==================== block 1
## config.mk

```make
export PLATFORM = sky130hd
export DESIGN_NAME = seq_subtractor_32bit_flat
export DESIGN_NICKNAME = d
export VERILOG_FILES = /design/src/rtl/seq_subtractor_32bit_if.sv /design/src/rtl/seq_subtractor_32bit.sv /design/src/flat_wrapper.sv
export SDC_FILE = /design/constraint.sdc
export NUM_CORES = 1
export LEC_CHECK = 0
export CAP_MARGIN = 20
export CORE_MARGIN = 2
export CORE_UTILIZATION = 49
export DETAILED_ROUTE_END_ITERATION = 16
export PLACE_DENSITY = 0.79
export SETUP_SLACK_MARGIN = 0.3
export SLEW_MARGIN = 5
export SYNTH_ARGS = -nofsm -noshare
export SYNTH_HDL_FRONTEND = slang
export SYNTH_SLANG_ARGS = --single-unit
```

## constraint.sdc

```tcl
create_clock -name clock -period 4.1 [get_ports clock]
set_clock_uncertainty 0.2 [all_clocks]
set_input_delay 0.41 -clock clock [delete_from_list [all_inputs] [get_ports clock]]
set_output_delay 0.41 -clock clock [all_outputs]
set_load 0.02 [all_outputs]
```

## src/rtl/seq_subtractor_32bit_if.sv

```systemverilog
// Operand/result bus for seq_subtractor_32bit: valid/ready on the operand
// side and on the result side, plus the result flags.
// The DUT uses the slave modport and the producer/consumer uses master.
interface seq_subtractor_32bit_if #(
    parameter int WIDTH = 32
);
    logic             in_valid;
    logic             in_ready;
    logic [WIDTH-1:0] data_operandA;
    logic [WIDTH-1:0] data_operandB;
    logic             out_valid;
    logic             out_ready;
    logic [WIDTH-1:0] data_result;
    logic             overflow;
    logic             borrow;
    logic             isNotEqual;
    logic             isLessThan;

    modport slave (
        input  in_valid,
        input  data_operandA,
        input  data_operandB,
        input  out_ready,
        output in_ready,
        output out_valid,
        output data_result,
        output overflow,
        output borrow,
        output isNotEqual,
        output isLessThan
    );

    modport master (
        output in_valid,
        output data_operandA,
        output data_operandB,
        output out_ready,
        input  in_ready,
        input  out_valid,
        input  data_result,
        input  overflow,
        input  borrow,
        input  isNotEqual,
        input  isLessThan
    );
endinterface

```

## src/rtl/seq_subtractor_32bit.sv

```systemverilog
// Multi-cycle two's-complement subtractor: A - B computed as A + ~B + 1,
// one 8-bit slice per clock, LSB slice first, carry registered between
// slices through a single shared csa_adder_8bit.
// Optional comparison flags are enabled with the macro SEQ_SUB_CMP_FLAGS_EN;
// without it isNotEqual and isLessThan are tied to 0.

// 8-bit carry-select adder: low nibble ripples, high nibble is precomputed
// for both possible nibble carries and selected by the real one.
module csa_adder_8bit (
    input  logic [7:0] a,
    input  logic [7:0] b,
    input  logic       cin,
    output logic [7:0] sum,
    output logic       cout
);
    logic [4:0] lo_sum;
    logic [4:0] hi_sum0;
    logic [4:0] hi_sum1;

    // Both high-nibble candidates are formed in parallel with the low nibble
    always_comb begin
        lo_sum  = {1'b0, a[3:0]} + {1'b0, b[3:0]} + {4'b0000, cin};
        hi_sum0 = {1'b0, a[7:4]} + {1'b0, b[7:4]};
        hi_sum1 = {1'b0, a[7:4]} + {1'b0, b[7:4]} + 5'd1;
        if (lo_sum[4]) begin
            sum  = {hi_sum1[3:0], lo_sum[3:0]};
            cout = hi_sum1[4];
        end else begin
            sum  = {hi_sum0[3:0], lo_sum[3:0]};
            cout = hi_sum0[4];
        end
    end
endmodule

module seq_subtractor_32bit #(
    parameter int WIDTH = 32,
    parameter int CHUNK = 8
) (
    input  logic                   clock,
    input  logic                   reset,
    seq_subtractor_32bit_if.slave  bus
);
    // Slice count follows from the widths; CHUNK must stay 8 for the adder
    localparam int NSLICE = WIDTH / CHUNK;
    localparam int CNT_W  = (NSLICE > 1) ? $clog2(NSLICE) : 1;

    localparam logic [1:0] IDLE = 2'd0;
    localparam logic [1:0] BUSY = 2'd1;
    localparam logic [1:0] DONE = 2'd2;

    logic [1:0]       state;
    logic [CNT_W-1:0] slice_cnt;
    logic [WIDTH-1:0] op_a;
    logic [WIDTH-1:0] op_b_inv;
    logic             carry_q;
    logic [WIDTH-1:0] result_q;
    logic             overflow_q;
    logic             borrow_q;

    logic [CHUNK-1:0] a_slice;
    logic [CHUNK-1:0] b_slice;
    logic [CHUNK-1:0] slice_sum;
    logic             slice_cout;
    logic [WIDTH-1:0] res_next;
    logic             ovf_next;
    logic             last_slice;

    // Pick the current slice of the latched operands and merge its sum into
    // the partial result, so the flags can be formed from the full result
    always_comb begin
        a_slice    = op_a[int'(slice_cnt) * CHUNK +: CHUNK];
        b_slice    = op_b_inv[int'(slice_cnt) * CHUNK +: CHUNK];
        res_next   = result_q;
        res_next[int'(slice_cnt) * CHUNK +: CHUNK] = slice_sum;
        ovf_next   = (op_a[WIDTH-1] != ~op_b_inv[WIDTH-1]) &&
                     (res_next[WIDTH-1] != op_a[WIDTH-1]);
        last_slice = (slice_cnt == CNT_W'(NSLICE - 1));
    end

    csa_adder_8bit u_slice_adder (
        .a    (a_slice),
        .b    (b_slice),
        .cin  (carry_q),
        .sum  (slice_sum),
        .cout (slice_cout)
    );

`ifdef SEQ_SUB_CMP_FLAGS_EN
    logic not_equal_q;
    logic less_than_q;
`endif

    // Handshake FSM plus slice datapath; flags are captured on the last slice
    always_ff @(posedge clock) begin
        if (reset) begin
            state      <= IDLE;
            slice_cnt  <= '0;
            op_a       <= '0;
            op_b_inv   <= '0;
            carry_q    <= 1'b0;
            result_q   <= '0;
            overflow_q <= 1'b0;
            borrow_q   <= 1'b0;
`ifdef SEQ_SUB_CMP_FLAGS_EN
            not_equal_q <= 1'b0;
            less_than_q <= 1'b0;
`endif
        end else begin
            case (state)
                IDLE: begin
                    if (bus.in_valid) begin
                        op_a      <= bus.data_operandA;
                        op_b_inv  <= ~bus.data_operandB;
                        carry_q   <= 1'b1;
                        result_q  <= '0;
                        slice_cnt <= '0;
                        state     <= BUSY;
                    end
                end
                BUSY: begin
                    result_q <= res_next;
                    carry_q  <= slice_cout;
                    if (last_slice) begin
                        slice_cnt  <= '0;
                        state      <= DONE;
                        overflow_q <= ovf_next;
                        borrow_q   <= ~slice_cout;
`ifdef SEQ_SUB_CMP_FLAGS_EN
                        not_equal_q <= |res_next;
                        less_than_q <= res_next[WIDTH-1] ^ ovf_next;
`endif
                    end else begin
                        slice_cnt <= slice_cnt + 1'b1;
                    end
                end
                DONE: begin
                    if (bus.out_ready) begin
                        state <= IDLE;
                    end
                end
                default: state <= IDLE;
            endcase
        end
    end

    assign bus.in_ready    = (state == IDLE);
    assign bus.out_valid   = (state == DONE);
    assign bus.data_result = result_q;
    assign bus.overflow    = overflow_q;
    assign bus.borrow      = borrow_q;
`ifdef SEQ_SUB_CMP_FLAGS_EN
    assign bus.isNotEqual  = not_equal_q;
    assign bus.isLessThan  = less_than_q;
`else
    assign bus.isNotEqual  = 1'b0;
    assign bus.isLessThan  = 1'b0;
`endif
endmodule

```

## src/flat_wrapper.sv

```systemverilog
// flat-port wrapper written by rule: the top's interface ports become plain ports
module seq_subtractor_32bit_flat 
#(
    parameter int WIDTH = 32,
    parameter int CHUNK = 8
)
  (clock, reset, bus_in_valid, bus_data_operandA, bus_data_operandB, bus_out_ready, bus_in_ready, bus_out_valid, bus_data_result, bus_overflow, bus_borrow, bus_isNotEqual, bus_isLessThan);
  seq_subtractor_32bit_if #(.WIDTH(WIDTH)) bus_i ();
  input  logic clock;
  input  logic reset;
  input wire logic [$bits(bus_i.in_valid)-1:0] bus_in_valid;
  input wire logic [$bits(bus_i.data_operandA)-1:0] bus_data_operandA;
  input wire logic [$bits(bus_i.data_operandB)-1:0] bus_data_operandB;
  input wire logic [$bits(bus_i.out_ready)-1:0] bus_out_ready;
  output wire logic [$bits(bus_i.in_ready)-1:0] bus_in_ready;
  output wire logic [$bits(bus_i.out_valid)-1:0] bus_out_valid;
  output wire logic [$bits(bus_i.data_result)-1:0] bus_data_result;
  output wire logic [$bits(bus_i.overflow)-1:0] bus_overflow;
  output wire logic [$bits(bus_i.borrow)-1:0] bus_borrow;
  output wire logic [$bits(bus_i.isNotEqual)-1:0] bus_isNotEqual;
  output wire logic [$bits(bus_i.isLessThan)-1:0] bus_isLessThan;
  assign bus_i.in_valid = bus_in_valid;
  assign bus_i.data_operandA = bus_data_operandA;
  assign bus_i.data_operandB = bus_data_operandB;
  assign bus_i.out_ready = bus_out_ready;
  assign bus_in_ready = bus_i.in_ready;
  assign bus_out_valid = bus_i.out_valid;
  assign bus_data_result = bus_i.data_result;
  assign bus_overflow = bus_i.overflow;
  assign bus_borrow = bus_i.borrow;
  assign bus_isNotEqual = bus_i.isNotEqual;
  assign bus_isLessThan = bus_i.isLessThan;
  seq_subtractor_32bit #(.WIDTH(WIDTH), .CHUNK(CHUNK)) u_core (.clock(clock), .reset(reset), .bus(bus_i));
endmodule
```

==> GITHUB_STEP_SUMMARY <==
## PnR job results

| Metric | Value |
|---|---|
| CTS tree | done |
| Comb gates | 324 |
| Flop area | between 0.002 and 0.0025 mm² |
| Hold Crit Class | reg2reg |
| Routed wire length | 11,000 µm |
| Clk latency of the worst-skew pair | 0.37 ns |
| Fmax achieved | 288 MHz |
| Simple-gate share of the synthesized area | 0.152 |
| Mapped Area | approximately 0.0044 mm² |
| CP Class | reg2reg |
| Final #Nets | 640 |
| Non-CTS buffers | 111 |
| Flop+latch power | between 1 and 1.5 mW |
| CP Max Fanout | 10 |
| Full die area | 0.00966 mm² |
| Fin crit period | 3.47 ns |
| Flop pwr share | 0.517 |
| Met1 wire length | 4490 µm |
| Placed cell areas | 0.00544 mm² |
| Iter 0 DRT Violations | 250 |
| H-tree levels | 3 |
| Run status | complete, no violations |
| WHS Path Cells | 2 |
| Pwr Total | 2.11 mW |
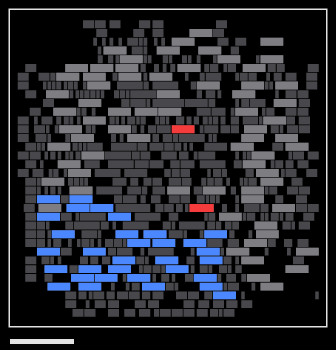
block_1/registers.png
The bar under the picture is 20 µm long.
legend:
  `u_core.op_b_inv`:
    color: blue
    sequential_cells: 32
  `u_core.slice_cnt`:
    color: red
    sequential_cells: 2
not colored: 69

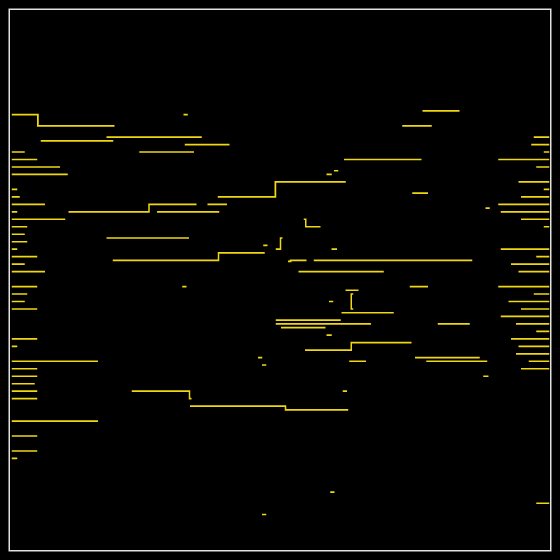
block_1/met3.png
longest straight run: 28.5 µm
wire length on this layer: 693 µm
nets with wire on the layer: 92
main direction: horizontal
share of all routed wire: 6.3%

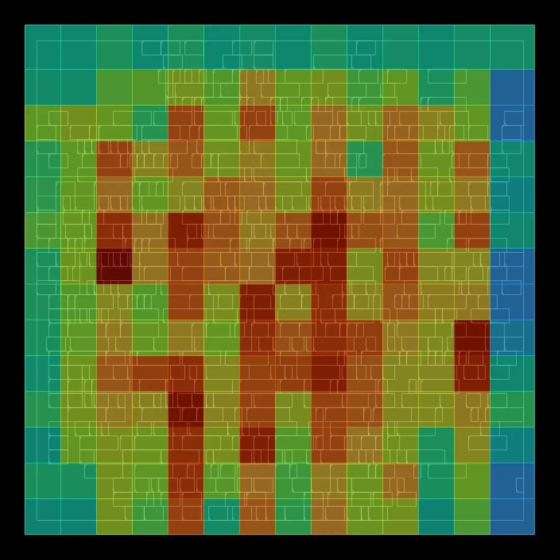
block_1/final_congestion.png
post-DR wirelength/cell: 16.4 µm
Util after Layout: 0.654
met3 Resource Use GR: 0.0616
M1 GR Usage: 0.279
GRT busiest layer: met2


==================== block 2
--- src/rtl/base0_pkg.sv ---
// base0_pkg
//   Shared definitions for the base0 sprite pipeline.
//   - SCREEN_W / SCREEN_H : visible screen size in pixels
//   - DEF_BASE_X / DEF_BASE_Y : default top-left corner of the base0 sprite window
//   - DEF_TRANSP_IDX : palette index that marks a transparent sprite pixel
//   - coord_t        : 10-bit scan coordinate
//   - flash_state_e  : states of the optional hit-flash FSM
package base0_pkg;

    localparam int SCREEN_W = 640;
    localparam int SCREEN_H = 480;

    typedef logic [9:0] coord_t;

    localparam coord_t     DEF_BASE_X     = 10'd304;
    localparam coord_t     DEF_BASE_Y     = 10'd448;
    localparam logic [7:0] DEF_TRANSP_IDX = 8'd0;

    typedef enum logic {
        IDLE  = 1'b0,
        FLASH = 1'b1
    } flash_state_e;

endpackage

--- src/rtl/base0_sync_delay.sv ---
// base0_sync_delay
//   Fixed-depth shift delay whose stages clear to a per-bit reset value, so a
//   mix of active-high and active-low signals all come out inactive after reset.
//   Parameters: WIDTH (bits carried), DEPTH (clocks of delay, >=1), RST_VAL.
//   Ports:
//     clk      in   1       clock
//     reset_n  in   1       asynchronous active-low reset
//     din      in   WIDTH   signals to delay
//     dout     out  WIDTH   din delayed by DEPTH clocks
module base0_sync_delay #(
    parameter int               WIDTH   = 4,
    parameter int               DEPTH   = 2,
    parameter logic [WIDTH-1:0] RST_VAL = '0
) (
    input  logic             clk,
    input  logic             reset_n,
    input  logic [WIDTH-1:0] din,
    output logic [WIDTH-1:0] dout
);

    logic [WIDTH-1:0] pipe [DEPTH];

    // NOTE: every stage is reset (not just the last) so that no pre-reset
    // value can ripple out after release; a plain data RAM would not need this.
    always_ff @(posedge clk or negedge reset_n) begin
        if (!reset_n) begin
            for (int i = 0; i < DEPTH; i++) begin
                pipe[i] <= RST_VAL;
            end
        end else begin
            // NOTE: non-blocking assignments make every stage sample the
            // previous stage's old value, giving a true shift rather than a
            // single-cycle fall-through.
            pipe[0] <= din;
            for (int i = 1; i < DEPTH; i++) begin
                pipe[i] <= pipe[i-1];
            end
        end
    end

    assign dout = pipe[DEPTH-1];

endmodule

--- src/rtl/base0_index_fetch.sv ---
// base0_index_fetch
//   Upstream stage of the base0 palette lookup. Decides whether the scan
//   position lies in the base0 sprite window, drives the sprite ROM address,
//   and returns the palette index plus an opaque-coverage flag. hs/vs/de are
//   delayed to stay aligned with the index. Total latency L = ROM_LAT+2.
//   Optional hit-flash (blink) effect: define BASE0_FLASH_EN.
//   Ports:
//     clk        in   1               pixel clock
//     reset_n    in   1               asynchronous active-low reset
//     draw_x     in   10              current scan column
//     draw_y     in   10              current scan row
//     de         in   1               active video
//     hs, vs     in   1               syncs, active low
//     hit        in   1               one-clock pulse: base was struck
//     rom_addr   out  W_LOG2+H_LOG2   sprite ROM address (registered)
//     rom_q      in   8               ROM data, ROM_LAT clocks after rom_addr
//     index      out  8               palette index
//     sprite_on  out  1               index is an opaque, visible sprite pixel
//     de_out, hs_out, vs_out  out 1   inputs delayed by L
module base0_index_fetch
    import base0_pkg::*;
#(
    parameter coord_t     BASE_X       = DEF_BASE_X,
    parameter coord_t     BASE_Y       = DEF_BASE_Y,
    parameter int         W_LOG2       = 5,
    parameter int         H_LOG2       = 5,
    parameter int         ROM_LAT      = 1,
    parameter logic [7:0] TRANSP_IDX   = DEF_TRANSP_IDX,
    parameter logic [5:0] FLASH_FRAMES = 6'd48
) (
    input  logic                     clk,
    input  logic                     reset_n,
    input  logic [9:0]               draw_x,
    input  logic [9:0]               draw_y,
    input  logic                     de,
    input  logic                     hs,
    input  logic                     vs,
    input  logic                     hit,
    output logic [W_LOG2+H_LOG2-1:0] rom_addr,
    input  logic [7:0]               rom_q,
    output logic [7:0]               index,
    output logic                     sprite_on,
    output logic                     de_out,
    output logic                     hs_out,
    output logic                     vs_out
);

    // Window bounds in 11 bits so BASE + size cannot wrap past 1023.
    localparam logic [10:0] X_LO = {1'b0, BASE_X};
    localparam logic [10:0] X_HI = X_LO + 11'(1 << W_LOG2);
    localparam logic [10:0] Y_LO = {1'b0, BASE_Y};
    localparam logic [10:0] Y_HI = Y_LO + 11'(1 << H_LOG2);

    // ---------------- Stage 0: window test and ROM address ----------------
    logic              in_win;
    logic [W_LOG2-1:0] dx;
    logic [H_LOG2-1:0] dy;

    always_comb begin
        in_win = de
              && ({1'b0, draw_x} >= X_LO) && ({1'b0, draw_x} < X_HI)
              && ({1'b0, draw_y} >= Y_LO) && ({1'b0, draw_y} < Y_HI);
    end

    // Only the low bits of the offset matter; inside the window they are exact.
    assign dx = draw_x[W_LOG2-1:0] - BASE_X[W_LOG2-1:0];
    assign dy = draw_y[H_LOG2-1:0] - BASE_Y[H_LOG2-1:0];

    always_ff @(posedge clk or negedge reset_n) begin
        if (!reset_n) begin
            rom_addr <= '0;
        end else begin
            rom_addr <= in_win ? {dy, dx} : '0;
        end
    end

    // ------------- Control delay matching address reg + ROM ---------------
    logic in_win_d, de_d, hs_d, vs_d;

    base0_sync_delay #(
        .WIDTH   (4),
        .DEPTH   (ROM_LAT + 1),
        .RST_VAL (4'b0011)          // in_win, de clear to 0; hs, vs idle high
    ) u_sync_delay (
        .clk     (clk),
        .reset_n (reset_n),
        .din     ({in_win, de, hs, vs}),
        .dout    ({in_win_d, de_d, hs_d, vs_d})
    );

    // ------------------------- Optional hit flash -------------------------
    logic blank_now;

`ifdef BASE0_FLASH_EN
    flash_state_e state, state_next;
    logic [5:0]   frame_cnt, frame_cnt_next;
    logic         vs_q;
    logic         frame_tick;

    // vs is active low: a frame starts where it falls.
    assign frame_tick = vs_q && !vs;

    always_ff @(posedge clk or negedge reset_n) begin
        if (!reset_n) begin
            state     <= IDLE;
            frame_cnt <= '0;
            vs_q      <= 1'b1;
        end else begin
            state     <= state_next;
            frame_cnt <= frame_cnt_next;
            vs_q      <= vs;
        end
    end

    always_comb begin
        // NOTE: defaults first so every path assigns both outputs and no
        // latch is inferred.
        state_next     = state;
        frame_cnt_next = frame_cnt;
        if (hit) begin
            // A hit restarts the effect and takes priority over a tick.
            state_next     = FLASH;
            frame_cnt_next = '0;
        end else if (state == FLASH && frame_tick) begin
            if (frame_cnt == FLASH_FRAMES - 6'd1) begin
                state_next     = IDLE;
                frame_cnt_next = '0;
            end else begin
                frame_cnt_next = frame_cnt + 6'd1;
            end
        end
    end

    // Hidden for 4 frames, shown for 4 frames while flashing.
    assign blank_now = (state == FLASH) && frame_cnt[2];
`else
    logic unused_flash;
    assign unused_flash = ^{hit, FLASH_FRAMES};
    assign blank_now    = 1'b0;
`endif

    // ---------------------------- Output stage ----------------------------
    always_ff @(posedge clk or negedge reset_n) begin
        if (!reset_n) begin
            index     <= TRANSP_IDX;
            sprite_on <= 1'b0;
            de_out    <= 1'b0;
            hs_out    <= 1'b1;
            vs_out    <= 1'b1;
        end else begin
            index     <= in_win_d ? rom_q : TRANSP_IDX;
            sprite_on <= in_win_d && (rom_q != TRANSP_IDX) && !blank_now;
            de_out    <= de_d;
            hs_out    <= hs_d;
            vs_out    <= vs_d;
        end
    end

endmodule

--- config.mk ---
export PLATFORM = sky130hd
export DESIGN_NAME = base0_index_fetch
export DESIGN_NICKNAME = d
export VERILOG_FILES = /design/src/rtl/base0_pkg.sv /design/src/rtl/base0_sync_delay.sv /design/src/rtl/base0_index_fetch.sv
export SDC_FILE = /design/constraint.sdc
export NUM_CORES = 1
export LEC_CHECK = 0
export ABC_AREA = 1
export CAP_MARGIN = 20
export CORE_MARGIN = 4
export CORE_UTILIZATION = 37
export CTS_BUF_LIST = sky130_fd_sc_hd__clkbuf_16
export DETAILED_ROUTE_END_ITERATION = 8
export GPL_TIMING_DRIVEN = 0
export PLACE_DENSITY_LB_ADDON = 0.12
export REMOVE_ABC_BUFFERS = 1
export SYNTH_ARGS = -nofsm -noshare
export SYNTH_HDL_FRONTEND = slang
export SYNTH_SLANG_ARGS = --single-unit
--- constraint.sdc ---
create_clock -name clk -period 0.9 [get_ports clk]
set_input_delay 0.09 -clock clk [delete_from_list [all_inputs] [get_ports clk]]
set_output_delay 0.09 -clock clk [all_outputs]
set_load 0.03 [all_outputs]
==> GITHUB_STEP_SUMMARY <==
## PnR job results

| Metric | Value |
|---|---|
| Hold_buf cts | 0 |
| Commonest Layout Cell | dfrtp_1 |
| Hold Violations, Final | 10 |
| Crit share post-route | 1.11 |
| Synth top cells by count | dfrtp_1, inv_1, nor2_1 |
| Top sig layer | met4 |
| PnR worst setup slack | -0.0990 ns |
| Simple-gate share of the synthesized area | 0.165 |
| Failing checks | hold timing, setup timing |
| Final setup viols | 2 |
| Post-CTS Setup Bufs | 0 |
| Run status | finished, violations left |
| Worst hold slack | -0.124 ns |
| CP max stage delay | 0.52 ns |
| Top cells by area | dfrtp_1, dfstp_2, inv_1, nor2_1, nand2_1 |
| Diode count | 0 |
| Non-CTS buffers | 56 |
| Clock net power | 1.54 mW |
| Crit. End Element | primary output |
| Top Registers | rom_addr: 10 flops, index: 8 flops |
| Inverters | 21 |
| Ratio of cells with drive above 1 in the final layout | 0.303 |
| R2r setup slk | 0.13 ns |
| Crit path DRT | 0.81 ns |
| Slowest CP cell | dfstp_2 |
| Max reg flops | 10 |
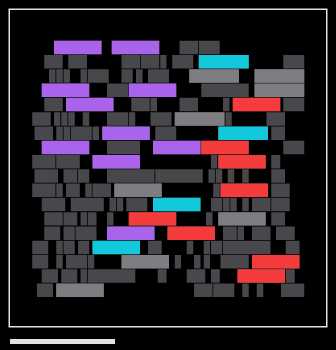
block_2/registers.png
The bar under the picture is 20 µm long.
legend:
  `rom_addr`:
    color: purple
    sequential_cells: 10
  `u_sync_delay.dout`:
    color: cyan
    sequential_cells: 4
  `index`:
    color: red
    sequential_cells: 8
not colored: 8
Flop+latch power: 1.39 mW
flop share of the area: 0.425
Flop area: 758 µm²
Util after Layout: 0.701


==================== block 3
## config.mk

```make
export PLATFORM = sky130hd
export DESIGN_NAME = imem_dmem_port_arbiter
export DESIGN_NICKNAME = d
export VERILOG_FILES = /design/src/rtl/imem_dmem_port_arbiter.sv
export SDC_FILE = /design/constraint.sdc
export NUM_CORES = 1
export LEC_CHECK = 0
export CAP_MARGIN = 0
export CORE_MARGIN = 8
export CORE_UTILIZATION = 30
export CTS_BUF_LIST = sky130_fd_sc_hd__clkbuf_4
export CTS_CLUSTER_DIAMETER = 60
export DETAILED_ROUTE_END_ITERATION = 10
export HOLD_SLACK_MARGIN = 0.15
export PLACE_DENSITY_LB_ADDON = 0.25
export RECOVER_POWER = 100
export SYNTH_ARGS = -nofsm -noshare
export SYNTH_HDL_FRONTEND = slang
export SYNTH_SLANG_ARGS = --single-unit
```

## constraint.sdc

```tcl
create_clock -name clock -period 2 [get_ports clock]
set_input_delay 0.5 -clock clock [delete_from_list [all_inputs] [get_ports clock]]
set_output_delay 0.5 -clock clock [all_outputs]
set_load 0.02 [all_outputs]
```

## src/rtl/imem_dmem_port_arbiter.sv

```systemverilog
// Shares one single-port synchronous RAM between instruction fetch and data access.
// MEM wins collisions; a saturating starvation counter hands IF one slot after STARVE_MAX denials.
module imem_dmem_port_arbiter #(
  parameter int AW         = 32,
  parameter int DW         = 32,
  parameter int STARVE_MAX = 4
) (
  input  logic          clock,
  input  logic          resetn,
  input  logic          if_req,
  input  logic [AW-1:0] if_addr,
  output logic [DW-1:0] if_rdata,
  output logic          if_valid,
  input  logic          d_req,
  input  logic          d_we,
  input  logic [AW-1:0] d_addr,
  input  logic [DW-1:0] d_wdata,
  output logic [DW-1:0] d_rdata,
  output logic          d_valid,
  output logic          mem_en,
  output logic          mem_we,
  output logic [AW-1:0] mem_addr,
  output logic [DW-1:0] mem_wdata,
  input  logic [DW-1:0] mem_rdata,
  output logic          stall_if,
  output logic          stall_mem,
  output logic [1:0]    dbg_resp_owner,
  output logic [3:0]    dbg_starve_cnt
);

  typedef enum logic [1:0] {
    OWN_NONE = 2'd0,
    OWN_IF   = 2'd1,
    OWN_DRD  = 2'd2,
    OWN_DWR  = 2'd3
  } owner_e;

  localparam logic [3:0] STARVE_LIM = 4'(STARVE_MAX);

  owner_e        resp_owner_q, resp_owner_d;
  logic [3:0]    starve_cnt_q, starve_cnt_d;
  logic [DW-1:0] if_hold_q, d_hold_q;
  logic          gnt_if, gnt_d, starved;

  // Handshake: a request is held stable while its stall is high; the cycle it is
  // granted (stall low) it is consumed, and its response pulses valid exactly one cycle later.
  always_comb begin
    starved = (starve_cnt_q == STARVE_LIM);
    gnt_if  = if_req & (~d_req | starved);
    gnt_d   = d_req & ~gnt_if;
  end

  always_comb begin
    mem_en    = gnt_if | gnt_d;
    mem_we    = gnt_d & d_we;
    mem_addr  = '0;
    mem_wdata = '0;
    if (gnt_d) begin
      mem_addr  = d_addr;
      mem_wdata = d_wdata;
    end else if (gnt_if) begin
      mem_addr  = if_addr;
    end
    stall_if  = if_req & ~gnt_if;
    stall_mem = d_req & ~gnt_d;
  end

  always_comb begin
    resp_owner_d = OWN_NONE;
    if (gnt_if)             resp_owner_d = OWN_IF;
    else if (gnt_d && d_we) resp_owner_d = OWN_DWR;
    else if (gnt_d)         resp_owner_d = OWN_DRD;

    starve_cnt_d = starve_cnt_q;
    if (!if_req || gnt_if)         starve_cnt_d = '0;
    else if (starve_cnt_q < STARVE_LIM) starve_cnt_d = starve_cnt_q + 4'd1;
  end

  always_ff @(posedge clock or negedge resetn) begin
    if (!resetn) begin
      resp_owner_q <= OWN_NONE;
      starve_cnt_q <= '0;
      if_hold_q    <= '0;
      d_hold_q     <= '0;
    end else begin
      resp_owner_q <= resp_owner_d;
      starve_cnt_q <= starve_cnt_d;
      if (resp_owner_q == OWN_IF)  if_hold_q <= mem_rdata;
      if (resp_owner_q == OWN_DRD) d_hold_q  <= mem_rdata;
    end
  end

  // Store acks pulse d_valid but leave the last load value on d_rdata.
  always_comb begin
    if_valid       = (resp_owner_q == OWN_IF);
    d_valid        = (resp_owner_q == OWN_DRD) || (resp_owner_q == OWN_DWR);
    if_rdata       = if_valid ? mem_rdata : if_hold_q;
    d_rdata        = (resp_owner_q == OWN_DRD) ? mem_rdata : d_hold_q;
    dbg_resp_owner = resp_owner_q;
    dbg_starve_cnt = starve_cnt_q;
  end

endmodule
```

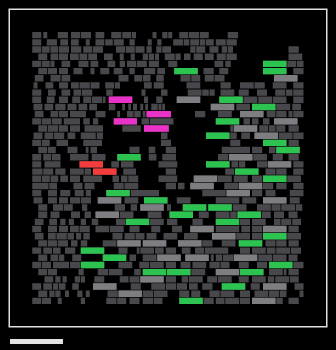
block_3/registers.png
The bar under the picture is 20 µm long.
legend:
  `dbg_starve_cnt`:
    color: magenta
    sequential_cells: 4
  `d_hold_q`:
    color: green
    sequential_cells: 32
  `dbg_resp_owner`:
    color: red
    sequential_cells: 2
Flop area: 0.00175 mm²
Util after Layout: 0.689
flop share of the area: 0.239

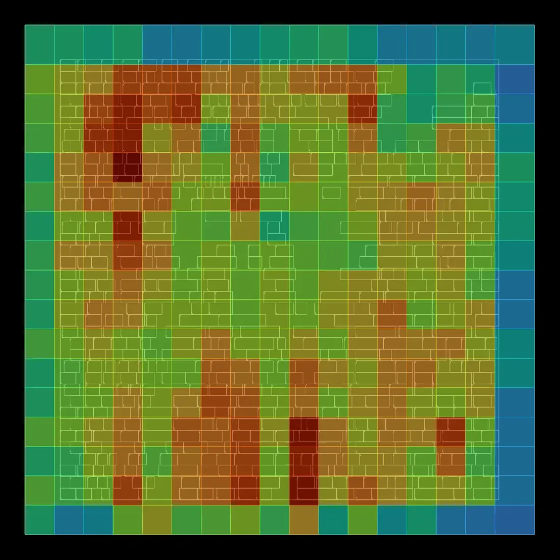
block_3/final_congestion.png
GRT Overall Usage: 0.190
met3 Resource Use GR: 0.0700
met2 Track Usage GR: 0.338
M1 GR Usage: 0.190

==> GITHUB_STEP_SUMMARY <==
## PnR job results

| Metric | Value |
|---|---|
| Run status | finished, violations left |
| Failing checks | setup timing |
| Post-DR wirelength/cell | 21.2 µm |
| Largest net degree at the start of global routing | 71 |
| Pwr top | combinational cells |
| Detailed-routed wire length on met2 | 8110 µm |
| Clock Path Buffers | 2 |
| Yosys adder share | 0.00776 |
| PnR worst setup slack | -0.441 ns |
| Vias | 3,347 |
| Initial antenna violation count | 0 |
| Top class by area | buffers |
| Simple-gate share of the synthesized area | 0.0853 |
| Ratio of cells with drive above 1 in the final layout | 0.514 |
| Startpoint Class | flip-flop |
| Crit path arrival time | 1.94 ns |
| Vias in the first global route | roughly 3,600 |
| Routability congestion estimate | roughly 0.86 |
| CTS Buf Count | 9 |
| WL met3 | between 1000 and 1500 µm |
| Final #Nets | 717 |
| Final setup viols | ~130 |
| Unique cell types | 24 |
| CP Max Fanout | 28 |
| DRT antenna net count | 0 |
| Core area | around 0.011 mm² |
| Commonest Layout Cell | buf_6 |
| Main synth FF type | dfrtp_1 |
| Post-CTS Setup Bufs | 8 |
| Hold Crit Class | reg2reg |
| GRT busiest layer | met2 |
| Worst-margin pin slew | 0.970 ns |
| FFs w/ async S/R, synth | 1.00 |
| Leak | around 3.5 nW |
| Gr ovfl total | 0 |
| CP Depth | 7 |
| Router iterations before antenna repair | 4 |
| Mapped Area | 0.00323 mm² |
| Clock group share of total power | 0.198 |
| Reg clk slew, reported paths | 0.11 ns |
| Worst hold slack | roughly 0.51 ns |
| Max_cap viols | 0 |
| Peak supply drop | 0.399 mV |
| Dominant cell by count in the synthesized netlist | dfrtp_1 |
| Floorplan net count | 379 |
| P_int | 3.49 mW |
| Mux share | 0.223 |
| Fillcell total | 795 |
| Largest area contributor in the netlist | dfrtp_1 |
| Post-DP HPWL | between 10,000 and 15,000 µm |
| Dominant cell area share | 0.543 |

==================== block 4
<file path="src/rtl/div_sweep_pkg.sv">
// Shared state encoding and the frequency-code decode table for the divider sweep sequencer.
// code_to_div is the single source of the table; the divider reuses it through div_code_lut.
package div_sweep_pkg;

    localparam int CODE_W = 8;
    localparam int LUT_W  = 26;

    localparam logic [LUT_W-1:0] DIV_DEFAULT = 26'd59_999_999;

    typedef enum logic [2:0] {
        IDLE,
        CHECK,
        LOAD,
        DWELL,
        NEXT,
        DONE
    } state_t;

    function automatic logic [LUT_W-1:0] code_to_div(input logic [CODE_W-1:0] code);
        logic [LUT_W-1:0] div;
        case (code)
            8'd1:    div = 26'd59_999_999;
            8'd2:    div = 26'd29_999_999;
            8'd10:   div = 26'd599_999;
            8'd100:  div = 26'd59_999;
            8'd206:  div = 26'd59_999;
            8'd213:  div = 26'd5_999;
            8'd220:  div = 26'd599;
            8'd227:  div = 26'd59;
            8'd230:  div = 26'd14;
            8'd233:  div = 26'd5;
            8'd234:  div = 26'd2;
            8'd235:  div = 26'd1;
            default: div = DIV_DEFAULT;
        endcase
        return div;
    endfunction

endpackage

</file>
<file path="src/rtl/div_code_lut.sv">
// Combinational frequency-code to terminal-count decoder.
// Kept as its own module so the divider can instantiate the identical table.
module div_code_lut
    import div_sweep_pkg::*;
(
    input  logic [CODE_W-1:0] code,
    output logic [LUT_W-1:0]  div
);

    assign div = code_to_div(code);

endmodule

</file>
<file path="src/rtl/div_sweep_sched.sv">
// Steps the programmable clock divider through a stored list of (code, dwell) entries,
// loading each terminal count with a load/ack handshake and dwelling for a number of toggles.
module div_sweep_sched
    import div_sweep_pkg::*;
#(
    parameter int  DEPTH   = 8,
    parameter int  DIV_W   = 26,
    parameter int  DWELL_W = 8,
    localparam int AW      = $clog2(DEPTH),
    localparam int LW      = AW + 1
) (
    input  logic               clk,
    input  logic               rst,
    input  logic               cfg_we,
    input  logic [AW-1:0]      cfg_addr,
    input  logic [CODE_W-1:0]  cfg_code,
    input  logic [DWELL_W-1:0] cfg_dwell,
    input  logic               start,
    input  logic               stop,
    input  logic               loop_en,
    input  logic [LW-1:0]      len,
    input  logic               div_tick,
    input  logic               div_ack,
    output logic [DIV_W-1:0]   div_value,
    output logic               div_load,
    output logic               busy,
    output logic [AW-1:0]      step_idx,
    output logic               done
);

    state_t             state, state_nxt;
    logic [CODE_W-1:0]  code_mem  [DEPTH];
    logic [DWELL_W-1:0] dwell_mem [DEPTH];
    logic [LW-1:0]      len_q;
    logic               loop_q;
    logic [DWELL_W-1:0] dwell_cnt;
    logic [CODE_W-1:0]  cur_code;
    logic [DWELL_W-1:0] cur_dwell;
    logic [LUT_W-1:0]   lut_div;
    logic               last_step;

    assign cur_code  = code_mem[step_idx];
    assign cur_dwell = dwell_mem[step_idx];
    assign last_step = {1'b0, step_idx} >= (len_q - LW'(1));

    div_code_lut u_lut (
        .code (cur_code),
        .div  (lut_div)
    );

    // NOTE: the program store is a flop array, not RAM, so rst can clear every entry.
    always_ff @(posedge clk or posedge rst) begin
        if (rst) begin
            for (int i = 0; i < DEPTH; i++) begin
                code_mem[i]  <= '0;
                dwell_mem[i] <= '0;
            end
        end else if (cfg_we && state == IDLE) begin
            code_mem[cfg_addr]  <= cfg_code;
            dwell_mem[cfg_addr] <= cfg_dwell;
        end
    end

    // NOTE: every clocked register uses non-blocking assignments.
    always_ff @(posedge clk or posedge rst) begin
        if (rst) state <= IDLE;
        else     state <= state_nxt;
    end

    // NOTE: state_nxt takes its default first so no branch can infer a latch.
    always_comb begin
        state_nxt = state;
        case (state)
            IDLE:    if (start && len != '0) state_nxt = CHECK;
            CHECK:   state_nxt = (cur_dwell == '0) ? NEXT : LOAD;
            LOAD:    if (div_ack) state_nxt = DWELL;
            DWELL:   if (div_tick && dwell_cnt == cur_dwell - DWELL_W'(1)) state_nxt = NEXT;
            NEXT:    state_nxt = (!last_step || loop_q) ? CHECK : DONE;
            DONE:    state_nxt = IDLE;
            default: state_nxt = IDLE;
        endcase
        // Abort wins over start, ack and tick alike.
        if (stop) state_nxt = IDLE;
    end

    always_ff @(posedge clk or posedge rst) begin
        if (rst) begin
            len_q     <= '0;
            loop_q    <= 1'b0;
            step_idx  <= '0;
            dwell_cnt <= '0;
            div_value <= DIV_W'(DIV_DEFAULT);
        end else begin
            if (state == IDLE && state_nxt == CHECK) begin
                len_q    <= (len > LW'(DEPTH)) ? LW'(DEPTH) : len;
                loop_q   <= loop_en;
                step_idx <= '0;
            end
            if (state == NEXT && state_nxt == CHECK)
                step_idx <= last_step ? '0 : step_idx + AW'(1);
            if (state == CHECK && state_nxt == LOAD)
                div_value <= DIV_W'(lut_div);
            if (state == LOAD && state_nxt == DWELL)
                dwell_cnt <= '0;
            else if (state == DWELL && div_tick)
                dwell_cnt <= dwell_cnt + DWELL_W'(1);
        end
    end

    assign div_load = (state == LOAD);
    assign busy     = (state != IDLE);
    assign done     = (state == DONE);

endmodule

</file>
<file path="config.mk">
export PLATFORM = sky130hd
export DESIGN_NAME = div_sweep_sched
export DESIGN_NICKNAME = d
export VERILOG_FILES = /design/src/rtl/div_sweep_pkg.sv /design/src/rtl/div_code_lut.sv /design/src/rtl/div_sweep_sched.sv
export SDC_FILE = /design/constraint.sdc
export NUM_CORES = 1
export LEC_CHECK = 0
export CAP_MARGIN = 10
export CORE_MARGIN = 1
export CORE_UTILIZATION = 40
export CTS_BUF_LIST = sky130_fd_sc_hd__clkbuf_8
export DETAILED_ROUTE_END_ITERATION = 12
export SETUP_SLACK_MARGIN = 0.4
export SLEW_MARGIN = 15
export SYNTH_ARGS = -nofsm -noshare
export SYNTH_HDL_FRONTEND = slang
export SYNTH_HIERARCHICAL = 1
export SYNTH_SLANG_ARGS = --single-unit
</file>
<file path="constraint.sdc">
create_clock -name clk -period 16 [get_ports clk]
set_input_delay 4 -clock clk [delete_from_list [all_inputs] [get_ports clk]]
set_output_delay 4 -clock clk [all_outputs]
set_load 0.01 [all_outputs]
</file>
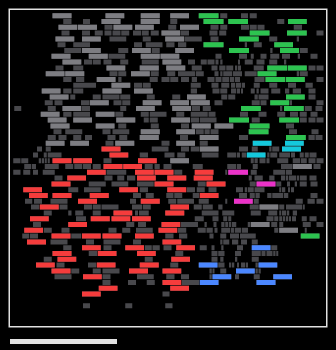
block_4/registers.png
The bar under the picture is 50 µm long.
legend:
  `len_q`:
    color: cyan
    sequential_cells: 4
    where: middle right
  `dwell_mem`:
    color: red
    sequential_cells: 64
  `dwell_cnt`:
    color: blue
    sequential_cells: 8
    where: lower right
  `div_value`:
    color: green
    sequential_cells: 26
    where: upper right
  `step_idx`:
    color: magenta
    sequential_cells: 3
not colored: 68
Flop area: 0.00435 mm²
flop share of the area: 0.443
Util after Layout: 0.468
Flop+latch power: 0.736 mW

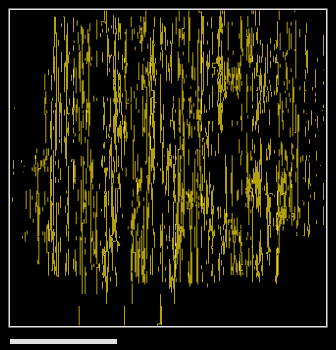
block_4/met2.png
The bar under the picture is 50 µm long.
longest straight run: 61.5 µm
nets with wire on the layer: 647
wire length on this layer: 8,370 µm
main direction: vertical
share of all routed wire: 47%
routed wire length: 17,700 µm
met2 Track Usage GR: 0.277

==> GITHUB_STEP_SUMMARY <==
## PnR job results

| Metric | Value |
|---|---|
| FFs w/ async S/R, synth | 1.00 |
| Gr ovfl total | 0 |
| # resized after CTS | 0 |
| Mapped Area | between 0.008 and 0.009 mm² |
| Post-CTS Setup Bufs | 0 |
| Pwr Total | 1.57 mW |
| Clk latency of the worst-skew pair | roughly 0.46 ns |
| Run status | complete, no violations |
| Cells after Synth | 600 |
| M1 GR Usage | 0.246 |
| Top cells by area | dfrtp_1, mux2_2, mux4_2, dfstp_2, xnor2_1 |
| Vias | 5,074 |
| Layout clock buffers | 17 |
| Hold Violations, Final | 0 |
| Synth Register Bits | 173 |
| Met1 wire length | 8530 µm |
| WL met3 | about 650 µm |
| Sequential cell count | 173 |
| Worst-path cell chain | nor3_1 -> inv_1 -> clkdlybuf4s50_1 |
| Router iterations before antenna repair | 6 |
| Met3 Resource Use GR | 0.0377 |
| Clock Path Buffers | 2 |
| Rows | 53 |
| Fillcell total | 1,845 |
| Power Combinational | 0.545 mW |
| Routability congestion estimate | 0.793 |
| Reg2reg path depth | 12 |
| Comb gates | 376 |
| Top class by area | registers |
| Hold Crit Class | reg2reg |
| Startpoint Class | flip-flop |
| Power share of the combinational group | 0.346 |
| Xor/xnor share | 0.0236 |
| GRT busiest layer | met2 |
| Tool Warnings | 27 |
| CP startpoint | state[2] |
| Ys cells | roughly 600 |
| Top Layout Cells | mux2_2, dfrtp_1, clkdlybuf4s50_1 |
| Crit Reg-Reg Endpoint | len_q[2] |
| Simple-gate share of the synthesized area | 0.0757 |
| Power per cell area | 160 mW/mm² |
| Buf+Inv Stages, Crit Path | 2 |
| Pwr top | sequential cells |
| Critical Path End | busy |
| Clk tree area frac | 0.0380 |

==================== block 5
block_5/met2.png
The bar under the picture is 20 µm long.
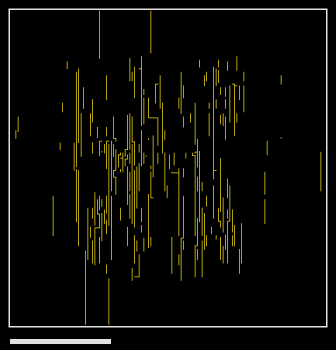
block_5/registers.png
The bar under the picture is 20 µm long.
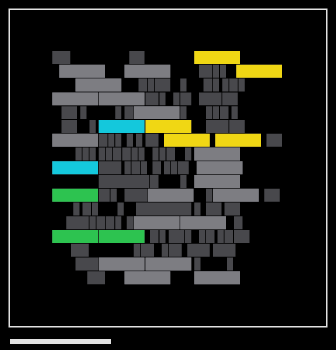
===== config.mk =====
export PLATFORM = sky130hd
export DESIGN_NAME = sr_input_conditioner
export DESIGN_NICKNAME = d
export VERILOG_FILES = /design/src/rtl/sr_cond_pkg.sv /design/src/rtl/sr_debounce.sv /design/src/rtl/sr_input_conditioner.sv
export SDC_FILE = /design/constraint.sdc
export NUM_CORES = 1
export LEC_CHECK = 0
export ABC_AREA = 1
export CAP_MARGIN = 20
export CORE_MARGIN = 8
export CORE_UTILIZATION = 55
export DETAILED_ROUTE_END_ITERATION = 12
export GPL_TIMING_DRIVEN = 0
export HOLD_SLACK_MARGIN = 0.06
export PLACE_DENSITY_LB_ADDON = 0.25
export SYNTH_ARGS = -nofsm -noshare
export SYNTH_HDL_FRONTEND = slang
export SYNTH_SLANG_ARGS = --single-unit

===== constraint.sdc =====
create_clock -name CLK -period 1.8 [get_ports CLK]
set_clock_uncertainty 0.15 [all_clocks]
set_input_delay 0.36 -clock CLK [delete_from_list [all_inputs] [get_ports CLK]]
set_output_delay 0.36 -clock CLK [all_outputs]
set_load 0.05 [all_outputs]

===== src/rtl/sr_cond_pkg.sv =====
// Shared types and default timing for the SR latch input conditioner.
package sr_cond_pkg;

  localparam int unsigned DefDebounceCycles = 16;
  localparam int unsigned DefPulseCycles    = 4;

  typedef enum logic [1:0] {
    StIdle,
    StSetPulse,
    StRstPulse,
    StGuard
  } sr_state_e;

endpackage


===== src/rtl/sr_debounce.sv =====
// Synchronizes and debounces one raw button; flags each debounced press for one cycle.
module sr_debounce #(
  parameter int unsigned DebounceCycles = 16
) (
  input  logic clk_i,
  input  logic rst_ni,
  input  logic btn_i,
  output logic req_o
);

  localparam int unsigned CntW = $clog2(DebounceCycles + 1);

  logic            sync1_q, sync2_q;
  logic            level_q, level_d;
  logic            level_prev_q;
  logic [CntW-1:0] cnt_q, cnt_d;

  // The level flips on the mismatching cycle seen while the count already equals
  // DebounceCycles; any matching sample restarts the count.
  always_comb begin
    cnt_d   = '0;
    level_d = level_q;
    if (sync2_q != level_q) begin
      if (cnt_q == CntW'(DebounceCycles)) begin
        level_d = ~level_q;
      end else begin
        cnt_d = cnt_q + CntW'(1);
      end
    end
  end

  always_ff @(posedge clk_i or negedge rst_ni) begin
    if (!rst_ni) begin
      sync1_q      <= 1'b0;
      sync2_q      <= 1'b0;
      level_q      <= 1'b0;
      level_prev_q <= 1'b0;
      cnt_q        <= '0;
    end else begin
      sync1_q      <= btn_i;
      sync2_q      <= sync1_q;
      level_q      <= level_d;
      level_prev_q <= level_q;
      cnt_q        <= cnt_d;
    end
  end

  assign req_o = level_q & ~level_prev_q;

endmodule


===== src/rtl/sr_input_conditioner.sv =====
// Turns two bouncy buttons into clean, mutually exclusive, fixed-width S/R pulses.
module sr_input_conditioner
  import sr_cond_pkg::*;
#(
  parameter int unsigned DEBOUNCE_CYCLES = DefDebounceCycles,
  parameter int unsigned PULSE_CYCLES    = DefPulseCycles
) (
  input  logic CLK,
  input  logic RST_N,
  input  logic BTN_SET,
  input  logic BTN_RST,
  output logic S,
  output logic R,
  output logic BUSY,
  output logic CONFLICT,
  output logic DROP
);

  localparam int unsigned PcntW = $clog2(PULSE_CYCLES + 1);

  logic             set_req, rst_req;
  sr_state_e        state_q, state_d;
  logic [PcntW-1:0] pcnt_q, pcnt_d;
  logic             conflict_d, drop_d;

  sr_debounce #(
    .DebounceCycles(DEBOUNCE_CYCLES)
  ) u_deb_set (
    .clk_i (CLK),
    .rst_ni(RST_N),
    .btn_i (BTN_SET),
    .req_o (set_req)
  );

  sr_debounce #(
    .DebounceCycles(DEBOUNCE_CYCLES)
  ) u_deb_rst (
    .clk_i (CLK),
    .rst_ni(RST_N),
    .btn_i (BTN_RST),
    .req_o (rst_req)
  );

  always_comb begin
    state_d    = state_q;
    pcnt_d     = pcnt_q;
    conflict_d = 1'b0;
    drop_d     = 1'b0;
    case (state_q)
      StIdle: begin
        pcnt_d = '0;
        if (set_req && rst_req) begin
          conflict_d = 1'b1;
        end else if (set_req) begin
          state_d = StSetPulse;
        end else if (rst_req) begin
          state_d = StRstPulse;
        end
      end
      StSetPulse, StRstPulse: begin
        if (pcnt_q == PcntW'(PULSE_CYCLES - 1)) begin
          state_d = StGuard;
          pcnt_d  = '0;
        end else begin
          pcnt_d = pcnt_q + PcntW'(1);
        end
      end
      StGuard: state_d = StIdle;
      default: state_d = StIdle;
    endcase
    // Coincident requests while busy collapse into a single drop.
    if ((state_q != StIdle) && (set_req || rst_req)) begin
      drop_d = 1'b1;
    end
  end

  // Outputs are registered from the next state so they line up with state_q.
  always_ff @(posedge CLK or negedge RST_N) begin
    if (!RST_N) begin
      state_q  <= StIdle;
      pcnt_q   <= '0;
      S        <= 1'b0;
      R        <= 1'b0;
      BUSY     <= 1'b0;
      CONFLICT <= 1'b0;
      DROP     <= 1'b0;
    end else begin
      state_q  <= state_d;
      pcnt_q   <= pcnt_d;
      S        <= (state_d == StSetPulse);
      R        <= (state_d == StRstPulse);
      BUSY     <= (state_d != StIdle);
      CONFLICT <= conflict_d;
      DROP     <= drop_d;
    end
  end

endmodule


==> GITHUB_STEP_SUMMARY <==
## PnR job results

| Metric | Value |
|---|---|
| Run status | complete, no violations |
| Dominant cell by count in the synthesized netlist | dfrtp_1 |
| Main synth FF type | dfrtp_1 |
| Met3 Resource Use GR | 0.0233 |
| Non-filler instance count after layout | 160 |
| Mux share | 0 |
| Design Area, Final | between 0.001 and 0.0015 mm² |
| CTS tree | done |
| Largest net degree at the start of global routing | 18 |
| Setup repair after global routing missed its margin | no |
| Flop area | ~700 µm² |
| Comb area | 418 µm² |
| Worst R2R Start | state_q[0] |
| Reg clk slew, reported paths | 0.15 ns |
| Crit share post-route | 0.959 |
| Clock Path Buffers | 2 |
| Crit path arrival time | 1.22 ns |
| Pwr top | sequential cells |
| Unique cell types | 15 |
| M1 GR Usage | 0.120 |
| Core area | about 0.0021 mm² |
| Xor/xnor share | 0.0517 |
| Worst-path cell chain | dlygate4sd2_1 |
| Top Layout Cells | dfrtp_1, nand2_1, inv_1 |
| Iter 0 DRT Violations | 20 |
| Root Buffer | clkbuf_4 |
| Power share of the combinational group | 0.077 |
| FFs w/ async S/R, synth | 1.00 |
| DRT antenna net count | 0 |
| Fillcell total | 162 |
| Yosys adder share | 0.0844 |
| Top class by area | registers |
| CTS Buf Count | 3 |
| Dominant cell area share | 0.591 |
| H-tree levels | 1 |
| Tool Warnings | 30 |
| Router iterations before antenna repair | 4 |
| Top delay family on crit path | buffers and inverters |
| Clock group share of total power | 0.347 |
| Aoi share | 0.0475 |
| Crit path DRT | around 1.3 ns |
| YS warnings | 0 |
| Mapped Area | 0.00119 mm² |
| WL met3 | 80 µm |
| R2r setup slk | 0.23 ns |
| CP Class | reg2out |
| Clock net power | 0.409 mW |
| Max_cap viols | 0 |
| Final setup viols | 0 |
| Ratio of cells with drive above 1 in the final layout | 0.0530 |
| Seq/Total Area, Yosys | 0.591 |
| Power per cell area | between 800 and 900 mW/mm² |
| Final #Nets | 145 |
| Post-DR wirelength/cell | around 11 µm |
| Area Overhead vs Synth | 15.9% |
| Comb gates | 73 |
| Flop pwr share | 0.576 |
| Fin crit period | about 1.7 ns |
| Post-DP HPWL | 1320 µm |
| Floorplan utilization | 0.558 |
| Flop+latch power | 0.678 mW |
| Crit. End Element | primary output |
| Hold_buf cts | 0 |
| Floorplan net count | between 100 and 150 |
| Top Registers | u_deb_rst.cnt_q: 5 flops, u_deb_set.cnt_q: 5 flops, pcnt_q: 3 flops |
| GRT Overall Usage | 0.102 |
About block_5/met2.png:
nets with wire on the layer: 119
main direction: vertical
wire length on this layer: 873 µm
share of all routed wire: 48%
longest straight run: 22.1 µm
Vias: 795
routed wire length: 1820 µm
met2 Track Usage GR: 0.175

About block_5/registers.png:
legend:
  `u_deb_set.cnt_q`:
    color: yellow
    sequential_cells: 5
  `pcnt_q`:
    color: green
    sequential_cells: 3
  `state_q`:
    color: cyan
    sequential_cells: 2


==================== block 6
block_6/gate_families.png
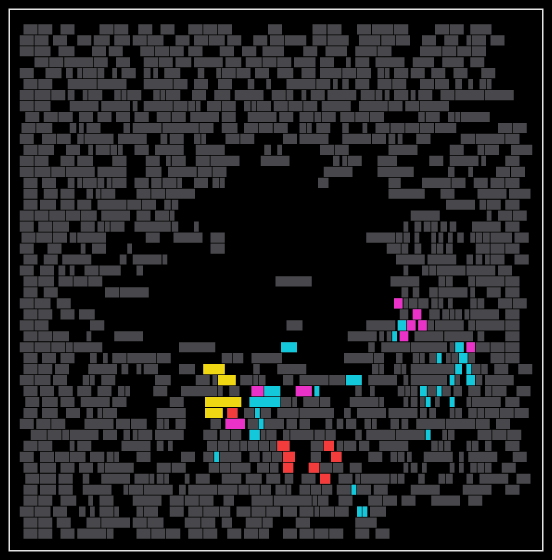
block_6/final_congestion.png
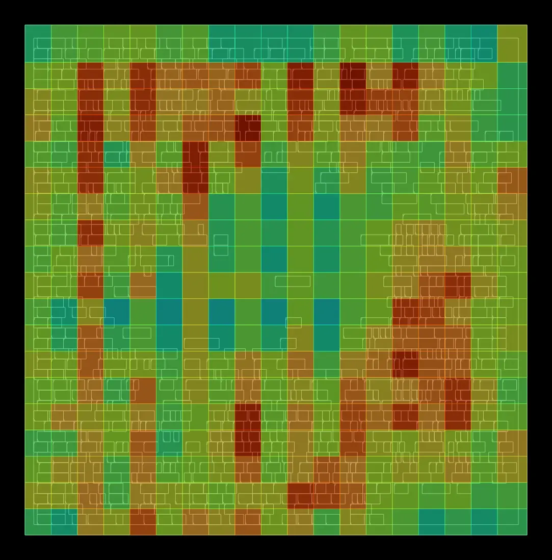
**src/rtl/wb_port_arbiter.sv**
```systemverilog
// Round-robin arbiter sharing the integer regfile write port between N_REQ writeback
// sources, with a registered write port and a 32-entry busy scoreboard. Optional
// perf counters (stall_cnt, conflict_cnt) are built when WB_ARB_PERF_EN is defined.
module wb_port_arbiter #(
  parameter int N_REQ = 3,
  parameter int XLEN  = 64
) (
  input  logic                  clk,
  input  logic                  reset,
  input  logic [N_REQ-1:0]      req_valid,
  output logic [N_REQ-1:0]      req_ready,
  input  logic [N_REQ*5-1:0]    req_dest,
  input  logic [N_REQ-1:0]      req_wen,
  input  logic [N_REQ*XLEN-1:0] req_data,
  output logic                  wb_valid,
  output logic [4:0]            wb_dest,
  output logic                  wb_wen,
  output logic [XLEN-1:0]       wb_data,
  input  logic                  issue_valid,
  input  logic [4:0]            issue_dest,
  output logic [31:0]           busy
`ifdef WB_ARB_PERF_EN
  ,
  output logic [31:0]           stall_cnt,
  output logic [31:0]           conflict_cnt
`endif
);

  localparam int PTR_W = (N_REQ > 1) ? $clog2(N_REQ) : 1;

  logic [PTR_W-1:0] rr_ptr_q, rr_ptr_d;
  logic             wb_valid_q, wb_valid_d;
  logic             wb_wen_q, wb_wen_d;
  logic [4:0]       wb_dest_q, wb_dest_d;
  logic [XLEN-1:0]  wb_data_q, wb_data_d;
  logic [31:0]      busy_q, busy_d;

  logic             grant_any_s;
  logic [PTR_W-1:0] grant_idx_s;
  logic [PTR_W-1:0] cand_s;
  logic [N_REQ-1:0] grant_oh_s;
  logic [4:0]       sel_dest_s;
  logic             sel_wen_s;
  logic [XLEN-1:0]  sel_data_s;
  logic [31:0]      set_mask_s;
  logic [31:0]      clr_mask_s;

  // Requester index k positions after the pointer, wrapping mod N_REQ.
  function automatic logic [PTR_W-1:0] rr_idx(input logic [PTR_W-1:0] ptr, input int k);
    int s;
    s = int'(ptr) + k;
    if (s >= N_REQ) begin
      s = s - N_REQ;
    end else begin
      s = s;
    end
    return s[PTR_W-1:0];
  endfunction

  // Round-robin scan: first valid requester at or after rr_ptr wins.
  always_comb begin
    grant_any_s = 1'b0;
    grant_idx_s = '0;
    cand_s      = '0;
    grant_oh_s  = '0;
    for (int k = 0; k < N_REQ; k++) begin
      cand_s = rr_idx(rr_ptr_q, k);
      if (!grant_any_s && req_valid[cand_s]) begin
        grant_any_s = 1'b1;
        grant_idx_s = cand_s;
      end else begin
        grant_any_s = grant_any_s;
      end
    end
    if (reset) begin
      grant_any_s = 1'b0;
    end else begin
      grant_oh_s[grant_idx_s] = grant_any_s;
    end
  end

  assign req_ready  = grant_oh_s;
  assign sel_dest_s = req_dest[int'(grant_idx_s)*5 +: 5];
  assign sel_wen_s  = req_wen[grant_idx_s];
  assign sel_data_s = req_data[int'(grant_idx_s)*XLEN +: XLEN];

  // Pointer advance and writeback register next state.
  always_comb begin
    rr_ptr_d   = rr_ptr_q;
    wb_valid_d = 1'b0;
    wb_wen_d   = 1'b0;
    wb_dest_d  = wb_dest_q;
    wb_data_d  = wb_data_q;
    if (grant_any_s) begin
      if (grant_idx_s == PTR_W'(N_REQ - 1)) begin
        rr_ptr_d = '0;
      end else begin
        rr_ptr_d = grant_idx_s + PTR_W'(1);
      end
      wb_valid_d = 1'b1;
      wb_wen_d   = sel_wen_s & (sel_dest_s != 5'd0);
      wb_dest_d  = sel_dest_s;
      wb_data_d  = sel_data_s;
    end else begin
      rr_ptr_d   = rr_ptr_q;
    end
  end

  // Scoreboard: a new producer's set overrides the retiring write's clear; x0 never busy.
  always_comb begin
    set_mask_s = (issue_valid && issue_dest != 5'd0) ? (32'd1 << issue_dest) : 32'd0;
    clr_mask_s = (wb_valid_q && wb_wen_q) ? (32'd1 << wb_dest_q) : 32'd0;
    busy_d     = ((busy_q & ~clr_mask_s) | set_mask_s) & ~32'd1;
  end

  // State registers with synchronous reset.
  always_ff @(posedge clk) begin
    if (reset) begin
      rr_ptr_q   <= '0;
      wb_valid_q <= 1'b0;
      wb_wen_q   <= 1'b0;
      wb_dest_q  <= 5'd0;
      wb_data_q  <= '0;
      busy_q     <= 32'd0;
    end else begin
      rr_ptr_q   <= rr_ptr_d;
      wb_valid_q <= wb_valid_d;
      wb_wen_q   <= wb_wen_d;
      wb_dest_q  <= wb_dest_d;
      wb_data_q  <= wb_data_d;
      busy_q     <= busy_d;
    end
  end

  assign wb_valid = wb_valid_q;
  assign wb_wen   = wb_wen_q;
  assign wb_dest  = wb_dest_q;
  assign wb_data  = wb_data_q;
  assign busy     = busy_q;

`ifdef WB_ARB_PERF_EN
  localparam int CNT_W = $clog2(N_REQ + 1);

  logic [31:0]      stall_cnt_q, stall_cnt_d;
  logic [31:0]      conflict_cnt_q, conflict_cnt_d;
  logic [CNT_W-1:0] n_valid_s;
  logic [CNT_W-1:0] n_stall_s;

  function automatic logic [CNT_W-1:0] popcnt(input logic [N_REQ-1:0] v);
    logic [CNT_W-1:0] c;
    c = '0;
    for (int i = 0; i < N_REQ; i++) begin
      c = c + CNT_W'(v[i]);
    end
    return c;
  endfunction

  function automatic logic [31:0] sat_add(input logic [31:0] a, input logic [CNT_W-1:0] b);
    logic [32:0] s;
    s = {1'b0, a} + {{(33-CNT_W){1'b0}}, b};
    return s[32] ? 32'hFFFF_FFFF : s[31:0];
  endfunction

  // Stalls count every waiting requester; conflicts count cycles with contention.
  always_comb begin
    n_valid_s      = popcnt(req_valid);
    n_stall_s      = popcnt(req_valid & ~grant_oh_s);
    stall_cnt_d    = sat_add(stall_cnt_q, n_stall_s);
    conflict_cnt_d = sat_add(conflict_cnt_q,
                             (n_valid_s >= CNT_W'(2)) ? CNT_W'(1) : CNT_W'(0));
  end

  // Perf counter registers.
  always_ff @(posedge clk) begin
    if (reset) begin
      stall_cnt_q    <= 32'd0;
      conflict_cnt_q <= 32'd0;
    end else begin
      stall_cnt_q    <= stall_cnt_d;
      conflict_cnt_q <= conflict_cnt_d;
    end
  end

  assign stall_cnt    = stall_cnt_q;
  assign conflict_cnt = conflict_cnt_q;
`endif

endmodule

```
**config.mk**
```make
export PLATFORM = sky130hd
export DESIGN_NAME = wb_port_arbiter
export DESIGN_NICKNAME = d
export VERILOG_FILES = /design/src/rtl/wb_port_arbiter.sv
export SDC_FILE = /design/constraint.sdc
export NUM_CORES = 1
export LEC_CHECK = 0
export ABC_AREA = 0
export CORE_AREA = 2 2 130 132
export CTS_CLUSTER_SIZE = 28
export DETAILED_ROUTE_END_ITERATION = 10
export DIE_AREA = 0 0 132 134
export PLACE_DENSITY = 0.77
export SLEW_MARGIN = 20
export SYNTH_ARGS = -nofsm -noshare
export SYNTH_HDL_FRONTEND = slang
export SYNTH_SLANG_ARGS = --single-unit
```
**constraint.sdc**
```tcl
create_clock -name clk -period 3.4 [get_ports clk]
set_input_delay 1.02 -clock clk [delete_from_list [all_inputs] [get_ports clk]]
set_output_delay 1.02 -clock clk [all_outputs]
set_load 0.02 [all_outputs]
```
==> GITHUB_STEP_SUMMARY <==
## PnR job results

| Metric | Value |
|---|---|
| Router iterations before antenna repair | 4 |
| Vias | between 5,000 and 6,000 |
| Fmax achieved | 298 MHz |
| P_int | 4.60 mW |
| Synth top cells by count | nand2_1, dfxtp_1, o21ai_0 |
| Pwr Total | 7.67 mW |
| Post-DP HPWL | 15,700 µm |
| Main synth FF type | dfxtp_1 |
| Power Combinational | 4.81 mW |
| # DRC | 0 |
| Placed cells | 1,159 |
| Flop pwr share | 0.234 |
| Run status | complete, no violations |
| Startpoint Class | input pin |
| NonClk Buf Share | 0.371 |
| Simple-gate share of the synthesized area | 0.135 |
| Syn Area/Cell | 8.94 µm² |
| Flop share of the area | 0.217 |
| CP Class | in2out |
| FFs w/ async S/R, synth | 0 |
| Clk tree area frac | 0.0317 |
| Seq/Total Area, Yosys | 0.373 |
| DIE HEIGHT | around 130 µm |
| Slowest CP cell | or4b_4 |
## Picture notes: block_6/gate_families.png
legend:
  adder and majority cells:
    color: yellow
    cells: 4
    most_used: ha_1
  AND and OR gates:
    color: magenta
    cells: 9
  NOR gates:
    color: cyan
    cells: 26
    most_used: nor2_1
  AND-OR and OR-AND gates:
    color: red
    cells: 8
    most_used: a21o_1
    where: bottom center
non-filler instance count after layout: 1,180
logic share of the area: 0.349
Commonest Layout Cell: clkdlybuf4s50_1

## Picture notes: block_6/final_congestion.png
M1 GR Usage: 0.268
met3 Resource Use GR: 0.0423
Util after Layout: 0.589
post-DR wirelength/cell: 17.1 µm


==================== block 7
block_7/final_congestion.png
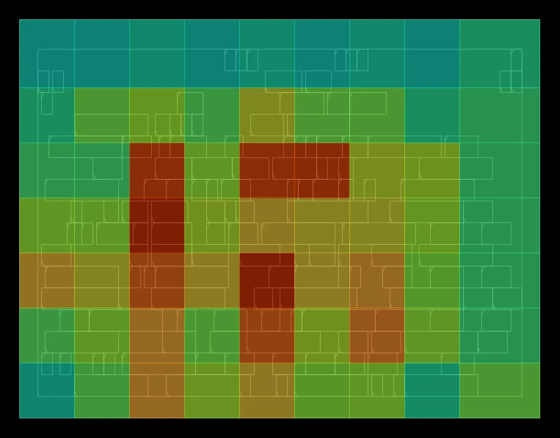
block_7/registers.png
The bar under the picture is 20 µm long.
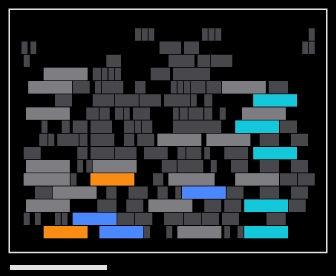
block_7/met3.png
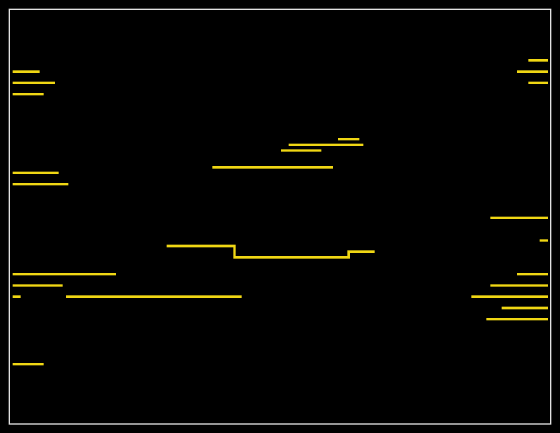
`config.mk`:
```
export PLATFORM = sky130hd
export DESIGN_NAME = mmc1_serial_writer_flat
export DESIGN_NICKNAME = d
export VERILOG_FILES = /design/src/rtl/mmc1_serial_writer_if.sv /design/src/rtl/mmc1_serial_writer.sv /design/src/flat_wrapper.sv
export SDC_FILE = /design/constraint.sdc
export NUM_CORES = 1
export LEC_CHECK = 0
export CORE_ASPECT_RATIO = 0.75
export CORE_MARGIN = 2
export CORE_UTILIZATION = 50
export DETAILED_ROUTE_END_ITERATION = 10
export PLACE_DENSITY = 0.88
export SYNTH_ARGS = -nofsm -noshare
export SYNTH_HDL_FRONTEND = slang
export SYNTH_SLANG_ARGS = --single-unit
export TNS_END_PERCENT = 20
```
`constraint.sdc`:
```
create_clock -name clk -period 4.7 [get_ports clk]
set_input_delay 0.94 -clock clk [delete_from_list [all_inputs] [get_ports clk]]
set_output_delay 0.94 -clock clk [all_outputs]
set_load 0.02 [all_outputs]
```
`src/rtl/mmc1_serial_writer_if.sv`:
```
// mmc1_serial_writer_if
// Request handshake and CPU-bus strobes of the MMC1 serial writer, grouped
// so the host side and the writer side connect through one bundle.
//   master : the requester (issues req_*, observes status and CPU bus)
//   slave  : the serial writer (accepts req_*, drives status and CPU bus)
interface mmc1_serial_writer_if;
  logic        req_valid;
  logic        req_ready;
  logic [1:0]  req_reg;
  logic [4:0]  req_value;
  logic        req_rst;
  logic        busy;
  logic        done;
  logic        m2;
  logic        cpu_rw_n;
  logic [15:0] cpu_addr;
  logic [7:0]  cpu_data;

  modport master (
    output req_valid, req_reg, req_value, req_rst,
    input  req_ready, busy, done, m2, cpu_rw_n, cpu_addr, cpu_data
  );

  modport slave (
    input  req_valid, req_reg, req_value, req_rst,
    output req_ready, busy, done, m2, cpu_rw_n, cpu_addr, cpu_data
  );
endinterface

```
`src/rtl/mmc1_serial_writer.sv`:
```
// mmc1_serial_writer
// Master end of the MMC1 serial register port. One accepted request becomes
// either five CPU write cycles (value bits LSB first on D0) or a single
// shift-reset write (D7=1) to $8000/$A000/$C000/$E000. Every write cycle is
// followed by GAP_CYCLES idle CPU cycles, so the mapper never sees two writes
// in adjacent CPU cycles and its consecutive-write filter never drops a bit.
//
// Optional feature macro: MMC1_WR_PRERESET_EN
//   When defined, every value transfer is prefixed with a shift-reset write
//   (plus its gap) to the target register, so a partial shift left behind by
//   an aborted transfer can never corrupt the next value.
//
// All outputs are registered; they are computed from the next-state values
// so the bus lines change exactly on the clock where the CPU cycle starts.
module mmc1_serial_writer #(
  parameter int CPU_DIV    = 4,
  parameter int GAP_CYCLES = 1
) (
  input logic                  clk,
  input logic                  nres,
  mmc1_serial_writer_if.slave  bus
);

  localparam logic [1:0] ST_IDLE = 2'd0;
  localparam logic [1:0] ST_WR   = 2'd1;
  localparam logic [1:0] ST_GAP  = 2'd2;

  localparam int PW = (CPU_DIV > 2) ? $clog2(CPU_DIV) : 1;
  localparam int GW = (GAP_CYCLES > 1) ? $clog2(GAP_CYCLES) : 1;

  localparam logic [PW-1:0] PH_LAST  = PW'(CPU_DIV - 1);
  localparam logic [PW-1:0] PH_HALF  = PW'(CPU_DIV / 2);
  localparam logic [PW-1:0] PH_ONE   = PW'(1);
  localparam logic [GW-1:0] GAP_LAST = GW'(GAP_CYCLES - 1);
  localparam logic [GW-1:0] GAP_ONE  = GW'(1);

`ifdef MMC1_WR_PRERESET_EN
  localparam logic [2:0] VAL_LAST_IDX = 3'd5;
`else
  localparam logic [2:0] VAL_LAST_IDX = 3'd4;
`endif

  // Index of the final write of a transfer: a reset transfer is one write.
  function automatic logic [2:0] last_idx(input logic rst_x);
    if (rst_x) begin
      return 3'd0;
    end else begin
      return VAL_LAST_IDX;
    end
  endfunction

  // Selects one value bit by write index; out-of-range indices give 0.
  function automatic logic sel_bit(input logic [4:0] val, input logic [2:0] idx);
    case (idx)
      3'd0:    return val[0];
      3'd1:    return val[1];
      3'd2:    return val[2];
      3'd3:    return val[3];
      3'd4:    return val[4];
      default: return 1'b0;
    endcase
  endfunction

  // Data byte for write number idx of the captured transfer.
  function automatic logic [7:0] wr_data(input logic rst_x, input logic [4:0] val,
                                         input logic [2:0] idx);
    if (rst_x) begin
      return 8'h80;
    end else begin
`ifdef MMC1_WR_PRERESET_EN
      if (idx == 3'd0) begin
        return 8'h80;
      end else begin
        return {7'b0000000, sel_bit(val, idx - 3'd1)};
      end
`else
      return {7'b0000000, sel_bit(val, idx)};
`endif
    end
  endfunction

  // Sequencer state
  logic [1:0]    state_r,  state_s;
  logic [PW-1:0] phase_r,  phase_s;
  logic [GW-1:0] gap_r,    gap_s;
  logic [2:0]    idx_r,    idx_s;
  logic [1:0]    reg_r,    reg_s;
  logic [4:0]    value_r,  value_s;
  logic          rst_x_r,  rst_x_s;
  logic [PW-1:0] phase_adv_s;

  // Registered outputs and their next values
  logic          ready_r,  ready_s;
  logic          busy_r,   busy_s;
  logic          done_r,   done_s;
  logic          m2_r,     m2_s;
  logic          rw_n_r,   rw_n_s;
  logic [15:0]   addr_r,   addr_s;
  logic [7:0]    data_r,   data_s;

  // Next-state logic: request capture, CPU-cycle phase and write/gap sequencing.
  always_comb begin
    state_s = state_r;
    phase_s = phase_r;
    gap_s   = gap_r;
    idx_s   = idx_r;
    reg_s   = reg_r;
    value_s = value_r;
    rst_x_s = rst_x_r;

    if (phase_r == PH_LAST) begin
      phase_adv_s = {PW{1'b0}};
    end else begin
      phase_adv_s = phase_r + PH_ONE;
    end

    case (state_r)
      ST_IDLE: begin
        phase_s = {PW{1'b0}};
        if (bus.req_valid) begin
          state_s = ST_WR;
          gap_s   = {GW{1'b0}};
          idx_s   = 3'd0;
          reg_s   = bus.req_reg;
          value_s = bus.req_value;
          rst_x_s = bus.req_rst;
        end else begin
          state_s = ST_IDLE;
        end
      end
      ST_WR: begin
        phase_s = phase_adv_s;
        if (phase_r == PH_LAST) begin
          state_s = ST_GAP;
          gap_s   = {GW{1'b0}};
        end else begin
          state_s = ST_WR;
        end
      end
      ST_GAP: begin
        phase_s = phase_adv_s;
        if (phase_r == PH_LAST) begin
          if (gap_r == GAP_LAST) begin
            if (idx_r == last_idx(rst_x_r)) begin
              state_s = ST_IDLE;
              phase_s = {PW{1'b0}};
            end else begin
              state_s = ST_WR;
              idx_s   = idx_r + 3'd1;
            end
          end else begin
            gap_s = gap_r + GAP_ONE;
          end
        end else begin
          state_s = ST_GAP;
        end
      end
      default: begin
        state_s = ST_IDLE;
        phase_s = {PW{1'b0}};
        gap_s   = {GW{1'b0}};
        idx_s   = 3'd0;
      end
    endcase
  end

  // Output decode from next state so every bus line is a clean register.
  always_comb begin
    ready_s = (state_s == ST_IDLE);
    busy_s  = (state_s != ST_IDLE);
    m2_s    = (state_s != ST_IDLE) && (phase_s >= PH_HALF);
    done_s  = (state_s == ST_GAP) && (phase_s == PH_LAST) &&
              (gap_s == GAP_LAST) && (idx_s == last_idx(rst_x_s));
    if (state_s == ST_WR) begin
      rw_n_s = 1'b0;
      addr_s = {1'b1, reg_s, 13'h0000};
      data_s = wr_data(rst_x_s, value_s, idx_s);
    end else begin
      rw_n_s = 1'b1;
      addr_s = 16'h0000;
      data_s = 8'h00;
    end
  end

  // State and output registers; reset discards any partial transfer at once.
  always_ff @(posedge clk or negedge nres) begin
    if (!nres) begin
      state_r <= ST_IDLE;
      phase_r <= {PW{1'b0}};
      gap_r   <= {GW{1'b0}};
      idx_r   <= 3'd0;
      reg_r   <= 2'd0;
      value_r <= 5'd0;
      rst_x_r <= 1'b0;
      ready_r <= 1'b1;
      busy_r  <= 1'b0;
      done_r  <= 1'b0;
      m2_r    <= 1'b0;
      rw_n_r  <= 1'b1;
      addr_r  <= 16'h0000;
      data_r  <= 8'h00;
    end else begin
      state_r <= state_s;
      phase_r <= phase_s;
      gap_r   <= gap_s;
      idx_r   <= idx_s;
      reg_r   <= reg_s;
      value_r <= value_s;
      rst_x_r <= rst_x_s;
      ready_r <= ready_s;
      busy_r  <= busy_s;
      done_r  <= done_s;
      m2_r    <= m2_s;
      rw_n_r  <= rw_n_s;
      addr_r  <= addr_s;
      data_r  <= data_s;
    end
  end

  assign bus.req_ready = ready_r;
  assign bus.busy      = busy_r;
  assign bus.done      = done_r;
  assign bus.m2        = m2_r;
  assign bus.cpu_rw_n  = rw_n_r;
  assign bus.cpu_addr  = addr_r;
  assign bus.cpu_data  = data_r;

endmodule

```
`src/flat_wrapper.sv`:
```
// flat-port wrapper written by rule: the top's interface ports become plain ports
module mmc1_serial_writer_flat 
#(
  parameter int CPU_DIV    = 4,
  parameter int GAP_CYCLES = 1
)
  (clk, nres, bus_req_valid, bus_req_reg, bus_req_value, bus_req_rst, bus_req_ready, bus_busy, bus_done, bus_m2, bus_cpu_rw_n, bus_cpu_addr, bus_cpu_data);
  mmc1_serial_writer_if bus_i ();
  input logic clk;
  input logic nres;
  input wire logic [$bits(bus_i.req_valid)-1:0] bus_req_valid;
  input wire logic [$bits(bus_i.req_reg)-1:0] bus_req_reg;
  input wire logic [$bits(bus_i.req_value)-1:0] bus_req_value;
  input wire logic [$bits(bus_i.req_rst)-1:0] bus_req_rst;
  output wire logic [$bits(bus_i.req_ready)-1:0] bus_req_ready;
  output wire logic [$bits(bus_i.busy)-1:0] bus_busy;
  output wire logic [$bits(bus_i.done)-1:0] bus_done;
  output wire logic [$bits(bus_i.m2)-1:0] bus_m2;
  output wire logic [$bits(bus_i.cpu_rw_n)-1:0] bus_cpu_rw_n;
  output wire logic [$bits(bus_i.cpu_addr)-1:0] bus_cpu_addr;
  output wire logic [$bits(bus_i.cpu_data)-1:0] bus_cpu_data;
  assign bus_i.req_valid = bus_req_valid;
  assign bus_i.req_reg = bus_req_reg;
  assign bus_i.req_value = bus_req_value;
  assign bus_i.req_rst = bus_req_rst;
  assign bus_req_ready = bus_i.req_ready;
  assign bus_busy = bus_i.busy;
  assign bus_done = bus_i.done;
  assign bus_m2 = bus_i.m2;
  assign bus_cpu_rw_n = bus_i.cpu_rw_n;
  assign bus_cpu_addr = bus_i.cpu_addr;
  assign bus_cpu_data = bus_i.cpu_data;
  mmc1_serial_writer #(.CPU_DIV(CPU_DIV), .GAP_CYCLES(GAP_CYCLES)) u_core (.clk(clk), .nres(nres), .bus(bus_i));
endmodule
```
==> GITHUB_STEP_SUMMARY <==
## PnR job results

| Metric | Value |
|---|---|
| Final tally of max-slew violations | 0 |
| Simple-gate share of the synthesized area | 0.132 |
| Chip Area, Yosys | 0.00141 mm² |
| Worst R2R Start | u_core.idx_r[0] |
| Reg clk slew, reported paths | 0.08 ns |
| CP max stage delay | between 0.4 and 0.5 ns |
| Peak supply drop | 0.406 mV |
| WL met3 | 169 µm |
| Hold_buf cts | 0 |
| Max_cap viols | 0 |
| DRT antenna net count | 0 |
| Mux share | 0.0818 |
| Top delay family on crit path | AND-OR/OR-AND gates |
| Diode count | 0 |
| Synth Register Bits | 26 |
| Power share of the combinational group | 0.445 |
| Iter 0 DRT Violations | 27 |
| Slew headroom | 0.260 |
| Flop pwr share | 0.395 |
| H-tree levels | 1 |
| Router iterations before antenna repair | 4 |
| HP Start | u_core.phase_r[0] |
| Tool Warnings | 30 |
| # IOs | 40 |
| DR vias/cell | 5.07 |
| Tap cells | 36 |
| Leak | 0.765 nW |
| DIE HEIGHT | 50.0 µm |
| Port Buffer Count | 20 |
| # resized after CTS | 0 |
| Clock net power | between 0.1 and 0.15 mW |
| Non-filler instance count after layout | 180 |
| Crit share post-route | 0.565 |
| Commonest Layout Cell | dfrtp_1 |
| Flop share of the area | 0.401 |
| Worst-margin pin slew | 1.11 ns |
| Gr ovfl total | 0 |
| FFs w/ async S/R, synth | 1.00 |
| P_int | 0.551 mW |
| Reg with most FFs | u_core.value_r |
| Run status | complete, no violations |
| Slowest CP cell | clkdlybuf4s50_1 |
| Pwr top | combinational cells |
| Vias in the first global route | 996 |
| Largest net degree at the start of global routing | 27 |
| Fillcell total | 228 |
| Power Combinational | 0.387 mW |
| Logic family by area | simple AND/OR/NAND/NOR gates |
| Aoi share | 0.119 |
| Startpoint Class | input pin |
Notes on block_7/final_congestion.png above:
GRT Overall Usage: 0.188
GRT busiest layer: met2

Notes on block_7/registers.png above:
legend:
  `u_core.reg_r`:
    color: orange
    sequential_cells: 2
  `u_core.value_r`:
    color: cyan
    sequential_cells: 5
  `u_core.bus.cpu_addr`:
    color: blue
    sequential_cells: 3
not colored: 16

Notes on block_7/met3.png above:
share of all routed wire: 6.3%
longest straight run: 20.9 µm
main direction: horizontal
wire length on this layer: 169 µm
nets with wire on the layer: 24
Vias: 913
routed wire length: 2680 µm
met3 Resource Use GR: 0.0639


==================== block 8
block_8/met2.png
The bar under the picture is 20 µm long.
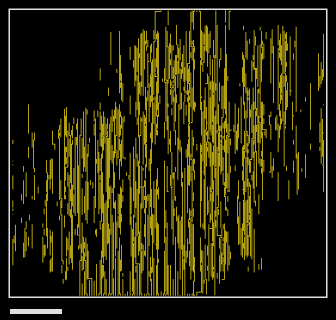
block_8/registers.png
The bar under the picture is 20 µm long.
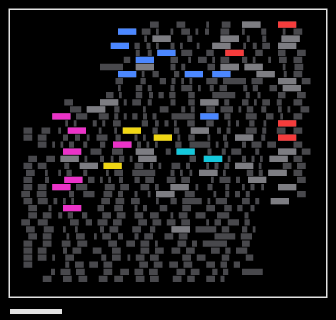
block_8/final_congestion.png
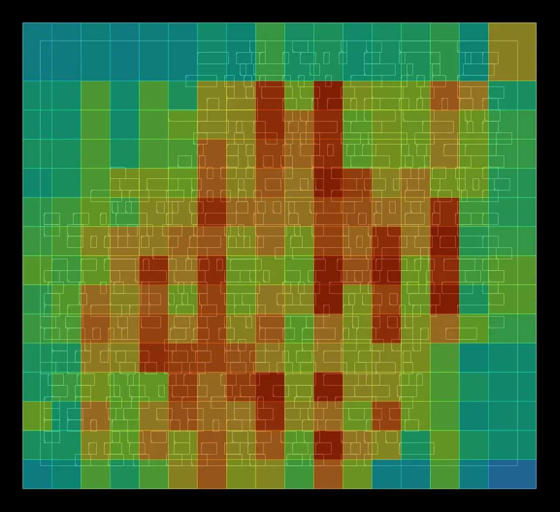
==> config.mk <==
export PLATFORM = sky130hd
export DESIGN_NAME = vend_request_arbiter
export DESIGN_NICKNAME = d
export VERILOG_FILES = /design/src/rtl/vend_request_arbiter_pkg.sv /design/src/rtl/vend_rr_arbiter.sv /design/src/rtl/vend_request_arbiter.sv
export SDC_FILE = /design/constraint.sdc
export NUM_CORES = 1
export LEC_CHECK = 0
export CELL_PAD_IN_SITES_DETAIL_PLACEMENT = 2
export CELL_PAD_IN_SITES_GLOBAL_PLACEMENT = 2
export CORE_ASPECT_RATIO = 0.9
export CORE_MARGIN = 4
export CORE_UTILIZATION = 29
export DETAILED_ROUTE_END_ITERATION = 7
export GPL_ROUTABILITY_DRIVEN = 1
export PLACE_DENSITY = 0.95
export SYNTH_ARGS = -nofsm -noshare
export SYNTH_HDL_FRONTEND = slang
export SYNTH_SLANG_ARGS = --single-unit
export TNS_END_PERCENT = 10
==> constraint.sdc <==
create_clock -name clk -period 11.25 [get_ports clk]
set_clock_uncertainty 0.15 [all_clocks]
set_input_delay 2.8125 -clock clk [delete_from_list [all_inputs] [get_ports clk]]
set_output_delay 2.8125 -clock clk [all_outputs]
set_load 0.05 [all_outputs]
==> src/rtl/vend_request_arbiter_pkg.sv <==
// rtl/vend_request_arbiter_pkg.sv - state encodings, coin values and widths shared by the vend arbiter
package vend_request_arbiter_pkg;

   localparam int MONEY_W = 7;
   localparam int CNT_W   = 4;

   localparam int COIN_Q = 25;
   localparam int COIN_D = 10;
   localparam int COIN_N = 5;
   localparam int COIN_P = 1;

   typedef enum logic [2:0] {
      ST_IDLE   = 3'd0,
      ST_START  = 3'd1,
      ST_WAIT   = 3'd2,
      ST_DONE   = 3'd3,
      ST_REJECT = 3'd4,
      ST_ABORT  = 3'd5
   } vend_state_t;

   // Coin counters stick at all-ones rather than wrapping.
   function automatic logic [CNT_W-1:0] sat_inc(input logic [CNT_W-1:0] c, input logic hit);
      return (hit && (c != '1)) ? c + 1'b1 : c;
   endfunction

endpackage

==> src/rtl/vend_rr_arbiter.sv <==
// rtl/vend_rr_arbiter.sv - combinational round-robin pick; the pointer register lives in the parent
module vend_rr_arbiter #(
   parameter int NREQ = 4,
   parameter int IDW  = 2
) (
   input  logic [NREQ-1:0] req,
   input  logic [IDW-1:0]  ptr,
   output logic [NREQ-1:0] gnt,
   output logic [IDW-1:0]  idx,
   output logic            any
);

   always_comb begin
      gnt = '0;
      idx = '0;
      any = 1'b0;
      // Scan from the far end so the nearest request at or after ptr wins.
      for (int k = NREQ - 1; k >= 0; k--) begin
         if (req[(int'(ptr) + k) % NREQ]) begin
            gnt = '0;
            gnt[(int'(ptr) + k) % NREQ] = 1'b1;
            idx = IDW'((int'(ptr) + k) % NREQ);
            any = 1'b1;
         end
      end
   end

endmodule

==> src/rtl/vend_request_arbiter.sv <==
// rtl/vend_request_arbiter.sv - shares one vending change dispenser between NREQ ports
// VEND_TIMEOUT_EN adds a WAIT-state timeout that aborts the transaction and resets the vending FSM.
module vend_request_arbiter
   import vend_request_arbiter_pkg::*;
#(
   parameter int NREQ        = 4,
   parameter int IDW         = 2,
   parameter int START_LEN   = 2,
   parameter int TIMEOUT_CYC = 255
) (
   input  logic                    clk,
   input  logic                    reset,
   input  logic [NREQ-1:0]         req,
   input  logic [MONEY_W*NREQ-1:0] req_money,
   input  logic [MONEY_W*NREQ-1:0] req_price,
   output logic [NREQ-1:0]         ack,
   output logic                    err,
   output logic                    busy,
   output logic [IDW-1:0]          gnt_id,
   output logic [CNT_W-1:0]        chg_q,
   output logic [CNT_W-1:0]        chg_d,
   output logic [CNT_W-1:0]        chg_n,
   output logic [CNT_W-1:0]        chg_p,
   output logic [MONEY_W-1:0]      fsm_money,
   output logic [MONEY_W-1:0]      fsm_price,
   output logic                    fsm_start,
   output logic                    fsm_reset,
   input  logic                    fsm_done,
   input  logic                    fsm_disp_q,
   input  logic                    fsm_disp_d,
   input  logic                    fsm_disp_n,
   input  logic                    fsm_disp_p
);

   // One cycle counter serves both the start pulse and the WAIT timeout.
   localparam int CYC_MAX = (START_LEN > TIMEOUT_CYC) ? START_LEN : TIMEOUT_CYC;
   localparam int CYC_W   = $clog2(CYC_MAX + 1);

   vend_state_t          state;
   logic [IDW-1:0]       ptr;
   logic [NREQ-1:0]      gnt_oh;
   logic [CYC_W-1:0]     cyc;
   logic [NREQ-1:0]      rr_gnt;
   logic [IDW-1:0]       rr_idx;
   logic                 rr_any;
   logic [MONEY_W-1:0]   sel_money;
   logic [MONEY_W-1:0]   sel_price;

   vend_rr_arbiter #(
      .NREQ (NREQ),
      .IDW  (IDW)
   ) u_rr (
      .req (req),
      .ptr (ptr),
      .gnt (rr_gnt),
      .idx (rr_idx),
      .any (rr_any)
   );

   assign sel_money = req_money[MONEY_W*rr_idx +: MONEY_W];
   assign sel_price = req_price[MONEY_W*rr_idx +: MONEY_W];

`ifdef VEND_TIMEOUT_EN
   logic abort_q;
   assign fsm_reset = ~reset | abort_q;
`else
   assign fsm_reset = ~reset;
`endif

   always_ff @(posedge clk) begin
      if (!reset) begin
         state     <= ST_IDLE;
         ack       <= '0;
         err       <= 1'b0;
         busy      <= 1'b0;
         fsm_start <= 1'b0;
         gnt_id    <= '0;
         gnt_oh    <= '0;
         ptr       <= '0;
         cyc       <= '0;
         chg_q     <= '0;
         chg_d     <= '0;
         chg_n     <= '0;
         chg_p     <= '0;
         fsm_money <= '0;
         fsm_price <= '0;
`ifdef VEND_TIMEOUT_EN
         abort_q   <= 1'b0;
`endif
      end else begin
         ack <= '0;
         err <= 1'b0;
`ifdef VEND_TIMEOUT_EN
         abort_q <= 1'b0;
`endif
         case (state)
            ST_IDLE: begin
               if (rr_any) begin
                  gnt_id    <= rr_idx;
                  gnt_oh    <= rr_gnt;
                  fsm_money <= sel_money;
                  fsm_price <= sel_price;
                  chg_q     <= '0;
                  chg_d     <= '0;
                  chg_n     <= '0;
                  chg_p     <= '0;
                  ptr       <= (rr_idx == IDW'(NREQ - 1)) ? '0 : rr_idx + 1'b1;
                  busy      <= 1'b1;
                  cyc       <= '0;
                  if (sel_money < sel_price) begin
                     state <= ST_REJECT;
                     ack   <= rr_gnt;
                     err   <= 1'b1;
                  end else begin
                     state     <= ST_START;
                     fsm_start <= 1'b1;
                  end
               end
            end
            ST_START, ST_WAIT: begin
               chg_q <= sat_inc(chg_q, fsm_disp_q);
               chg_d <= sat_inc(chg_d, fsm_disp_d);
               chg_n <= sat_inc(chg_n, fsm_disp_n);
               chg_p <= sat_inc(chg_p, fsm_disp_p);
               if (state == ST_START) begin
                  if (cyc == CYC_W'(START_LEN - 1)) begin
                     fsm_start <= 1'b0;
                     state     <= ST_WAIT;
                     cyc       <= '0;
                  end else begin
                     cyc <= cyc + 1'b1;
                  end
               end else if (fsm_done) begin
                  state <= ST_DONE;
                  ack   <= gnt_oh;
`ifdef VEND_TIMEOUT_EN
               end else if (cyc == CYC_W'(TIMEOUT_CYC - 1)) begin
                  state   <= ST_ABORT;
                  ack     <= gnt_oh;
                  err     <= 1'b1;
                  abort_q <= 1'b1;
`endif
               end else begin
                  cyc <= cyc + 1'b1;
               end
            end
            ST_DONE, ST_REJECT, ST_ABORT: begin
               state <= ST_IDLE;
               busy  <= 1'b0;
            end
            default: begin
               state <= ST_IDLE;
               busy  <= 1'b0;
            end
         endcase
      end
   end

endmodule

==> GITHUB_STEP_SUMMARY <==
## PnR job results

| Metric | Value |
|---|---|
| Worst R2R Start | ptr[0] |
| Cells after Synth | 392 |
| CTS Sinks | roughly 56 |
| Top Layout Cells | clkdlybuf4s50_1, dfxtp_1, nand2_1 |
| CTS tree | done |
| Fin crit period | 8.34 ns |
| Clk latency of the worst-skew pair | 0.30 ns |
| Floorplan net count | ~480 |
| Ys cells | 392 |
| Pwr top | combinational cells |
| Initial antenna violation count | 0 |
| Largest area contributor in the netlist | dfxtp_1 |
| Util after Layout | 0.413 |
| CP startpoint | reset |
| # IOs | 107 |
| Placed cells | ~640 |
| Tool Warnings | 31 |
| Startpoint Class | input pin |
| Logic family by area | simple AND/OR/NAND/NOR gates |
| Die width | 122 µm |
| CP max stage delay | roughly 0.93 ns |
| Setup repair after global routing missed its margin | no |
| DR vias/cell | 5.30 |
| Hold_buf cts | 0 |
| Crit share post-route | 0.741 |
| Cell mode on critical path | clkdlybuf4s50_1 |
| Final tally of max-slew violations | 0 |
| Mux share | 0.152 |
| HP Start | fsm_money[3] |
| Comb area | 0.00212 mm² |
| Logic share of the area | 0.451 |
| Unique cell types | 46 |
| Crit path DRT | slightly above 8 ns |
| Syn Area/Cell | 8.61 µm² |
| Run status | complete, no violations |
| Hold Violations, Final | 0 |
| Critical Path End | fsm_reset |
| Reg clk slew, reported paths | approximately 0.070 ns |
| Ratio of cells with drive above 1 in the final layout | 0.0697 |
| Post-CTS Setup Bufs | 0 |
| Clk tree area frac | 0.0319 |
| Tap cells | ~160 |
| Clock Path Buffers | 2 |
| Router iterations before antenna repair | 5 |
| Routed wire length | roughly 14,000 µm |
| Power Combinational | 0.848 mW |
| Diode count | 0 |
| Clock group share of total power | 0.125 |
| CP Max Fanout | 23 |
| Post-DP HPWL | around 9900 µm |
| Full die area | 0.0134 mm² |
| Global-route wire length before repair | 21,900 µm |
About block_8/met2.png:
main direction: vertical
wire length on this layer: 7,800 µm
share of all routed wire: 56%
longest straight run: 49.1 µm
nets with wire on the layer: 542
met2 Track Usage GR: 0.427
Vias: 3,410

About block_8/registers.png:
legend:
  `state`:
    color: yellow
    sequential_cells: 3
  `cyc`:
    color: blue
    sequential_cells: 8
    where: top center
  `fsm_price`:
    color: magenta
    sequential_cells: 7
    where: middle left
  `chg_n`:
    color: red
    sequential_cells: 4
  `ptr`:
    color: cyan
    sequential_cells: 2

About block_8/final_congestion.png:
GRT Overall Usage: 0.212
met3 Resource Use GR: 0.0291
M1 GR Usage: 0.224


==================== block 9
===== config.mk =====
export PLATFORM = sky130hd
export DESIGN_NAME = mul_div_seq
export DESIGN_NICKNAME = d
export VERILOG_FILES = /design/src/rtl/mul_div_seq.sv
export SDC_FILE = /design/constraint.sdc
export NUM_CORES = 1
export LEC_CHECK = 0
export CELL_PAD_IN_SITES_DETAIL_PLACEMENT = 0
export CELL_PAD_IN_SITES_GLOBAL_PLACEMENT = 1
export CORE_MARGIN = 2
export CORE_UTILIZATION = 50
export CTS_CLUSTER_SIZE = 24
export DETAILED_ROUTE_END_ITERATION = 16
export PLACE_DENSITY = 0.95
export SLEW_MARGIN = 20
export SYNTH_ARGS = -nofsm -noshare
export SYNTH_HDL_FRONTEND = slang
export SYNTH_SLANG_ARGS = --single-unit

===== constraint.sdc =====
create_clock -name clk_100M -period 4.9 [get_ports clk_100M]
set_input_delay 0.735 -clock clk_100M [delete_from_list [all_inputs] [get_ports clk_100M]]
set_output_delay 0.735 -clock clk_100M [all_outputs]
set_load 0.01 [all_outputs]

===== src/rtl/mul_div_seq.sv =====
// Sequential RV32M multiply/divide unit.
// Shift-add multiply and restoring divide, one bit per cycle.
module mul_div_seq #(
   parameter int XLEN = 32,
   parameter int ITER = XLEN
) (
   input  logic            clk_100M,
   input  logic            rst_n,
   input  logic            start,
   input  logic [2:0]      funct3,
   input  logic [XLEN-1:0] op_a,
   input  logic [XLEN-1:0] op_b,
   output logic [XLEN-1:0] result,
   output logic            result_valid,
   output logic            alu_complete
);

   localparam int CW = $clog2(ITER + 1);
   localparam logic [XLEN-1:0] MIN = {1'b1, {(XLEN-1){1'b0}}};

   typedef enum logic [1:0] {IDLE, PREP, CALC, FIX} state_t;

   state_t            state;
   state_t            state_nxt;
   logic [2:0]        f3_q;
   logic [XLEN-1:0]   a_q;
   logic [XLEN-1:0]   b_q;
   logic [XLEN-1:0]   mag;
   logic [2*XLEN-1:0] prod;
   logic [CW-1:0]     cnt;
   logic              neg_q;
   logic              neg_r;

   logic              is_div;
   logic              sgn_a;
   logic              sgn_b;
   logic              neg_a;
   logic              neg_b;
   logic [XLEN-1:0]   abs_a;
   logic [XLEN-1:0]   abs_b;
   logic              div_zero;
   logic              div_ovf;
   logic [XLEN:0]     mul_sum;
   logic [2*XLEN-1:0] mul_step;
   logic [XLEN:0]     shl;
   logic [XLEN:0]     diff;
   logic [2*XLEN-1:0] div_step;
   logic [2*XLEN-1:0] mul_res;
   logic [XLEN-1:0]   quo;
   logic [XLEN-1:0]   rem;
   logic [XLEN-1:0]   fix_res;

   always_comb begin
      sgn_a = 1'b0;
      sgn_b = 1'b0;
      unique case (1'b1)
         (f3_q == 3'b001), (f3_q == 3'b100), (f3_q == 3'b110): begin
            sgn_a = 1'b1;
            sgn_b = 1'b1;
         end
         (f3_q == 3'b010): sgn_a = 1'b1;
         default: ;
      endcase
   end

   assign is_div   = f3_q[2];
   assign neg_a    = sgn_a & a_q[XLEN-1];
   assign neg_b    = sgn_b & b_q[XLEN-1];
   assign abs_a    = neg_a ? -a_q : a_q;
   assign abs_b    = neg_b ? -b_q : b_q;
   assign div_zero = is_div && (b_q == '0);
   assign div_ovf  = is_div && !f3_q[0] && (a_q == MIN) && (b_q == '1);

   // Multiply: low half holds the multiplier, consumed LSB first.
   assign mul_sum  = {1'b0, prod[2*XLEN-1:XLEN]}
                   + (prod[0] ? {1'b0, mag} : '0);
   assign mul_step = {mul_sum, prod[XLEN-1:1]};

   // Divide: high half is the partial remainder, low half dividend/quotient.
   assign shl  = {prod[2*XLEN-1:XLEN], prod[XLEN-1]};
   assign diff = shl - {1'b0, mag};
   assign div_step = diff[XLEN]
                   ? {shl[XLEN-1:0], prod[XLEN-2:0], 1'b0}
                   : {diff[XLEN-1:0], prod[XLEN-2:0], 1'b1};

   assign mul_res = neg_q ? -prod : prod;
   assign quo     = neg_q ? -prod[XLEN-1:0] : prod[XLEN-1:0];
   assign rem     = neg_r ? -prod[2*XLEN-1:XLEN] : prod[2*XLEN-1:XLEN];

   always_comb begin
      fix_res = '0;
      unique case (1'b1)
         (f3_q == 3'b000):            fix_res = mul_res[XLEN-1:0];
         (!f3_q[2] && f3_q != 3'b0):  fix_res = mul_res[2*XLEN-1:XLEN];
         (f3_q[2] && !f3_q[1]):       fix_res = quo;
         (f3_q[2] && f3_q[1]):        fix_res = rem;
         default: ;
      endcase
   end

   always_ff @(posedge clk_100M or negedge rst_n) begin
      if (!rst_n) state <= IDLE;
      else        state <= state_nxt;
   end

   always_comb begin
      state_nxt = state;
      unique case (state)
         IDLE: if (start) state_nxt = PREP;
         PREP: state_nxt = (div_zero || div_ovf) ? FIX : CALC;
         CALC: if (cnt == CW'(ITER - 1)) state_nxt = FIX;
         FIX:  state_nxt = IDLE;
         default: state_nxt = IDLE;
      endcase
   end

   always_comb begin
      alu_complete = (state == IDLE);
   end

   always_ff @(posedge clk_100M or negedge rst_n) begin
      if (!rst_n) begin
         f3_q         <= '0;
         a_q          <= '0;
         b_q          <= '0;
         mag          <= '0;
         prod         <= '0;
         cnt          <= '0;
         neg_q        <= 1'b0;
         neg_r        <= 1'b0;
         result       <= '0;
         result_valid <= 1'b0;
      end else begin
         result_valid <= 1'b0;
         unique case (state)
            IDLE: begin
               if (start) begin
                  f3_q <= funct3;
                  a_q  <= op_a;
                  b_q  <= op_b;
               end
            end
            PREP: begin
               cnt   <= '0;
               neg_q <= neg_a ^ neg_b;
               neg_r <= neg_a;
               mag   <= is_div ? abs_b : abs_a;
               if (div_zero) begin
                  prod  <= {a_q, {XLEN{1'b1}}};
                  neg_q <= 1'b0;
                  neg_r <= 1'b0;
               end else if (div_ovf) begin
                  prod  <= {{XLEN{1'b0}}, MIN};
                  neg_q <= 1'b0;
                  neg_r <= 1'b0;
               end else begin
                  prod <= {{XLEN{1'b0}}, is_div ? abs_a : abs_b};
               end
            end
            CALC: begin
               cnt  <= cnt + CW'(1);
               prod <= is_div ? div_step : mul_step;
            end
            FIX: begin
               result       <= fix_res;
               result_valid <= 1'b1;
            end
            default: ;
         endcase
      end
   end

endmodule


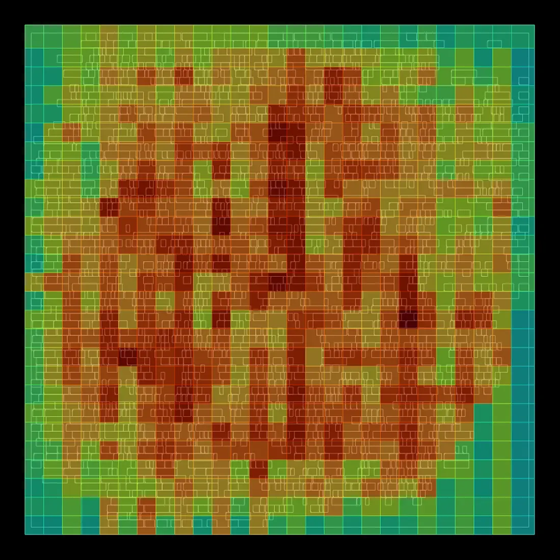
block_9/final_congestion.png
GRT Overall Usage: 0.338
M1 GR Usage: 0.463
met3 Resource Use GR: 0.0445

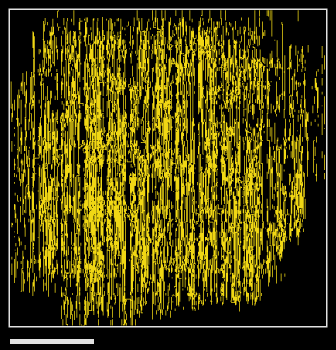
block_9/met2.png
The bar under the picture is 50 µm long.
share of all routed wire: 44%
wire length on this layer: 26.7 mm
longest straight run: 61.5 µm

==> GITHUB_STEP_SUMMARY <==
## PnR job results

| Metric | Value |
|---|---|
| Top delay family on crit path | AND-OR/OR-AND gates |
| Run status | complete, no violations |
| # resized after CTS | 0 |
| Routed wire length | just over 60,000 µm |
| Chip Area, Yosys | 0.0169 mm² |
| PnR worst setup slack | between 0.8 and 0.9 ns |
| YS warnings | 0 |
| Flop area | just over 0.005 mm² |
| Setup repair after global routing missed its margin | no |
| Peak supply drop | 0.601 mV |
| Design Area, Final | 0.0193 mm² |
| Vias | 16,500 |
| Syn Area/Cell | 8.24 µm² |
| Yosys adder share | 0.0571 |
| Tool Warnings | 34 |
| Router iterations before antenna repair | 6 |
| Crit path DRT | around 5.3 ns |
| Placed cells | 2,511 |
| Fmax achieved | 249 MHz |
| Iter 0 DRT Violations | 1,984 |
| Top Layout Cells | dfrtp_1, o21ai_0, nand2_1 |
| Pwr Total | 16.8 mW |
| Max reg flops | approximately 64 |
| R2r setup slk | 0.89 ns |
| Buf+Inv Stages, Crit Path | 2 |
| Final #Nets | between 2,000 and 2,500 |
| Logic family by area | AND-OR/OR-AND gates |
| Post-CTS Setup Bufs | 0 |
| DRT antenna net count | 0 |
| Slew headroom | 0.266 |
| Power per cell area | slightly below 900 mW/mm² |
| Ratio of cells with drive above 1 in the final layout | 0.0910 |
| Inverters | between 80 and 90 |
| Placed cell areas | 0.0183 mm² |
| Flop pwr share | 0.234 |
| Detailed-routed wire length on met2 | 26,700 µm |
| Fillcell total | 2,973 |
| CP max stage delay | 0.47 ns |
| Hold_buf cts | 0 |
| EDFF count, synth | 0 |
| Critical Path End | prod[34] |
| Top cells by area | dfrtp_1, o21ai_0, ha_1, mux2_2, xnor2_1 |
| Reg with most FFs | prod |
| Startpoint Class | flip-flop |
| Power share of the combinational group | 0.638 |
| Ys cells | 2,052 |
| Routability congestion estimate | 0.983 |
| Cells after Synth | 2,052 |
| Hold Crit Class | in2async |
| Tap cells | 448 |
| Largest area contributor in the netlist | dfrtp_1 |
| Final setup skew | 0.0330 ns |
| CTS Buf Count | 26 |
| Main synth FF type | dfrtp_1 |
| Area Overhead vs Synth | 13.9% |
| Mapped Area | 0.0169 mm² |
| CP Max Fanout | 16 |
| Layout clock buffers | 35 |
| Slowest CP cell | a211oi_1 |
| Flop share of the area | 0.268 |
| H-tree levels | 1 |
| Worst-path cell chain | inv_1 -> ha_1 -> fa_1 -> nand2b_1 -> a21o_1 -> a21boi_1 -> a41oi_1 -> a211oi_1 -> a22o_1 -> nor2_1 -> buf_4 -> a311oi_1 -> o21ai_0 |
| Worst hold slack | around 0.27 ns |
| Post-DR wirelength/cell | between 20 and 25 µm |
| Comb gates | 1,629 |
| Full die area | between 0.03 and 0.04 mm² |
| Synth Register Bits | 206 |

==================== block 10
block_10/met2.png
The bar under the picture is 20 µm long.
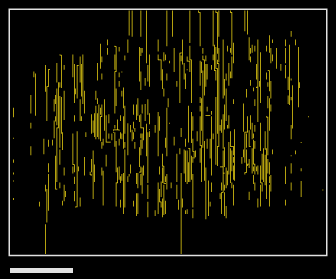
block_10/met3.png
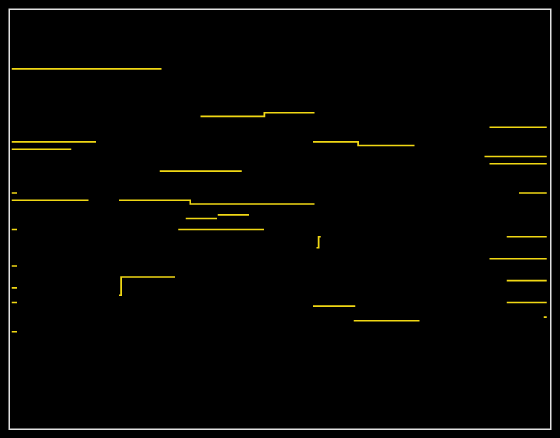
$ cat src/rtl/audipus_pkg.sv
// rtl/audipus_pkg.sv - shared constants and state encoding for the codec control-bus master
package audipus_pkg;

  localparam int   CODEC_FRAME_W = 16;
  localparam logic DEV_PCM9211   = 1'b0;
  localparam logic DEV_PCM1792   = 1'b1;
  localparam logic SPI_RW_READ   = 1'b1;

  typedef enum logic [2:0] {
    ST_IDLE,
    ST_SETUP,
    ST_LO,
    ST_HI,
    ST_HOLD,
    ST_GAP
  } spi_state_e;

endpackage

$ cat src/rtl/spi_half_tick.sv
// rtl/spi_half_tick.sv - pulses once every HALF_PERIOD clk cycles, restartable
module spi_half_tick #(
  parameter int HALF_PERIOD = 4
) (
  input  logic clk,
  input  logic reset_n,
  input  logic clear,
  output logic tick
);

  localparam logic [7:0] LAST = 8'(HALF_PERIOD - 1);

  logic [7:0] cnt;

  assign tick = (cnt == LAST);

  always_ff @(posedge clk or negedge reset_n) begin
    if (!reset_n) begin
      cnt <= '0;
    end else if (clear || tick) begin
      cnt <= '0;
    end else begin
      cnt <= cnt + 8'd1;
    end
  end

endmodule

$ cat src/rtl/codec_spi_master.sv
// rtl/codec_spi_master.sv - SPI initiator issuing one 16-bit R/W frame to PCM9211 or PCM1792
module codec_spi_master
  import audipus_pkg::*;
#(
  parameter int HALF_PERIOD = 4
) (
  input  logic       clk,
  input  logic       reset_n,
  input  logic       start,
  input  logic       rw,
  input  logic       dev_sel,
  input  logic [6:0] addr,
  input  logic [7:0] wr_data,
  output logic       busy,
  output logic       done,
  output logic [7:0] rd_data,
  output logic       spi_sclk,
  output logic       spi_mosi,
  input  logic       spi_miso,
  output logic       spi_cs_pcm9211_n,
  output logic       spi_cs_pcm1792_n
);

  spi_state_e state, state_d;
  logic [4:0] bit_cnt, bit_cnt_d;
  logic [CODEC_FRAME_W-2:0] tx_q, tx_d;
  logic [7:0] rx_q, rx_d, rd_data_d;
  logic rw_q, rw_d, dev_q, dev_d, gap_q, gap_d;
  logic mosi_d, done_d, accept, tick, miso_q, frame_act;

  spi_half_tick #(.HALF_PERIOD(HALF_PERIOD)) u_tick (
    .clk     (clk),
    .reset_n (reset_n),
    .clear   (accept),
    .tick    (tick)
  );

  always_ff @(posedge clk or negedge reset_n) begin
    if (!reset_n) begin
      state            <= ST_IDLE;
      bit_cnt          <= '0;
      tx_q             <= '0;
      rx_q             <= '0;
      rw_q             <= 1'b0;
      dev_q            <= 1'b0;
      gap_q            <= 1'b0;
      miso_q           <= 1'b0;
      busy             <= 1'b0;
      done             <= 1'b0;
      rd_data          <= '0;
      spi_sclk         <= 1'b1;
      spi_mosi         <= 1'b0;
      spi_cs_pcm9211_n <= 1'b1;
      spi_cs_pcm1792_n <= 1'b1;
    end else begin
      state            <= state_d;
      bit_cnt          <= bit_cnt_d;
      tx_q             <= tx_d;
      rx_q             <= rx_d;
      rw_q             <= rw_d;
      dev_q            <= dev_d;
      gap_q            <= gap_d;
      miso_q           <= spi_miso;
      busy             <= (state_d != ST_IDLE);
      done             <= done_d;
      rd_data          <= rd_data_d;
      spi_sclk         <= (state_d != ST_LO);
      spi_mosi         <= mosi_d;
      // Outputs follow the next state so each pin changes on the same edge as the state.
      spi_cs_pcm9211_n <= !(frame_act && (dev_d == DEV_PCM9211));
      spi_cs_pcm1792_n <= !(frame_act && (dev_d == DEV_PCM1792));
    end
  end

  always_comb begin
    state_d   = state;
    bit_cnt_d = bit_cnt;
    tx_d      = tx_q;
    rx_d      = rx_q;
    rw_d      = rw_q;
    dev_d     = dev_q;
    gap_d     = gap_q;
    mosi_d    = spi_mosi;
    done_d    = 1'b0;
    rd_data_d = rd_data;
    accept    = 1'b0;
    case (state)
      ST_IDLE: begin
        if (start) begin
          accept    = 1'b1;
          state_d   = ST_SETUP;
          rw_d      = rw;
          dev_d     = dev_sel;
          bit_cnt_d = '0;
          mosi_d    = rw;
          tx_d      = {addr, (rw == SPI_RW_READ) ? 8'h00 : wr_data};
        end
      end
      ST_SETUP: begin
        if (tick) state_d = ST_LO;
      end
      ST_LO: begin
        if (tick) begin
          state_d   = ST_HI;
          bit_cnt_d = bit_cnt + 5'd1;
          rx_d      = {rx_q[6:0], miso_q};
        end
      end
      ST_HI: begin
        if (tick) begin
          if (bit_cnt == 5'(CODEC_FRAME_W)) begin
            state_d = ST_HOLD;
          end else begin
            state_d = ST_LO;
            mosi_d  = tx_q[CODEC_FRAME_W-2];
            tx_d    = {tx_q[CODEC_FRAME_W-3:0], 1'b0};
          end
        end
      end
      ST_HOLD: begin
        if (tick) begin
          state_d = ST_GAP;
          gap_d   = 1'b0;
          done_d  = 1'b1;
          mosi_d  = 1'b0;
          if (rw_q == SPI_RW_READ) rd_data_d = rx_q;
        end
      end
      ST_GAP: begin
        // The gap spans two half-periods; gap_q marks the second one.
        if (tick) begin
          if (gap_q) state_d = ST_IDLE;
          else       gap_d   = 1'b1;
        end
      end
      default: state_d = ST_IDLE;
    endcase
  end

  always_comb begin
    frame_act = 1'b0;
    case (state_d)
      ST_SETUP, ST_LO, ST_HI, ST_HOLD: frame_act = 1'b1;
      default:                         frame_act = 1'b0;
    endcase
  end

endmodule
$ cat config.mk
export PLATFORM = sky130hd
export DESIGN_NAME = codec_spi_master
export DESIGN_NICKNAME = d
export VERILOG_FILES = /design/src/rtl/audipus_pkg.sv /design/src/rtl/spi_half_tick.sv /design/src/rtl/codec_spi_master.sv
export SDC_FILE = /design/constraint.sdc
export NUM_CORES = 1
export LEC_CHECK = 0
export CAP_MARGIN = 10
export CORE_ASPECT_RATIO = 0.75
export CORE_MARGIN = 5
export CORE_UTILIZATION = 45
export DETAILED_ROUTE_END_ITERATION = 12
export PLACE_DENSITY = 0.68
export SETUP_SLACK_MARGIN = 0.2
export SYNTH_ARGS = -nofsm -noshare
export SYNTH_HDL_FRONTEND = slang
export SYNTH_SLANG_ARGS = --single-unit
$ cat constraint.sdc
create_clock -name clk -period 2.8 [get_ports clk]
set_input_delay 0.84 -clock clk [delete_from_list [all_inputs] [get_ports clk]]
set_output_delay 0.84 -clock clk [all_outputs]
set_load 0.05 [all_outputs]
==> GITHUB_STEP_SUMMARY <==
## PnR job results

| Metric | Value |
|---|---|
| Sw Share | 0.363 |
| CP Max Fanout | 1 |
| Largest net degree at the start of global routing | 38 |
| EDFF count, synth | 0 |
| DR vias/cell | 5.31 |
| Post-DP HPWL | 3670 µm |
| Clock group share of total power | 0.222 |
| Syn Area/Cell | 12.4 µm² |
| Flop pwr share | 0.384 |
| Slowest CP cell | clkdlybuf4s50_1 |
| Floorplan utilization | 0.471 |
| Global-route wire length before repair | ~9200 µm |
| Ratio of cells with drive above 1 in the final layout | 0.269 |
| Diode count | 0 |
| Core area | 0.00589 mm² |
| Reg2reg path depth | 5 |
| Placed cell areas | 0.00320 mm² |
| Cells after Synth | 223 |
| Crit share post-route | 0.884 |
| Inverters | 11 |
| Clock net power | 0.754 mW |
| Flop area | about 0.0014 mm² |
| CTS tree | done |
| CP max stage delay | 0.79 ns |
| Peak supply drop | 0.367 mV |
| Crit path arrival time | between 1.5 and 2 ns |
| Top Layout Cells | dfrtp_1, clkdlybuf4s50_1, mux2_2 |
| CP Class | reg2out |
| Clk tree area frac | 0.0579 |
| Crit Reg-Reg Endpoint | rd_data[1] |
| Flop share of the area | 0.421 |
| Routability congestion estimate | 0.818 |
| Met1 wire length | 2580 µm |
| Run status | complete, no violations |
| CP Depth | 1 |
| Die width | 101 µm |
| Max_cap viols | 0 |
| CTS Buf Count | 9 |
| Layout clock buffers | 11 |
| Logic share of the area | 0.362 |
| Sequential cell count | 57 |
| Dominant cell area share | 0.488 |
| Setup repair after global routing missed its margin | no |
| DIE HEIGHT | 78.0 µm |
| Final #Nets | 290 |
| Ys cells | between 200 and 250 |
| Main synth FF type | dfrtp_1 |
| Area Overhead vs Synth | 22.5% |
| Commonest Layout Cell | dfrtp_1 |
| Unique cell types | 57 |
| GRT busiest layer | met2 |
| Slew headroom | 0.569 |
| GRT Overall Usage | 0.150 |
| PnR worst setup slack | 0.326 ns |
| M1 GR Usage | 0.203 |
| Gr ovfl total | 0 |
| Seq/Total Area, Yosys | 0.516 |
Notes on block_10/met2.png above:
nets with wire on the layer: 254
share of all routed wire: 45%
wire length on this layer: 2,350 µm
met2 Track Usage GR: 0.213
Vias: 1,854

Notes on block_10/met3.png above:
longest straight run: 27.6 µm
share of all routed wire: 5.6%
wire length on this layer: 296 µm
main direction: horizontal
nets with wire on the layer: 24


==================== block 11
block_11/met3.png
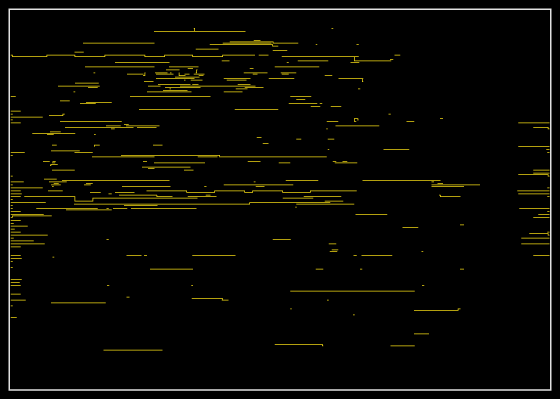
block_11/registers.png
The bar under the picture is 50 µm long.
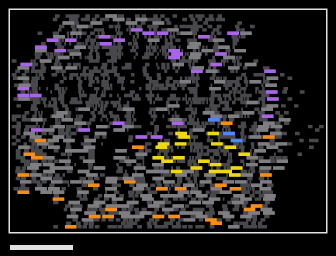
block_11/final_congestion.png
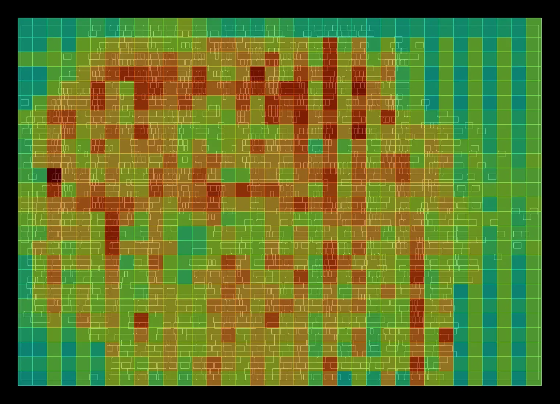
--- src/rtl/odom_integrator_if.sv ---
// Velocity in / pose out bundle for the odometry integrator.
// Master drives velocities and control, slave returns the pose.
interface odom_integrator_if #(
  parameter int DATAWIDTH_N = 32
);
  logic                   ODOM_INTEGRATOR_ENABLE_In;
  logic                   ODOM_INTEGRATOR_SETBEGIN_InLow;
  logic                   ODOM_INTEGRATOR_VALID_In;
  logic [DATAWIDTH_N-1:0] ODOM_INTEGRATOR_VX_InBus;
  logic [DATAWIDTH_N-1:0] ODOM_INTEGRATOR_VY_InBus;
  logic [DATAWIDTH_N-1:0] ODOM_INTEGRATOR_WZ_InBus;
  logic [DATAWIDTH_N-1:0] ODOM_INTEGRATOR_POSX_OutBus;
  logic [DATAWIDTH_N-1:0] ODOM_INTEGRATOR_POSY_OutBus;
  logic [DATAWIDTH_N-1:0] ODOM_INTEGRATOR_THETA_OutBus;
  logic                   ODOM_INTEGRATOR_BUSY_Out;
  logic                   ODOM_INTEGRATOR_DONE_Out;
  logic                   ODOM_INTEGRATOR_OVERRUN_Out;

  modport master (
    output ODOM_INTEGRATOR_ENABLE_In,
    output ODOM_INTEGRATOR_SETBEGIN_InLow,
    output ODOM_INTEGRATOR_VALID_In,
    output ODOM_INTEGRATOR_VX_InBus,
    output ODOM_INTEGRATOR_VY_InBus,
    output ODOM_INTEGRATOR_WZ_InBus,
    input  ODOM_INTEGRATOR_POSX_OutBus,
    input  ODOM_INTEGRATOR_POSY_OutBus,
    input  ODOM_INTEGRATOR_THETA_OutBus,
    input  ODOM_INTEGRATOR_BUSY_Out,
    input  ODOM_INTEGRATOR_DONE_Out,
    input  ODOM_INTEGRATOR_OVERRUN_Out
  );

  modport slave (
    input  ODOM_INTEGRATOR_ENABLE_In,
    input  ODOM_INTEGRATOR_SETBEGIN_InLow,
    input  ODOM_INTEGRATOR_VALID_In,
    input  ODOM_INTEGRATOR_VX_InBus,
    input  ODOM_INTEGRATOR_VY_InBus,
    input  ODOM_INTEGRATOR_WZ_InBus,
    output ODOM_INTEGRATOR_POSX_OutBus,
    output ODOM_INTEGRATOR_POSY_OutBus,
    output ODOM_INTEGRATOR_THETA_OutBus,
    output ODOM_INTEGRATOR_BUSY_Out,
    output ODOM_INTEGRATOR_DONE_Out,
    output ODOM_INTEGRATOR_OVERRUN_Out
  );
endinterface

--- src/rtl/odom_integrator.sv ---
// Dead-reckoning pose integrator: x, y and wrapped heading from
// global-frame velocities, one sequenced update per sample tick.
module odom_integrator #(
  parameter int DATAWIDTH_N   = 32,
  parameter int FRACTIONAL_Q  = 15,
  parameter int DT_SHIFT      = 6,
  parameter int SAMPLE_CYCLES = 781250,
  parameter int TWO_PI        =
    $rtoi(6.283185307179586 * (2.0 ** FRACTIONAL_Q) + 0.5)
) (
  input logic ODOM_INTEGRATOR_CLOCK_50,
  input logic ODOM_INTEGRATOR_Reset_InHigh,
  odom_integrator_if.slave bus
);
  localparam int N  = DATAWIDTH_N;
  localparam int CW =
    (SAMPLE_CYCLES > 1) ? $clog2(SAMPLE_CYCLES) : 1;
  localparam logic [CW-1:0] LAST = CW'(SAMPLE_CYCLES - 1);
  localparam logic signed [N-1:0] TWO  = N'(TWO_PI);
  localparam logic signed [N-1:0] SMAX = {1'b0, {(N-1){1'b1}}};
  localparam logic signed [N-1:0] SMIN = {1'b1, {(N-1){1'b0}}};

  typedef enum logic [2:0] {
    IDLE, ACC_X, ACC_Y, ACC_T, WRAP, DONE
  } state_t;

  logic clk, rst;
  assign clk = ODOM_INTEGRATOR_CLOCK_50;
  assign rst = ODOM_INTEGRATOR_Reset_InHigh;

  logic setb, enable, valid;
  assign setb   = bus.ODOM_INTEGRATOR_SETBEGIN_InLow;
  assign enable = bus.ODOM_INTEGRATOR_ENABLE_In;
  assign valid  = bus.ODOM_INTEGRATOR_VALID_In;

  state_t state;
  logic [CW-1:0] cnt;
  logic tick;
  logic signed [N-1:0] vx_h, vy_h, wz_h;
  logic signed [N-1:0] sx, sy, sw;
  logic signed [N-1:0] posx, posy, theta;
  logic busy, done, overrun;

  always_ff @(posedge clk or posedge rst) begin
    if (rst) begin
      vx_h <= '0;
      vy_h <= '0;
      wz_h <= '0;
    end else if (valid) begin
      vx_h <= bus.ODOM_INTEGRATOR_VX_InBus;
      vy_h <= bus.ODOM_INTEGRATOR_VY_InBus;
      wz_h <= bus.ODOM_INTEGRATOR_WZ_InBus;
    end
  end

  assign tick = enable && (cnt == LAST);

  always_ff @(posedge clk or posedge rst) begin
    if (rst) begin
      cnt <= '0;
    end else if (!setb) begin
      cnt <= '0;
    end else if (enable) begin
      cnt <= tick ? '0 : cnt + 1'b1;
    end
  end

  // One adder serves every update step; WRAP reuses it for +/-2pi.
  logic signed [N-1:0] a_op, b_op;
  logic signed [N:0]   sum;
  logic signed [N-1:0] sat;

  always_comb begin
    a_op = posx;
    b_op = sx >>> DT_SHIFT;
    unique case (state)
      ACC_Y: begin
        a_op = posy;
        b_op = sy >>> DT_SHIFT;
      end
      ACC_T: begin
        a_op = theta;
        b_op = sw >>> DT_SHIFT;
      end
      WRAP: begin
        a_op = theta;
        if (theta >= TWO)
          b_op = -TWO;
        else if (theta < 0)
          b_op = TWO;
        else
          b_op = '0;
      end
      default: ;
    endcase
  end

  assign sum = {a_op[N-1], a_op} + {b_op[N-1], b_op};

  always_comb begin
    sat = sum[N-1:0];
    if (sum[N] != sum[N-1])
      sat = sum[N] ? SMIN : SMAX;
  end

  always_ff @(posedge clk or posedge rst) begin
    if (rst) begin
      state   <= IDLE;
      sx      <= '0;
      sy      <= '0;
      sw      <= '0;
      posx    <= '0;
      posy    <= '0;
      theta   <= '0;
      busy    <= 1'b0;
      done    <= 1'b0;
      overrun <= 1'b0;
    end else if (!setb) begin
      state   <= IDLE;
      posx    <= '0;
      posy    <= '0;
      theta   <= '0;
      busy    <= 1'b0;
      done    <= 1'b0;
      overrun <= 1'b0;
    end else begin
      if (tick && state != IDLE)
        overrun <= 1'b1;
      unique case (state)
        IDLE: begin
          if (tick) begin
            sx    <= vx_h;
            sy    <= vy_h;
            sw    <= wz_h;
            busy  <= 1'b1;
            state <= ACC_X;
          end
        end
        ACC_X: begin
          posx  <= sat;
          state <= ACC_Y;
        end
        ACC_Y: begin
          posy  <= sat;
          state <= ACC_T;
        end
        ACC_T: begin
          theta <= sum[N-1:0];
          state <= WRAP;
        end
        WRAP: begin
          theta <= sum[N-1:0];
          done  <= 1'b1;
          state <= DONE;
        end
        DONE: begin
          done  <= 1'b0;
          busy  <= 1'b0;
          state <= IDLE;
        end
        default: state <= IDLE;
      endcase
    end
  end

  assign bus.ODOM_INTEGRATOR_POSX_OutBus  = posx;
  assign bus.ODOM_INTEGRATOR_POSY_OutBus  = posy;
  assign bus.ODOM_INTEGRATOR_THETA_OutBus = theta;
  assign bus.ODOM_INTEGRATOR_BUSY_Out     = busy;
  assign bus.ODOM_INTEGRATOR_DONE_Out     = done;
  assign bus.ODOM_INTEGRATOR_OVERRUN_Out  = overrun;
endmodule

--- src/flat_wrapper.sv ---
// flat-port wrapper written by rule: the top's interface ports become plain ports
module odom_integrator_flat 
#(
  parameter int DATAWIDTH_N   = 32,
  parameter int FRACTIONAL_Q  = 15,
  parameter int DT_SHIFT      = 6,
  parameter int SAMPLE_CYCLES = 781250,
  parameter int TWO_PI        =
    $rtoi(6.283185307179586 * (2.0 ** FRACTIONAL_Q) + 0.5)
)
  (ODOM_INTEGRATOR_CLOCK_50, ODOM_INTEGRATOR_Reset_InHigh, bus_ODOM_INTEGRATOR_ENABLE_In, bus_ODOM_INTEGRATOR_SETBEGIN_InLow, bus_ODOM_INTEGRATOR_VALID_In, bus_ODOM_INTEGRATOR_VX_InBus, bus_ODOM_INTEGRATOR_VY_InBus, bus_ODOM_INTEGRATOR_WZ_InBus, bus_ODOM_INTEGRATOR_POSX_OutBus, bus_ODOM_INTEGRATOR_POSY_OutBus, bus_ODOM_INTEGRATOR_THETA_OutBus, bus_ODOM_INTEGRATOR_BUSY_Out, bus_ODOM_INTEGRATOR_DONE_Out, bus_ODOM_INTEGRATOR_OVERRUN_Out);
  odom_integrator_if #(.DATAWIDTH_N(DATAWIDTH_N)) bus_i ();
  input logic ODOM_INTEGRATOR_CLOCK_50;
  input logic ODOM_INTEGRATOR_Reset_InHigh;
  input wire logic [$bits(bus_i.ODOM_INTEGRATOR_ENABLE_In)-1:0] bus_ODOM_INTEGRATOR_ENABLE_In;
  input wire logic [$bits(bus_i.ODOM_INTEGRATOR_SETBEGIN_InLow)-1:0] bus_ODOM_INTEGRATOR_SETBEGIN_InLow;
  input wire logic [$bits(bus_i.ODOM_INTEGRATOR_VALID_In)-1:0] bus_ODOM_INTEGRATOR_VALID_In;
  input wire logic [$bits(bus_i.ODOM_INTEGRATOR_VX_InBus)-1:0] bus_ODOM_INTEGRATOR_VX_InBus;
  input wire logic [$bits(bus_i.ODOM_INTEGRATOR_VY_InBus)-1:0] bus_ODOM_INTEGRATOR_VY_InBus;
  input wire logic [$bits(bus_i.ODOM_INTEGRATOR_WZ_InBus)-1:0] bus_ODOM_INTEGRATOR_WZ_InBus;
  output wire logic [$bits(bus_i.ODOM_INTEGRATOR_POSX_OutBus)-1:0] bus_ODOM_INTEGRATOR_POSX_OutBus;
  output wire logic [$bits(bus_i.ODOM_INTEGRATOR_POSY_OutBus)-1:0] bus_ODOM_INTEGRATOR_POSY_OutBus;
  output wire logic [$bits(bus_i.ODOM_INTEGRATOR_THETA_OutBus)-1:0] bus_ODOM_INTEGRATOR_THETA_OutBus;
  output wire logic [$bits(bus_i.ODOM_INTEGRATOR_BUSY_Out)-1:0] bus_ODOM_INTEGRATOR_BUSY_Out;
  output wire logic [$bits(bus_i.ODOM_INTEGRATOR_DONE_Out)-1:0] bus_ODOM_INTEGRATOR_DONE_Out;
  output wire logic [$bits(bus_i.ODOM_INTEGRATOR_OVERRUN_Out)-1:0] bus_ODOM_INTEGRATOR_OVERRUN_Out;
  assign bus_i.ODOM_INTEGRATOR_ENABLE_In = bus_ODOM_INTEGRATOR_ENABLE_In;
  assign bus_i.ODOM_INTEGRATOR_SETBEGIN_InLow = bus_ODOM_INTEGRATOR_SETBEGIN_InLow;
  assign bus_i.ODOM_INTEGRATOR_VALID_In = bus_ODOM_INTEGRATOR_VALID_In;
  assign bus_i.ODOM_INTEGRATOR_VX_InBus = bus_ODOM_INTEGRATOR_VX_InBus;
  assign bus_i.ODOM_INTEGRATOR_VY_InBus = bus_ODOM_INTEGRATOR_VY_InBus;
  assign bus_i.ODOM_INTEGRATOR_WZ_InBus = bus_ODOM_INTEGRATOR_WZ_InBus;
  assign bus_ODOM_INTEGRATOR_POSX_OutBus = bus_i.ODOM_INTEGRATOR_POSX_OutBus;
  assign bus_ODOM_INTEGRATOR_POSY_OutBus = bus_i.ODOM_INTEGRATOR_POSY_OutBus;
  assign bus_ODOM_INTEGRATOR_THETA_OutBus = bus_i.ODOM_INTEGRATOR_THETA_OutBus;
  assign bus_ODOM_INTEGRATOR_BUSY_Out = bus_i.ODOM_INTEGRATOR_BUSY_Out;
  assign bus_ODOM_INTEGRATOR_DONE_Out = bus_i.ODOM_INTEGRATOR_DONE_Out;
  assign bus_ODOM_INTEGRATOR_OVERRUN_Out = bus_i.ODOM_INTEGRATOR_OVERRUN_Out;
  odom_integrator #(.DATAWIDTH_N(DATAWIDTH_N), .FRACTIONAL_Q(FRACTIONAL_Q), .DT_SHIFT(DT_SHIFT), .SAMPLE_CYCLES(SAMPLE_CYCLES), .TWO_PI(TWO_PI)) u_core (.ODOM_INTEGRATOR_CLOCK_50(ODOM_INTEGRATOR_CLOCK_50), .ODOM_INTEGRATOR_Reset_InHigh(ODOM_INTEGRATOR_Reset_InHigh), .bus(bus_i));
endmodule
--- config.mk ---
export PLATFORM = sky130hd
export DESIGN_NAME = odom_integrator_flat
export DESIGN_NICKNAME = d
export VERILOG_FILES = /design/src/rtl/odom_integrator_if.sv /design/src/rtl/odom_integrator.sv /design/src/flat_wrapper.sv
export SDC_FILE = /design/constraint.sdc
export NUM_CORES = 1
export LEC_CHECK = 0
export CORE_ASPECT_RATIO = 0.7
export CORE_UTILIZATION = 35
export CTS_BUF_LIST = sky130_fd_sc_hd__clkbuf_8
export DETAILED_ROUTE_END_ITERATION = 6
export PLACE_DENSITY = 0.59
export REMOVE_ABC_BUFFERS = 1
export SLEW_MARGIN = 20
export SYNTH_ARGS = -nofsm -noshare
export SYNTH_HDL_FRONTEND = slang
export SYNTH_SLANG_ARGS = --single-unit
export TNS_END_PERCENT = 1
--- constraint.sdc ---
create_clock -name ODOM_INTEGRATOR_CLOCK_50 -period 16.8 [get_ports ODOM_INTEGRATOR_CLOCK_50]
set_clock_uncertainty 0.1 [all_clocks]
set_input_delay 2.52 -clock ODOM_INTEGRATOR_CLOCK_50 [delete_from_list [all_inputs] [get_ports ODOM_INTEGRATOR_CLOCK_50]]
set_output_delay 2.52 -clock ODOM_INTEGRATOR_CLOCK_50 [all_outputs]
set_load 0.02 [all_outputs]
==> GITHUB_STEP_SUMMARY <==
## PnR job results

| Metric | Value |
|---|---|
| CTS Sinks | 278 |
| FFs w/ async S/R, synth | 1.00 |
| Clock net power | 0.629 mW |
| HP Start | u_core.wz_h[6] |
| Placed cells | 2,163 |
| Ys cells | 1,523 |
| Synth Register Bits | 278 |
| Hold Crit Class | reg2reg |
| Mapped Area | 0.0149 mm² |
| CP Max Fanout | 25 |
| P_int | 1.06 mW |
| Routability congestion estimate | 0.917 |
| Aoi share | 0.166 |
| Floorplan utilization | 0.360 |
| DRT antenna net count | 0 |
| WHS Endpoint | u_core.sw[6] |
| Buf+Inv Stages, Crit Path | 1 |
| Root Buffer | clkbuf_8 |
| Port Buffer Count | 181 |
| CTS tree | done |
| Global-route wire length before repair | 73,300 µm |
| Iter 0 DRT Violations | 902 |
| Setup repair after global routing missed its margin | no |
| Comb area | ~0.0076 mm² |
| Slowest CP cell | a21oi_1 |
| Largest net degree at the start of global routing | 139 |
| Non-CTS buffers | 201 |
| Syn Area/Cell | 9.80 µm² |
| DIE HEIGHT | 175 µm |
| WL met3 | 2840 µm |
| Met1 wire length | ~22,000 µm |
| Flop share of the area | 0.382 |
| Hold Violations, Final | 0 |
| Crit share post-route | 0.417 |
| Power Combinational | ~0.07 mW |
| Main synth FF type | dfrtp_1 |
| Logic share of the area | 0.415 |
| Reg2reg path depth | 19 |
| Pwr Total | ~1.4 mW |
| Met2 Track Usage GR | 0.331 |
| Simple-gate share of the synthesized area | 0.149 |
| Power per cell area | 76.8 mW/mm² |
| Total net switching power | roughly 0.33 mW |
| # IOs | 200 |
| Area Overhead vs Synth | 21.9% |
| Crit. End Element | flip-flop |
| Startpoint Class | flip-flop |
| Worst hold slack | 0.400 ns |
| DR vias/cell | 5.59 |
| Leak | 8.03 nW |
| Core area | 0.0415 mm² |
| Largest area contributor in the netlist | dfrtp_1 |
| Dominant cell area share | 0.466 |
| Run status | complete, no violations |
| Seq/Total Area, Yosys | 0.466 |
| Non-filler instance count after layout | 2,250 |
| Top delay family on crit path | AND-OR/OR-AND gates |
| Tap cells | 544 |
| Final tally of max-slew violations | 0 |
| PnR worst setup slack | about 9.8 ns |
| Top class by area | combinational gates |
| Clock Path Buffers | 3 |
| NonClk Buf Share | 0.109 |
| Diode count | 0 |
| Fin crit period | 7.01 ns |
| Fmax achieved | 143 MHz |
| Crit path DRT | roughly 17 ns |
| YS warnings | 0 |
| WHS Path Cells | 1 |
Notes on block_11/met3.png above:
share of all routed wire: 6.1%
wire length on this layer: 2,840 µm
nets with wire on the layer: 163
Vias: 12,600
routed wire length: 46,700 µm
met3 Resource Use GR: 0.0410

Notes on block_11/registers.png above:
legend:
  `u_core.state`:
    color: blue
    sequential_cells: 3
  `u_core.cnt`:
    color: yellow
    sequential_cells: 20
  `u_core.wz_h`:
    color: orange
    sequential_cells: 26
  `u_core.bus.ODOM_INTEGRATOR_POSX_OutBus`:
    color: purple
    sequential_cells: 32

Notes on block_11/final_congestion.png above:
GRT Overall Usage: 0.214
M1 GR Usage: 0.307
GRT busiest layer: met2



==> gallery <==
Selected gate families.
picture 1
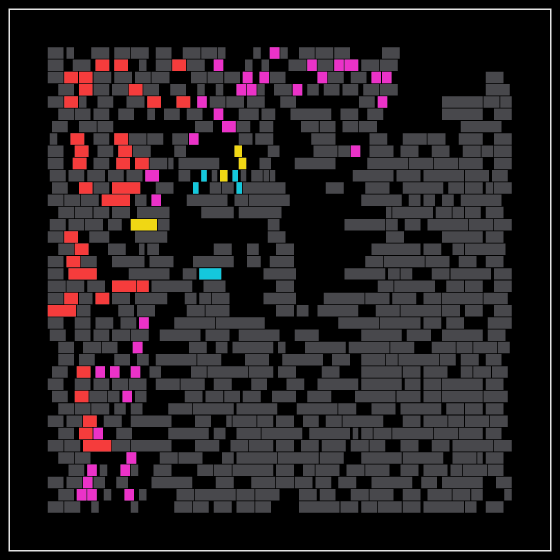
picture 2
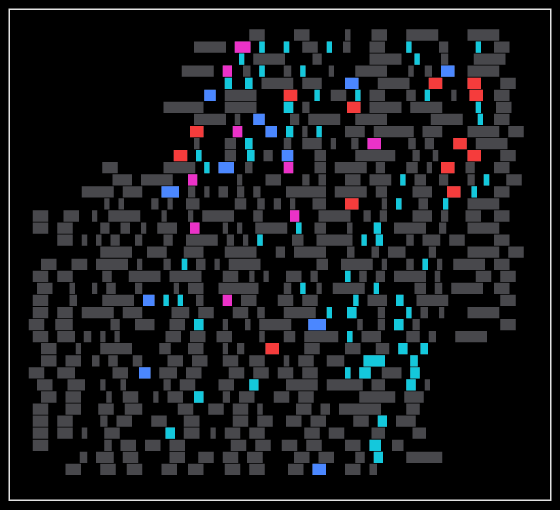
picture 3
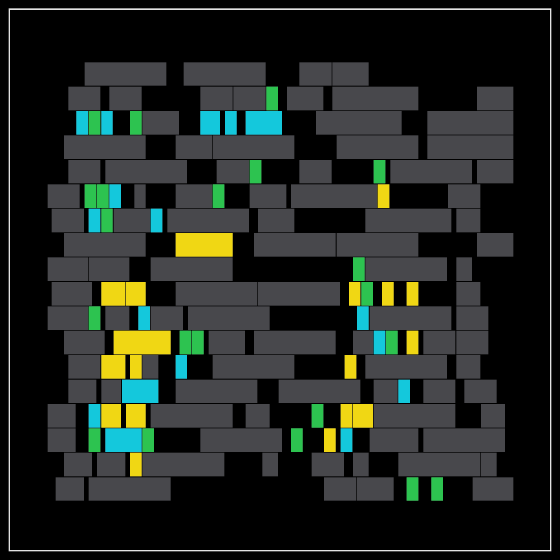
picture 4
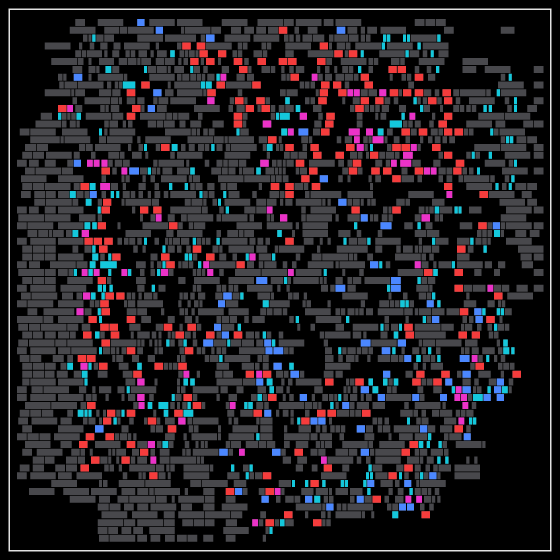
picture 5
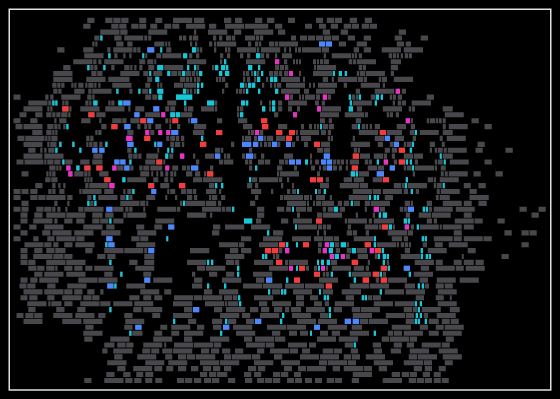
picture 6
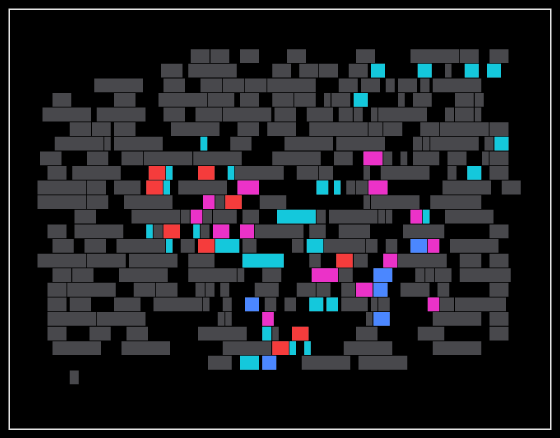
For block 3, see picture 1.
For block 8, see picture 2.
For block 11, see picture 5.
For block 10, see picture 6.
For block 9, see picture 4.
For block 2, see picture 3.
Of these, fewest cells: picture 3


==> screenshots <==
Where the registers sit.
panel A
The bar under the picture is 50 µm long.
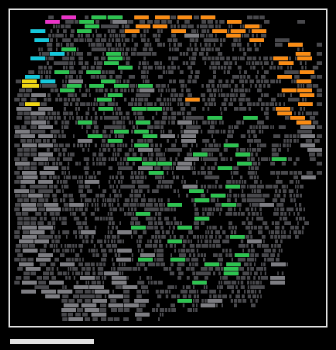
panel B
The bar under the picture is 20 µm long.
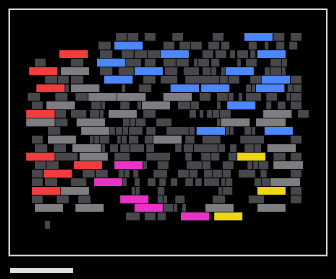
panel C
The bar under the picture is 50 µm long.
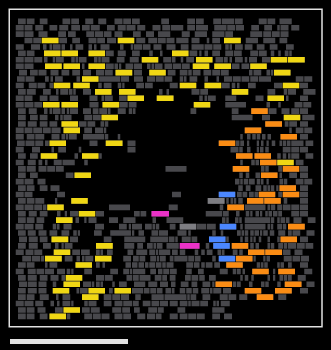
| from | picture |
|---|---|
| block 10 | panel B |
| block 9 | panel A |
| block 6 | panel C |

Power is estimated from default activity; no workload was simulated.
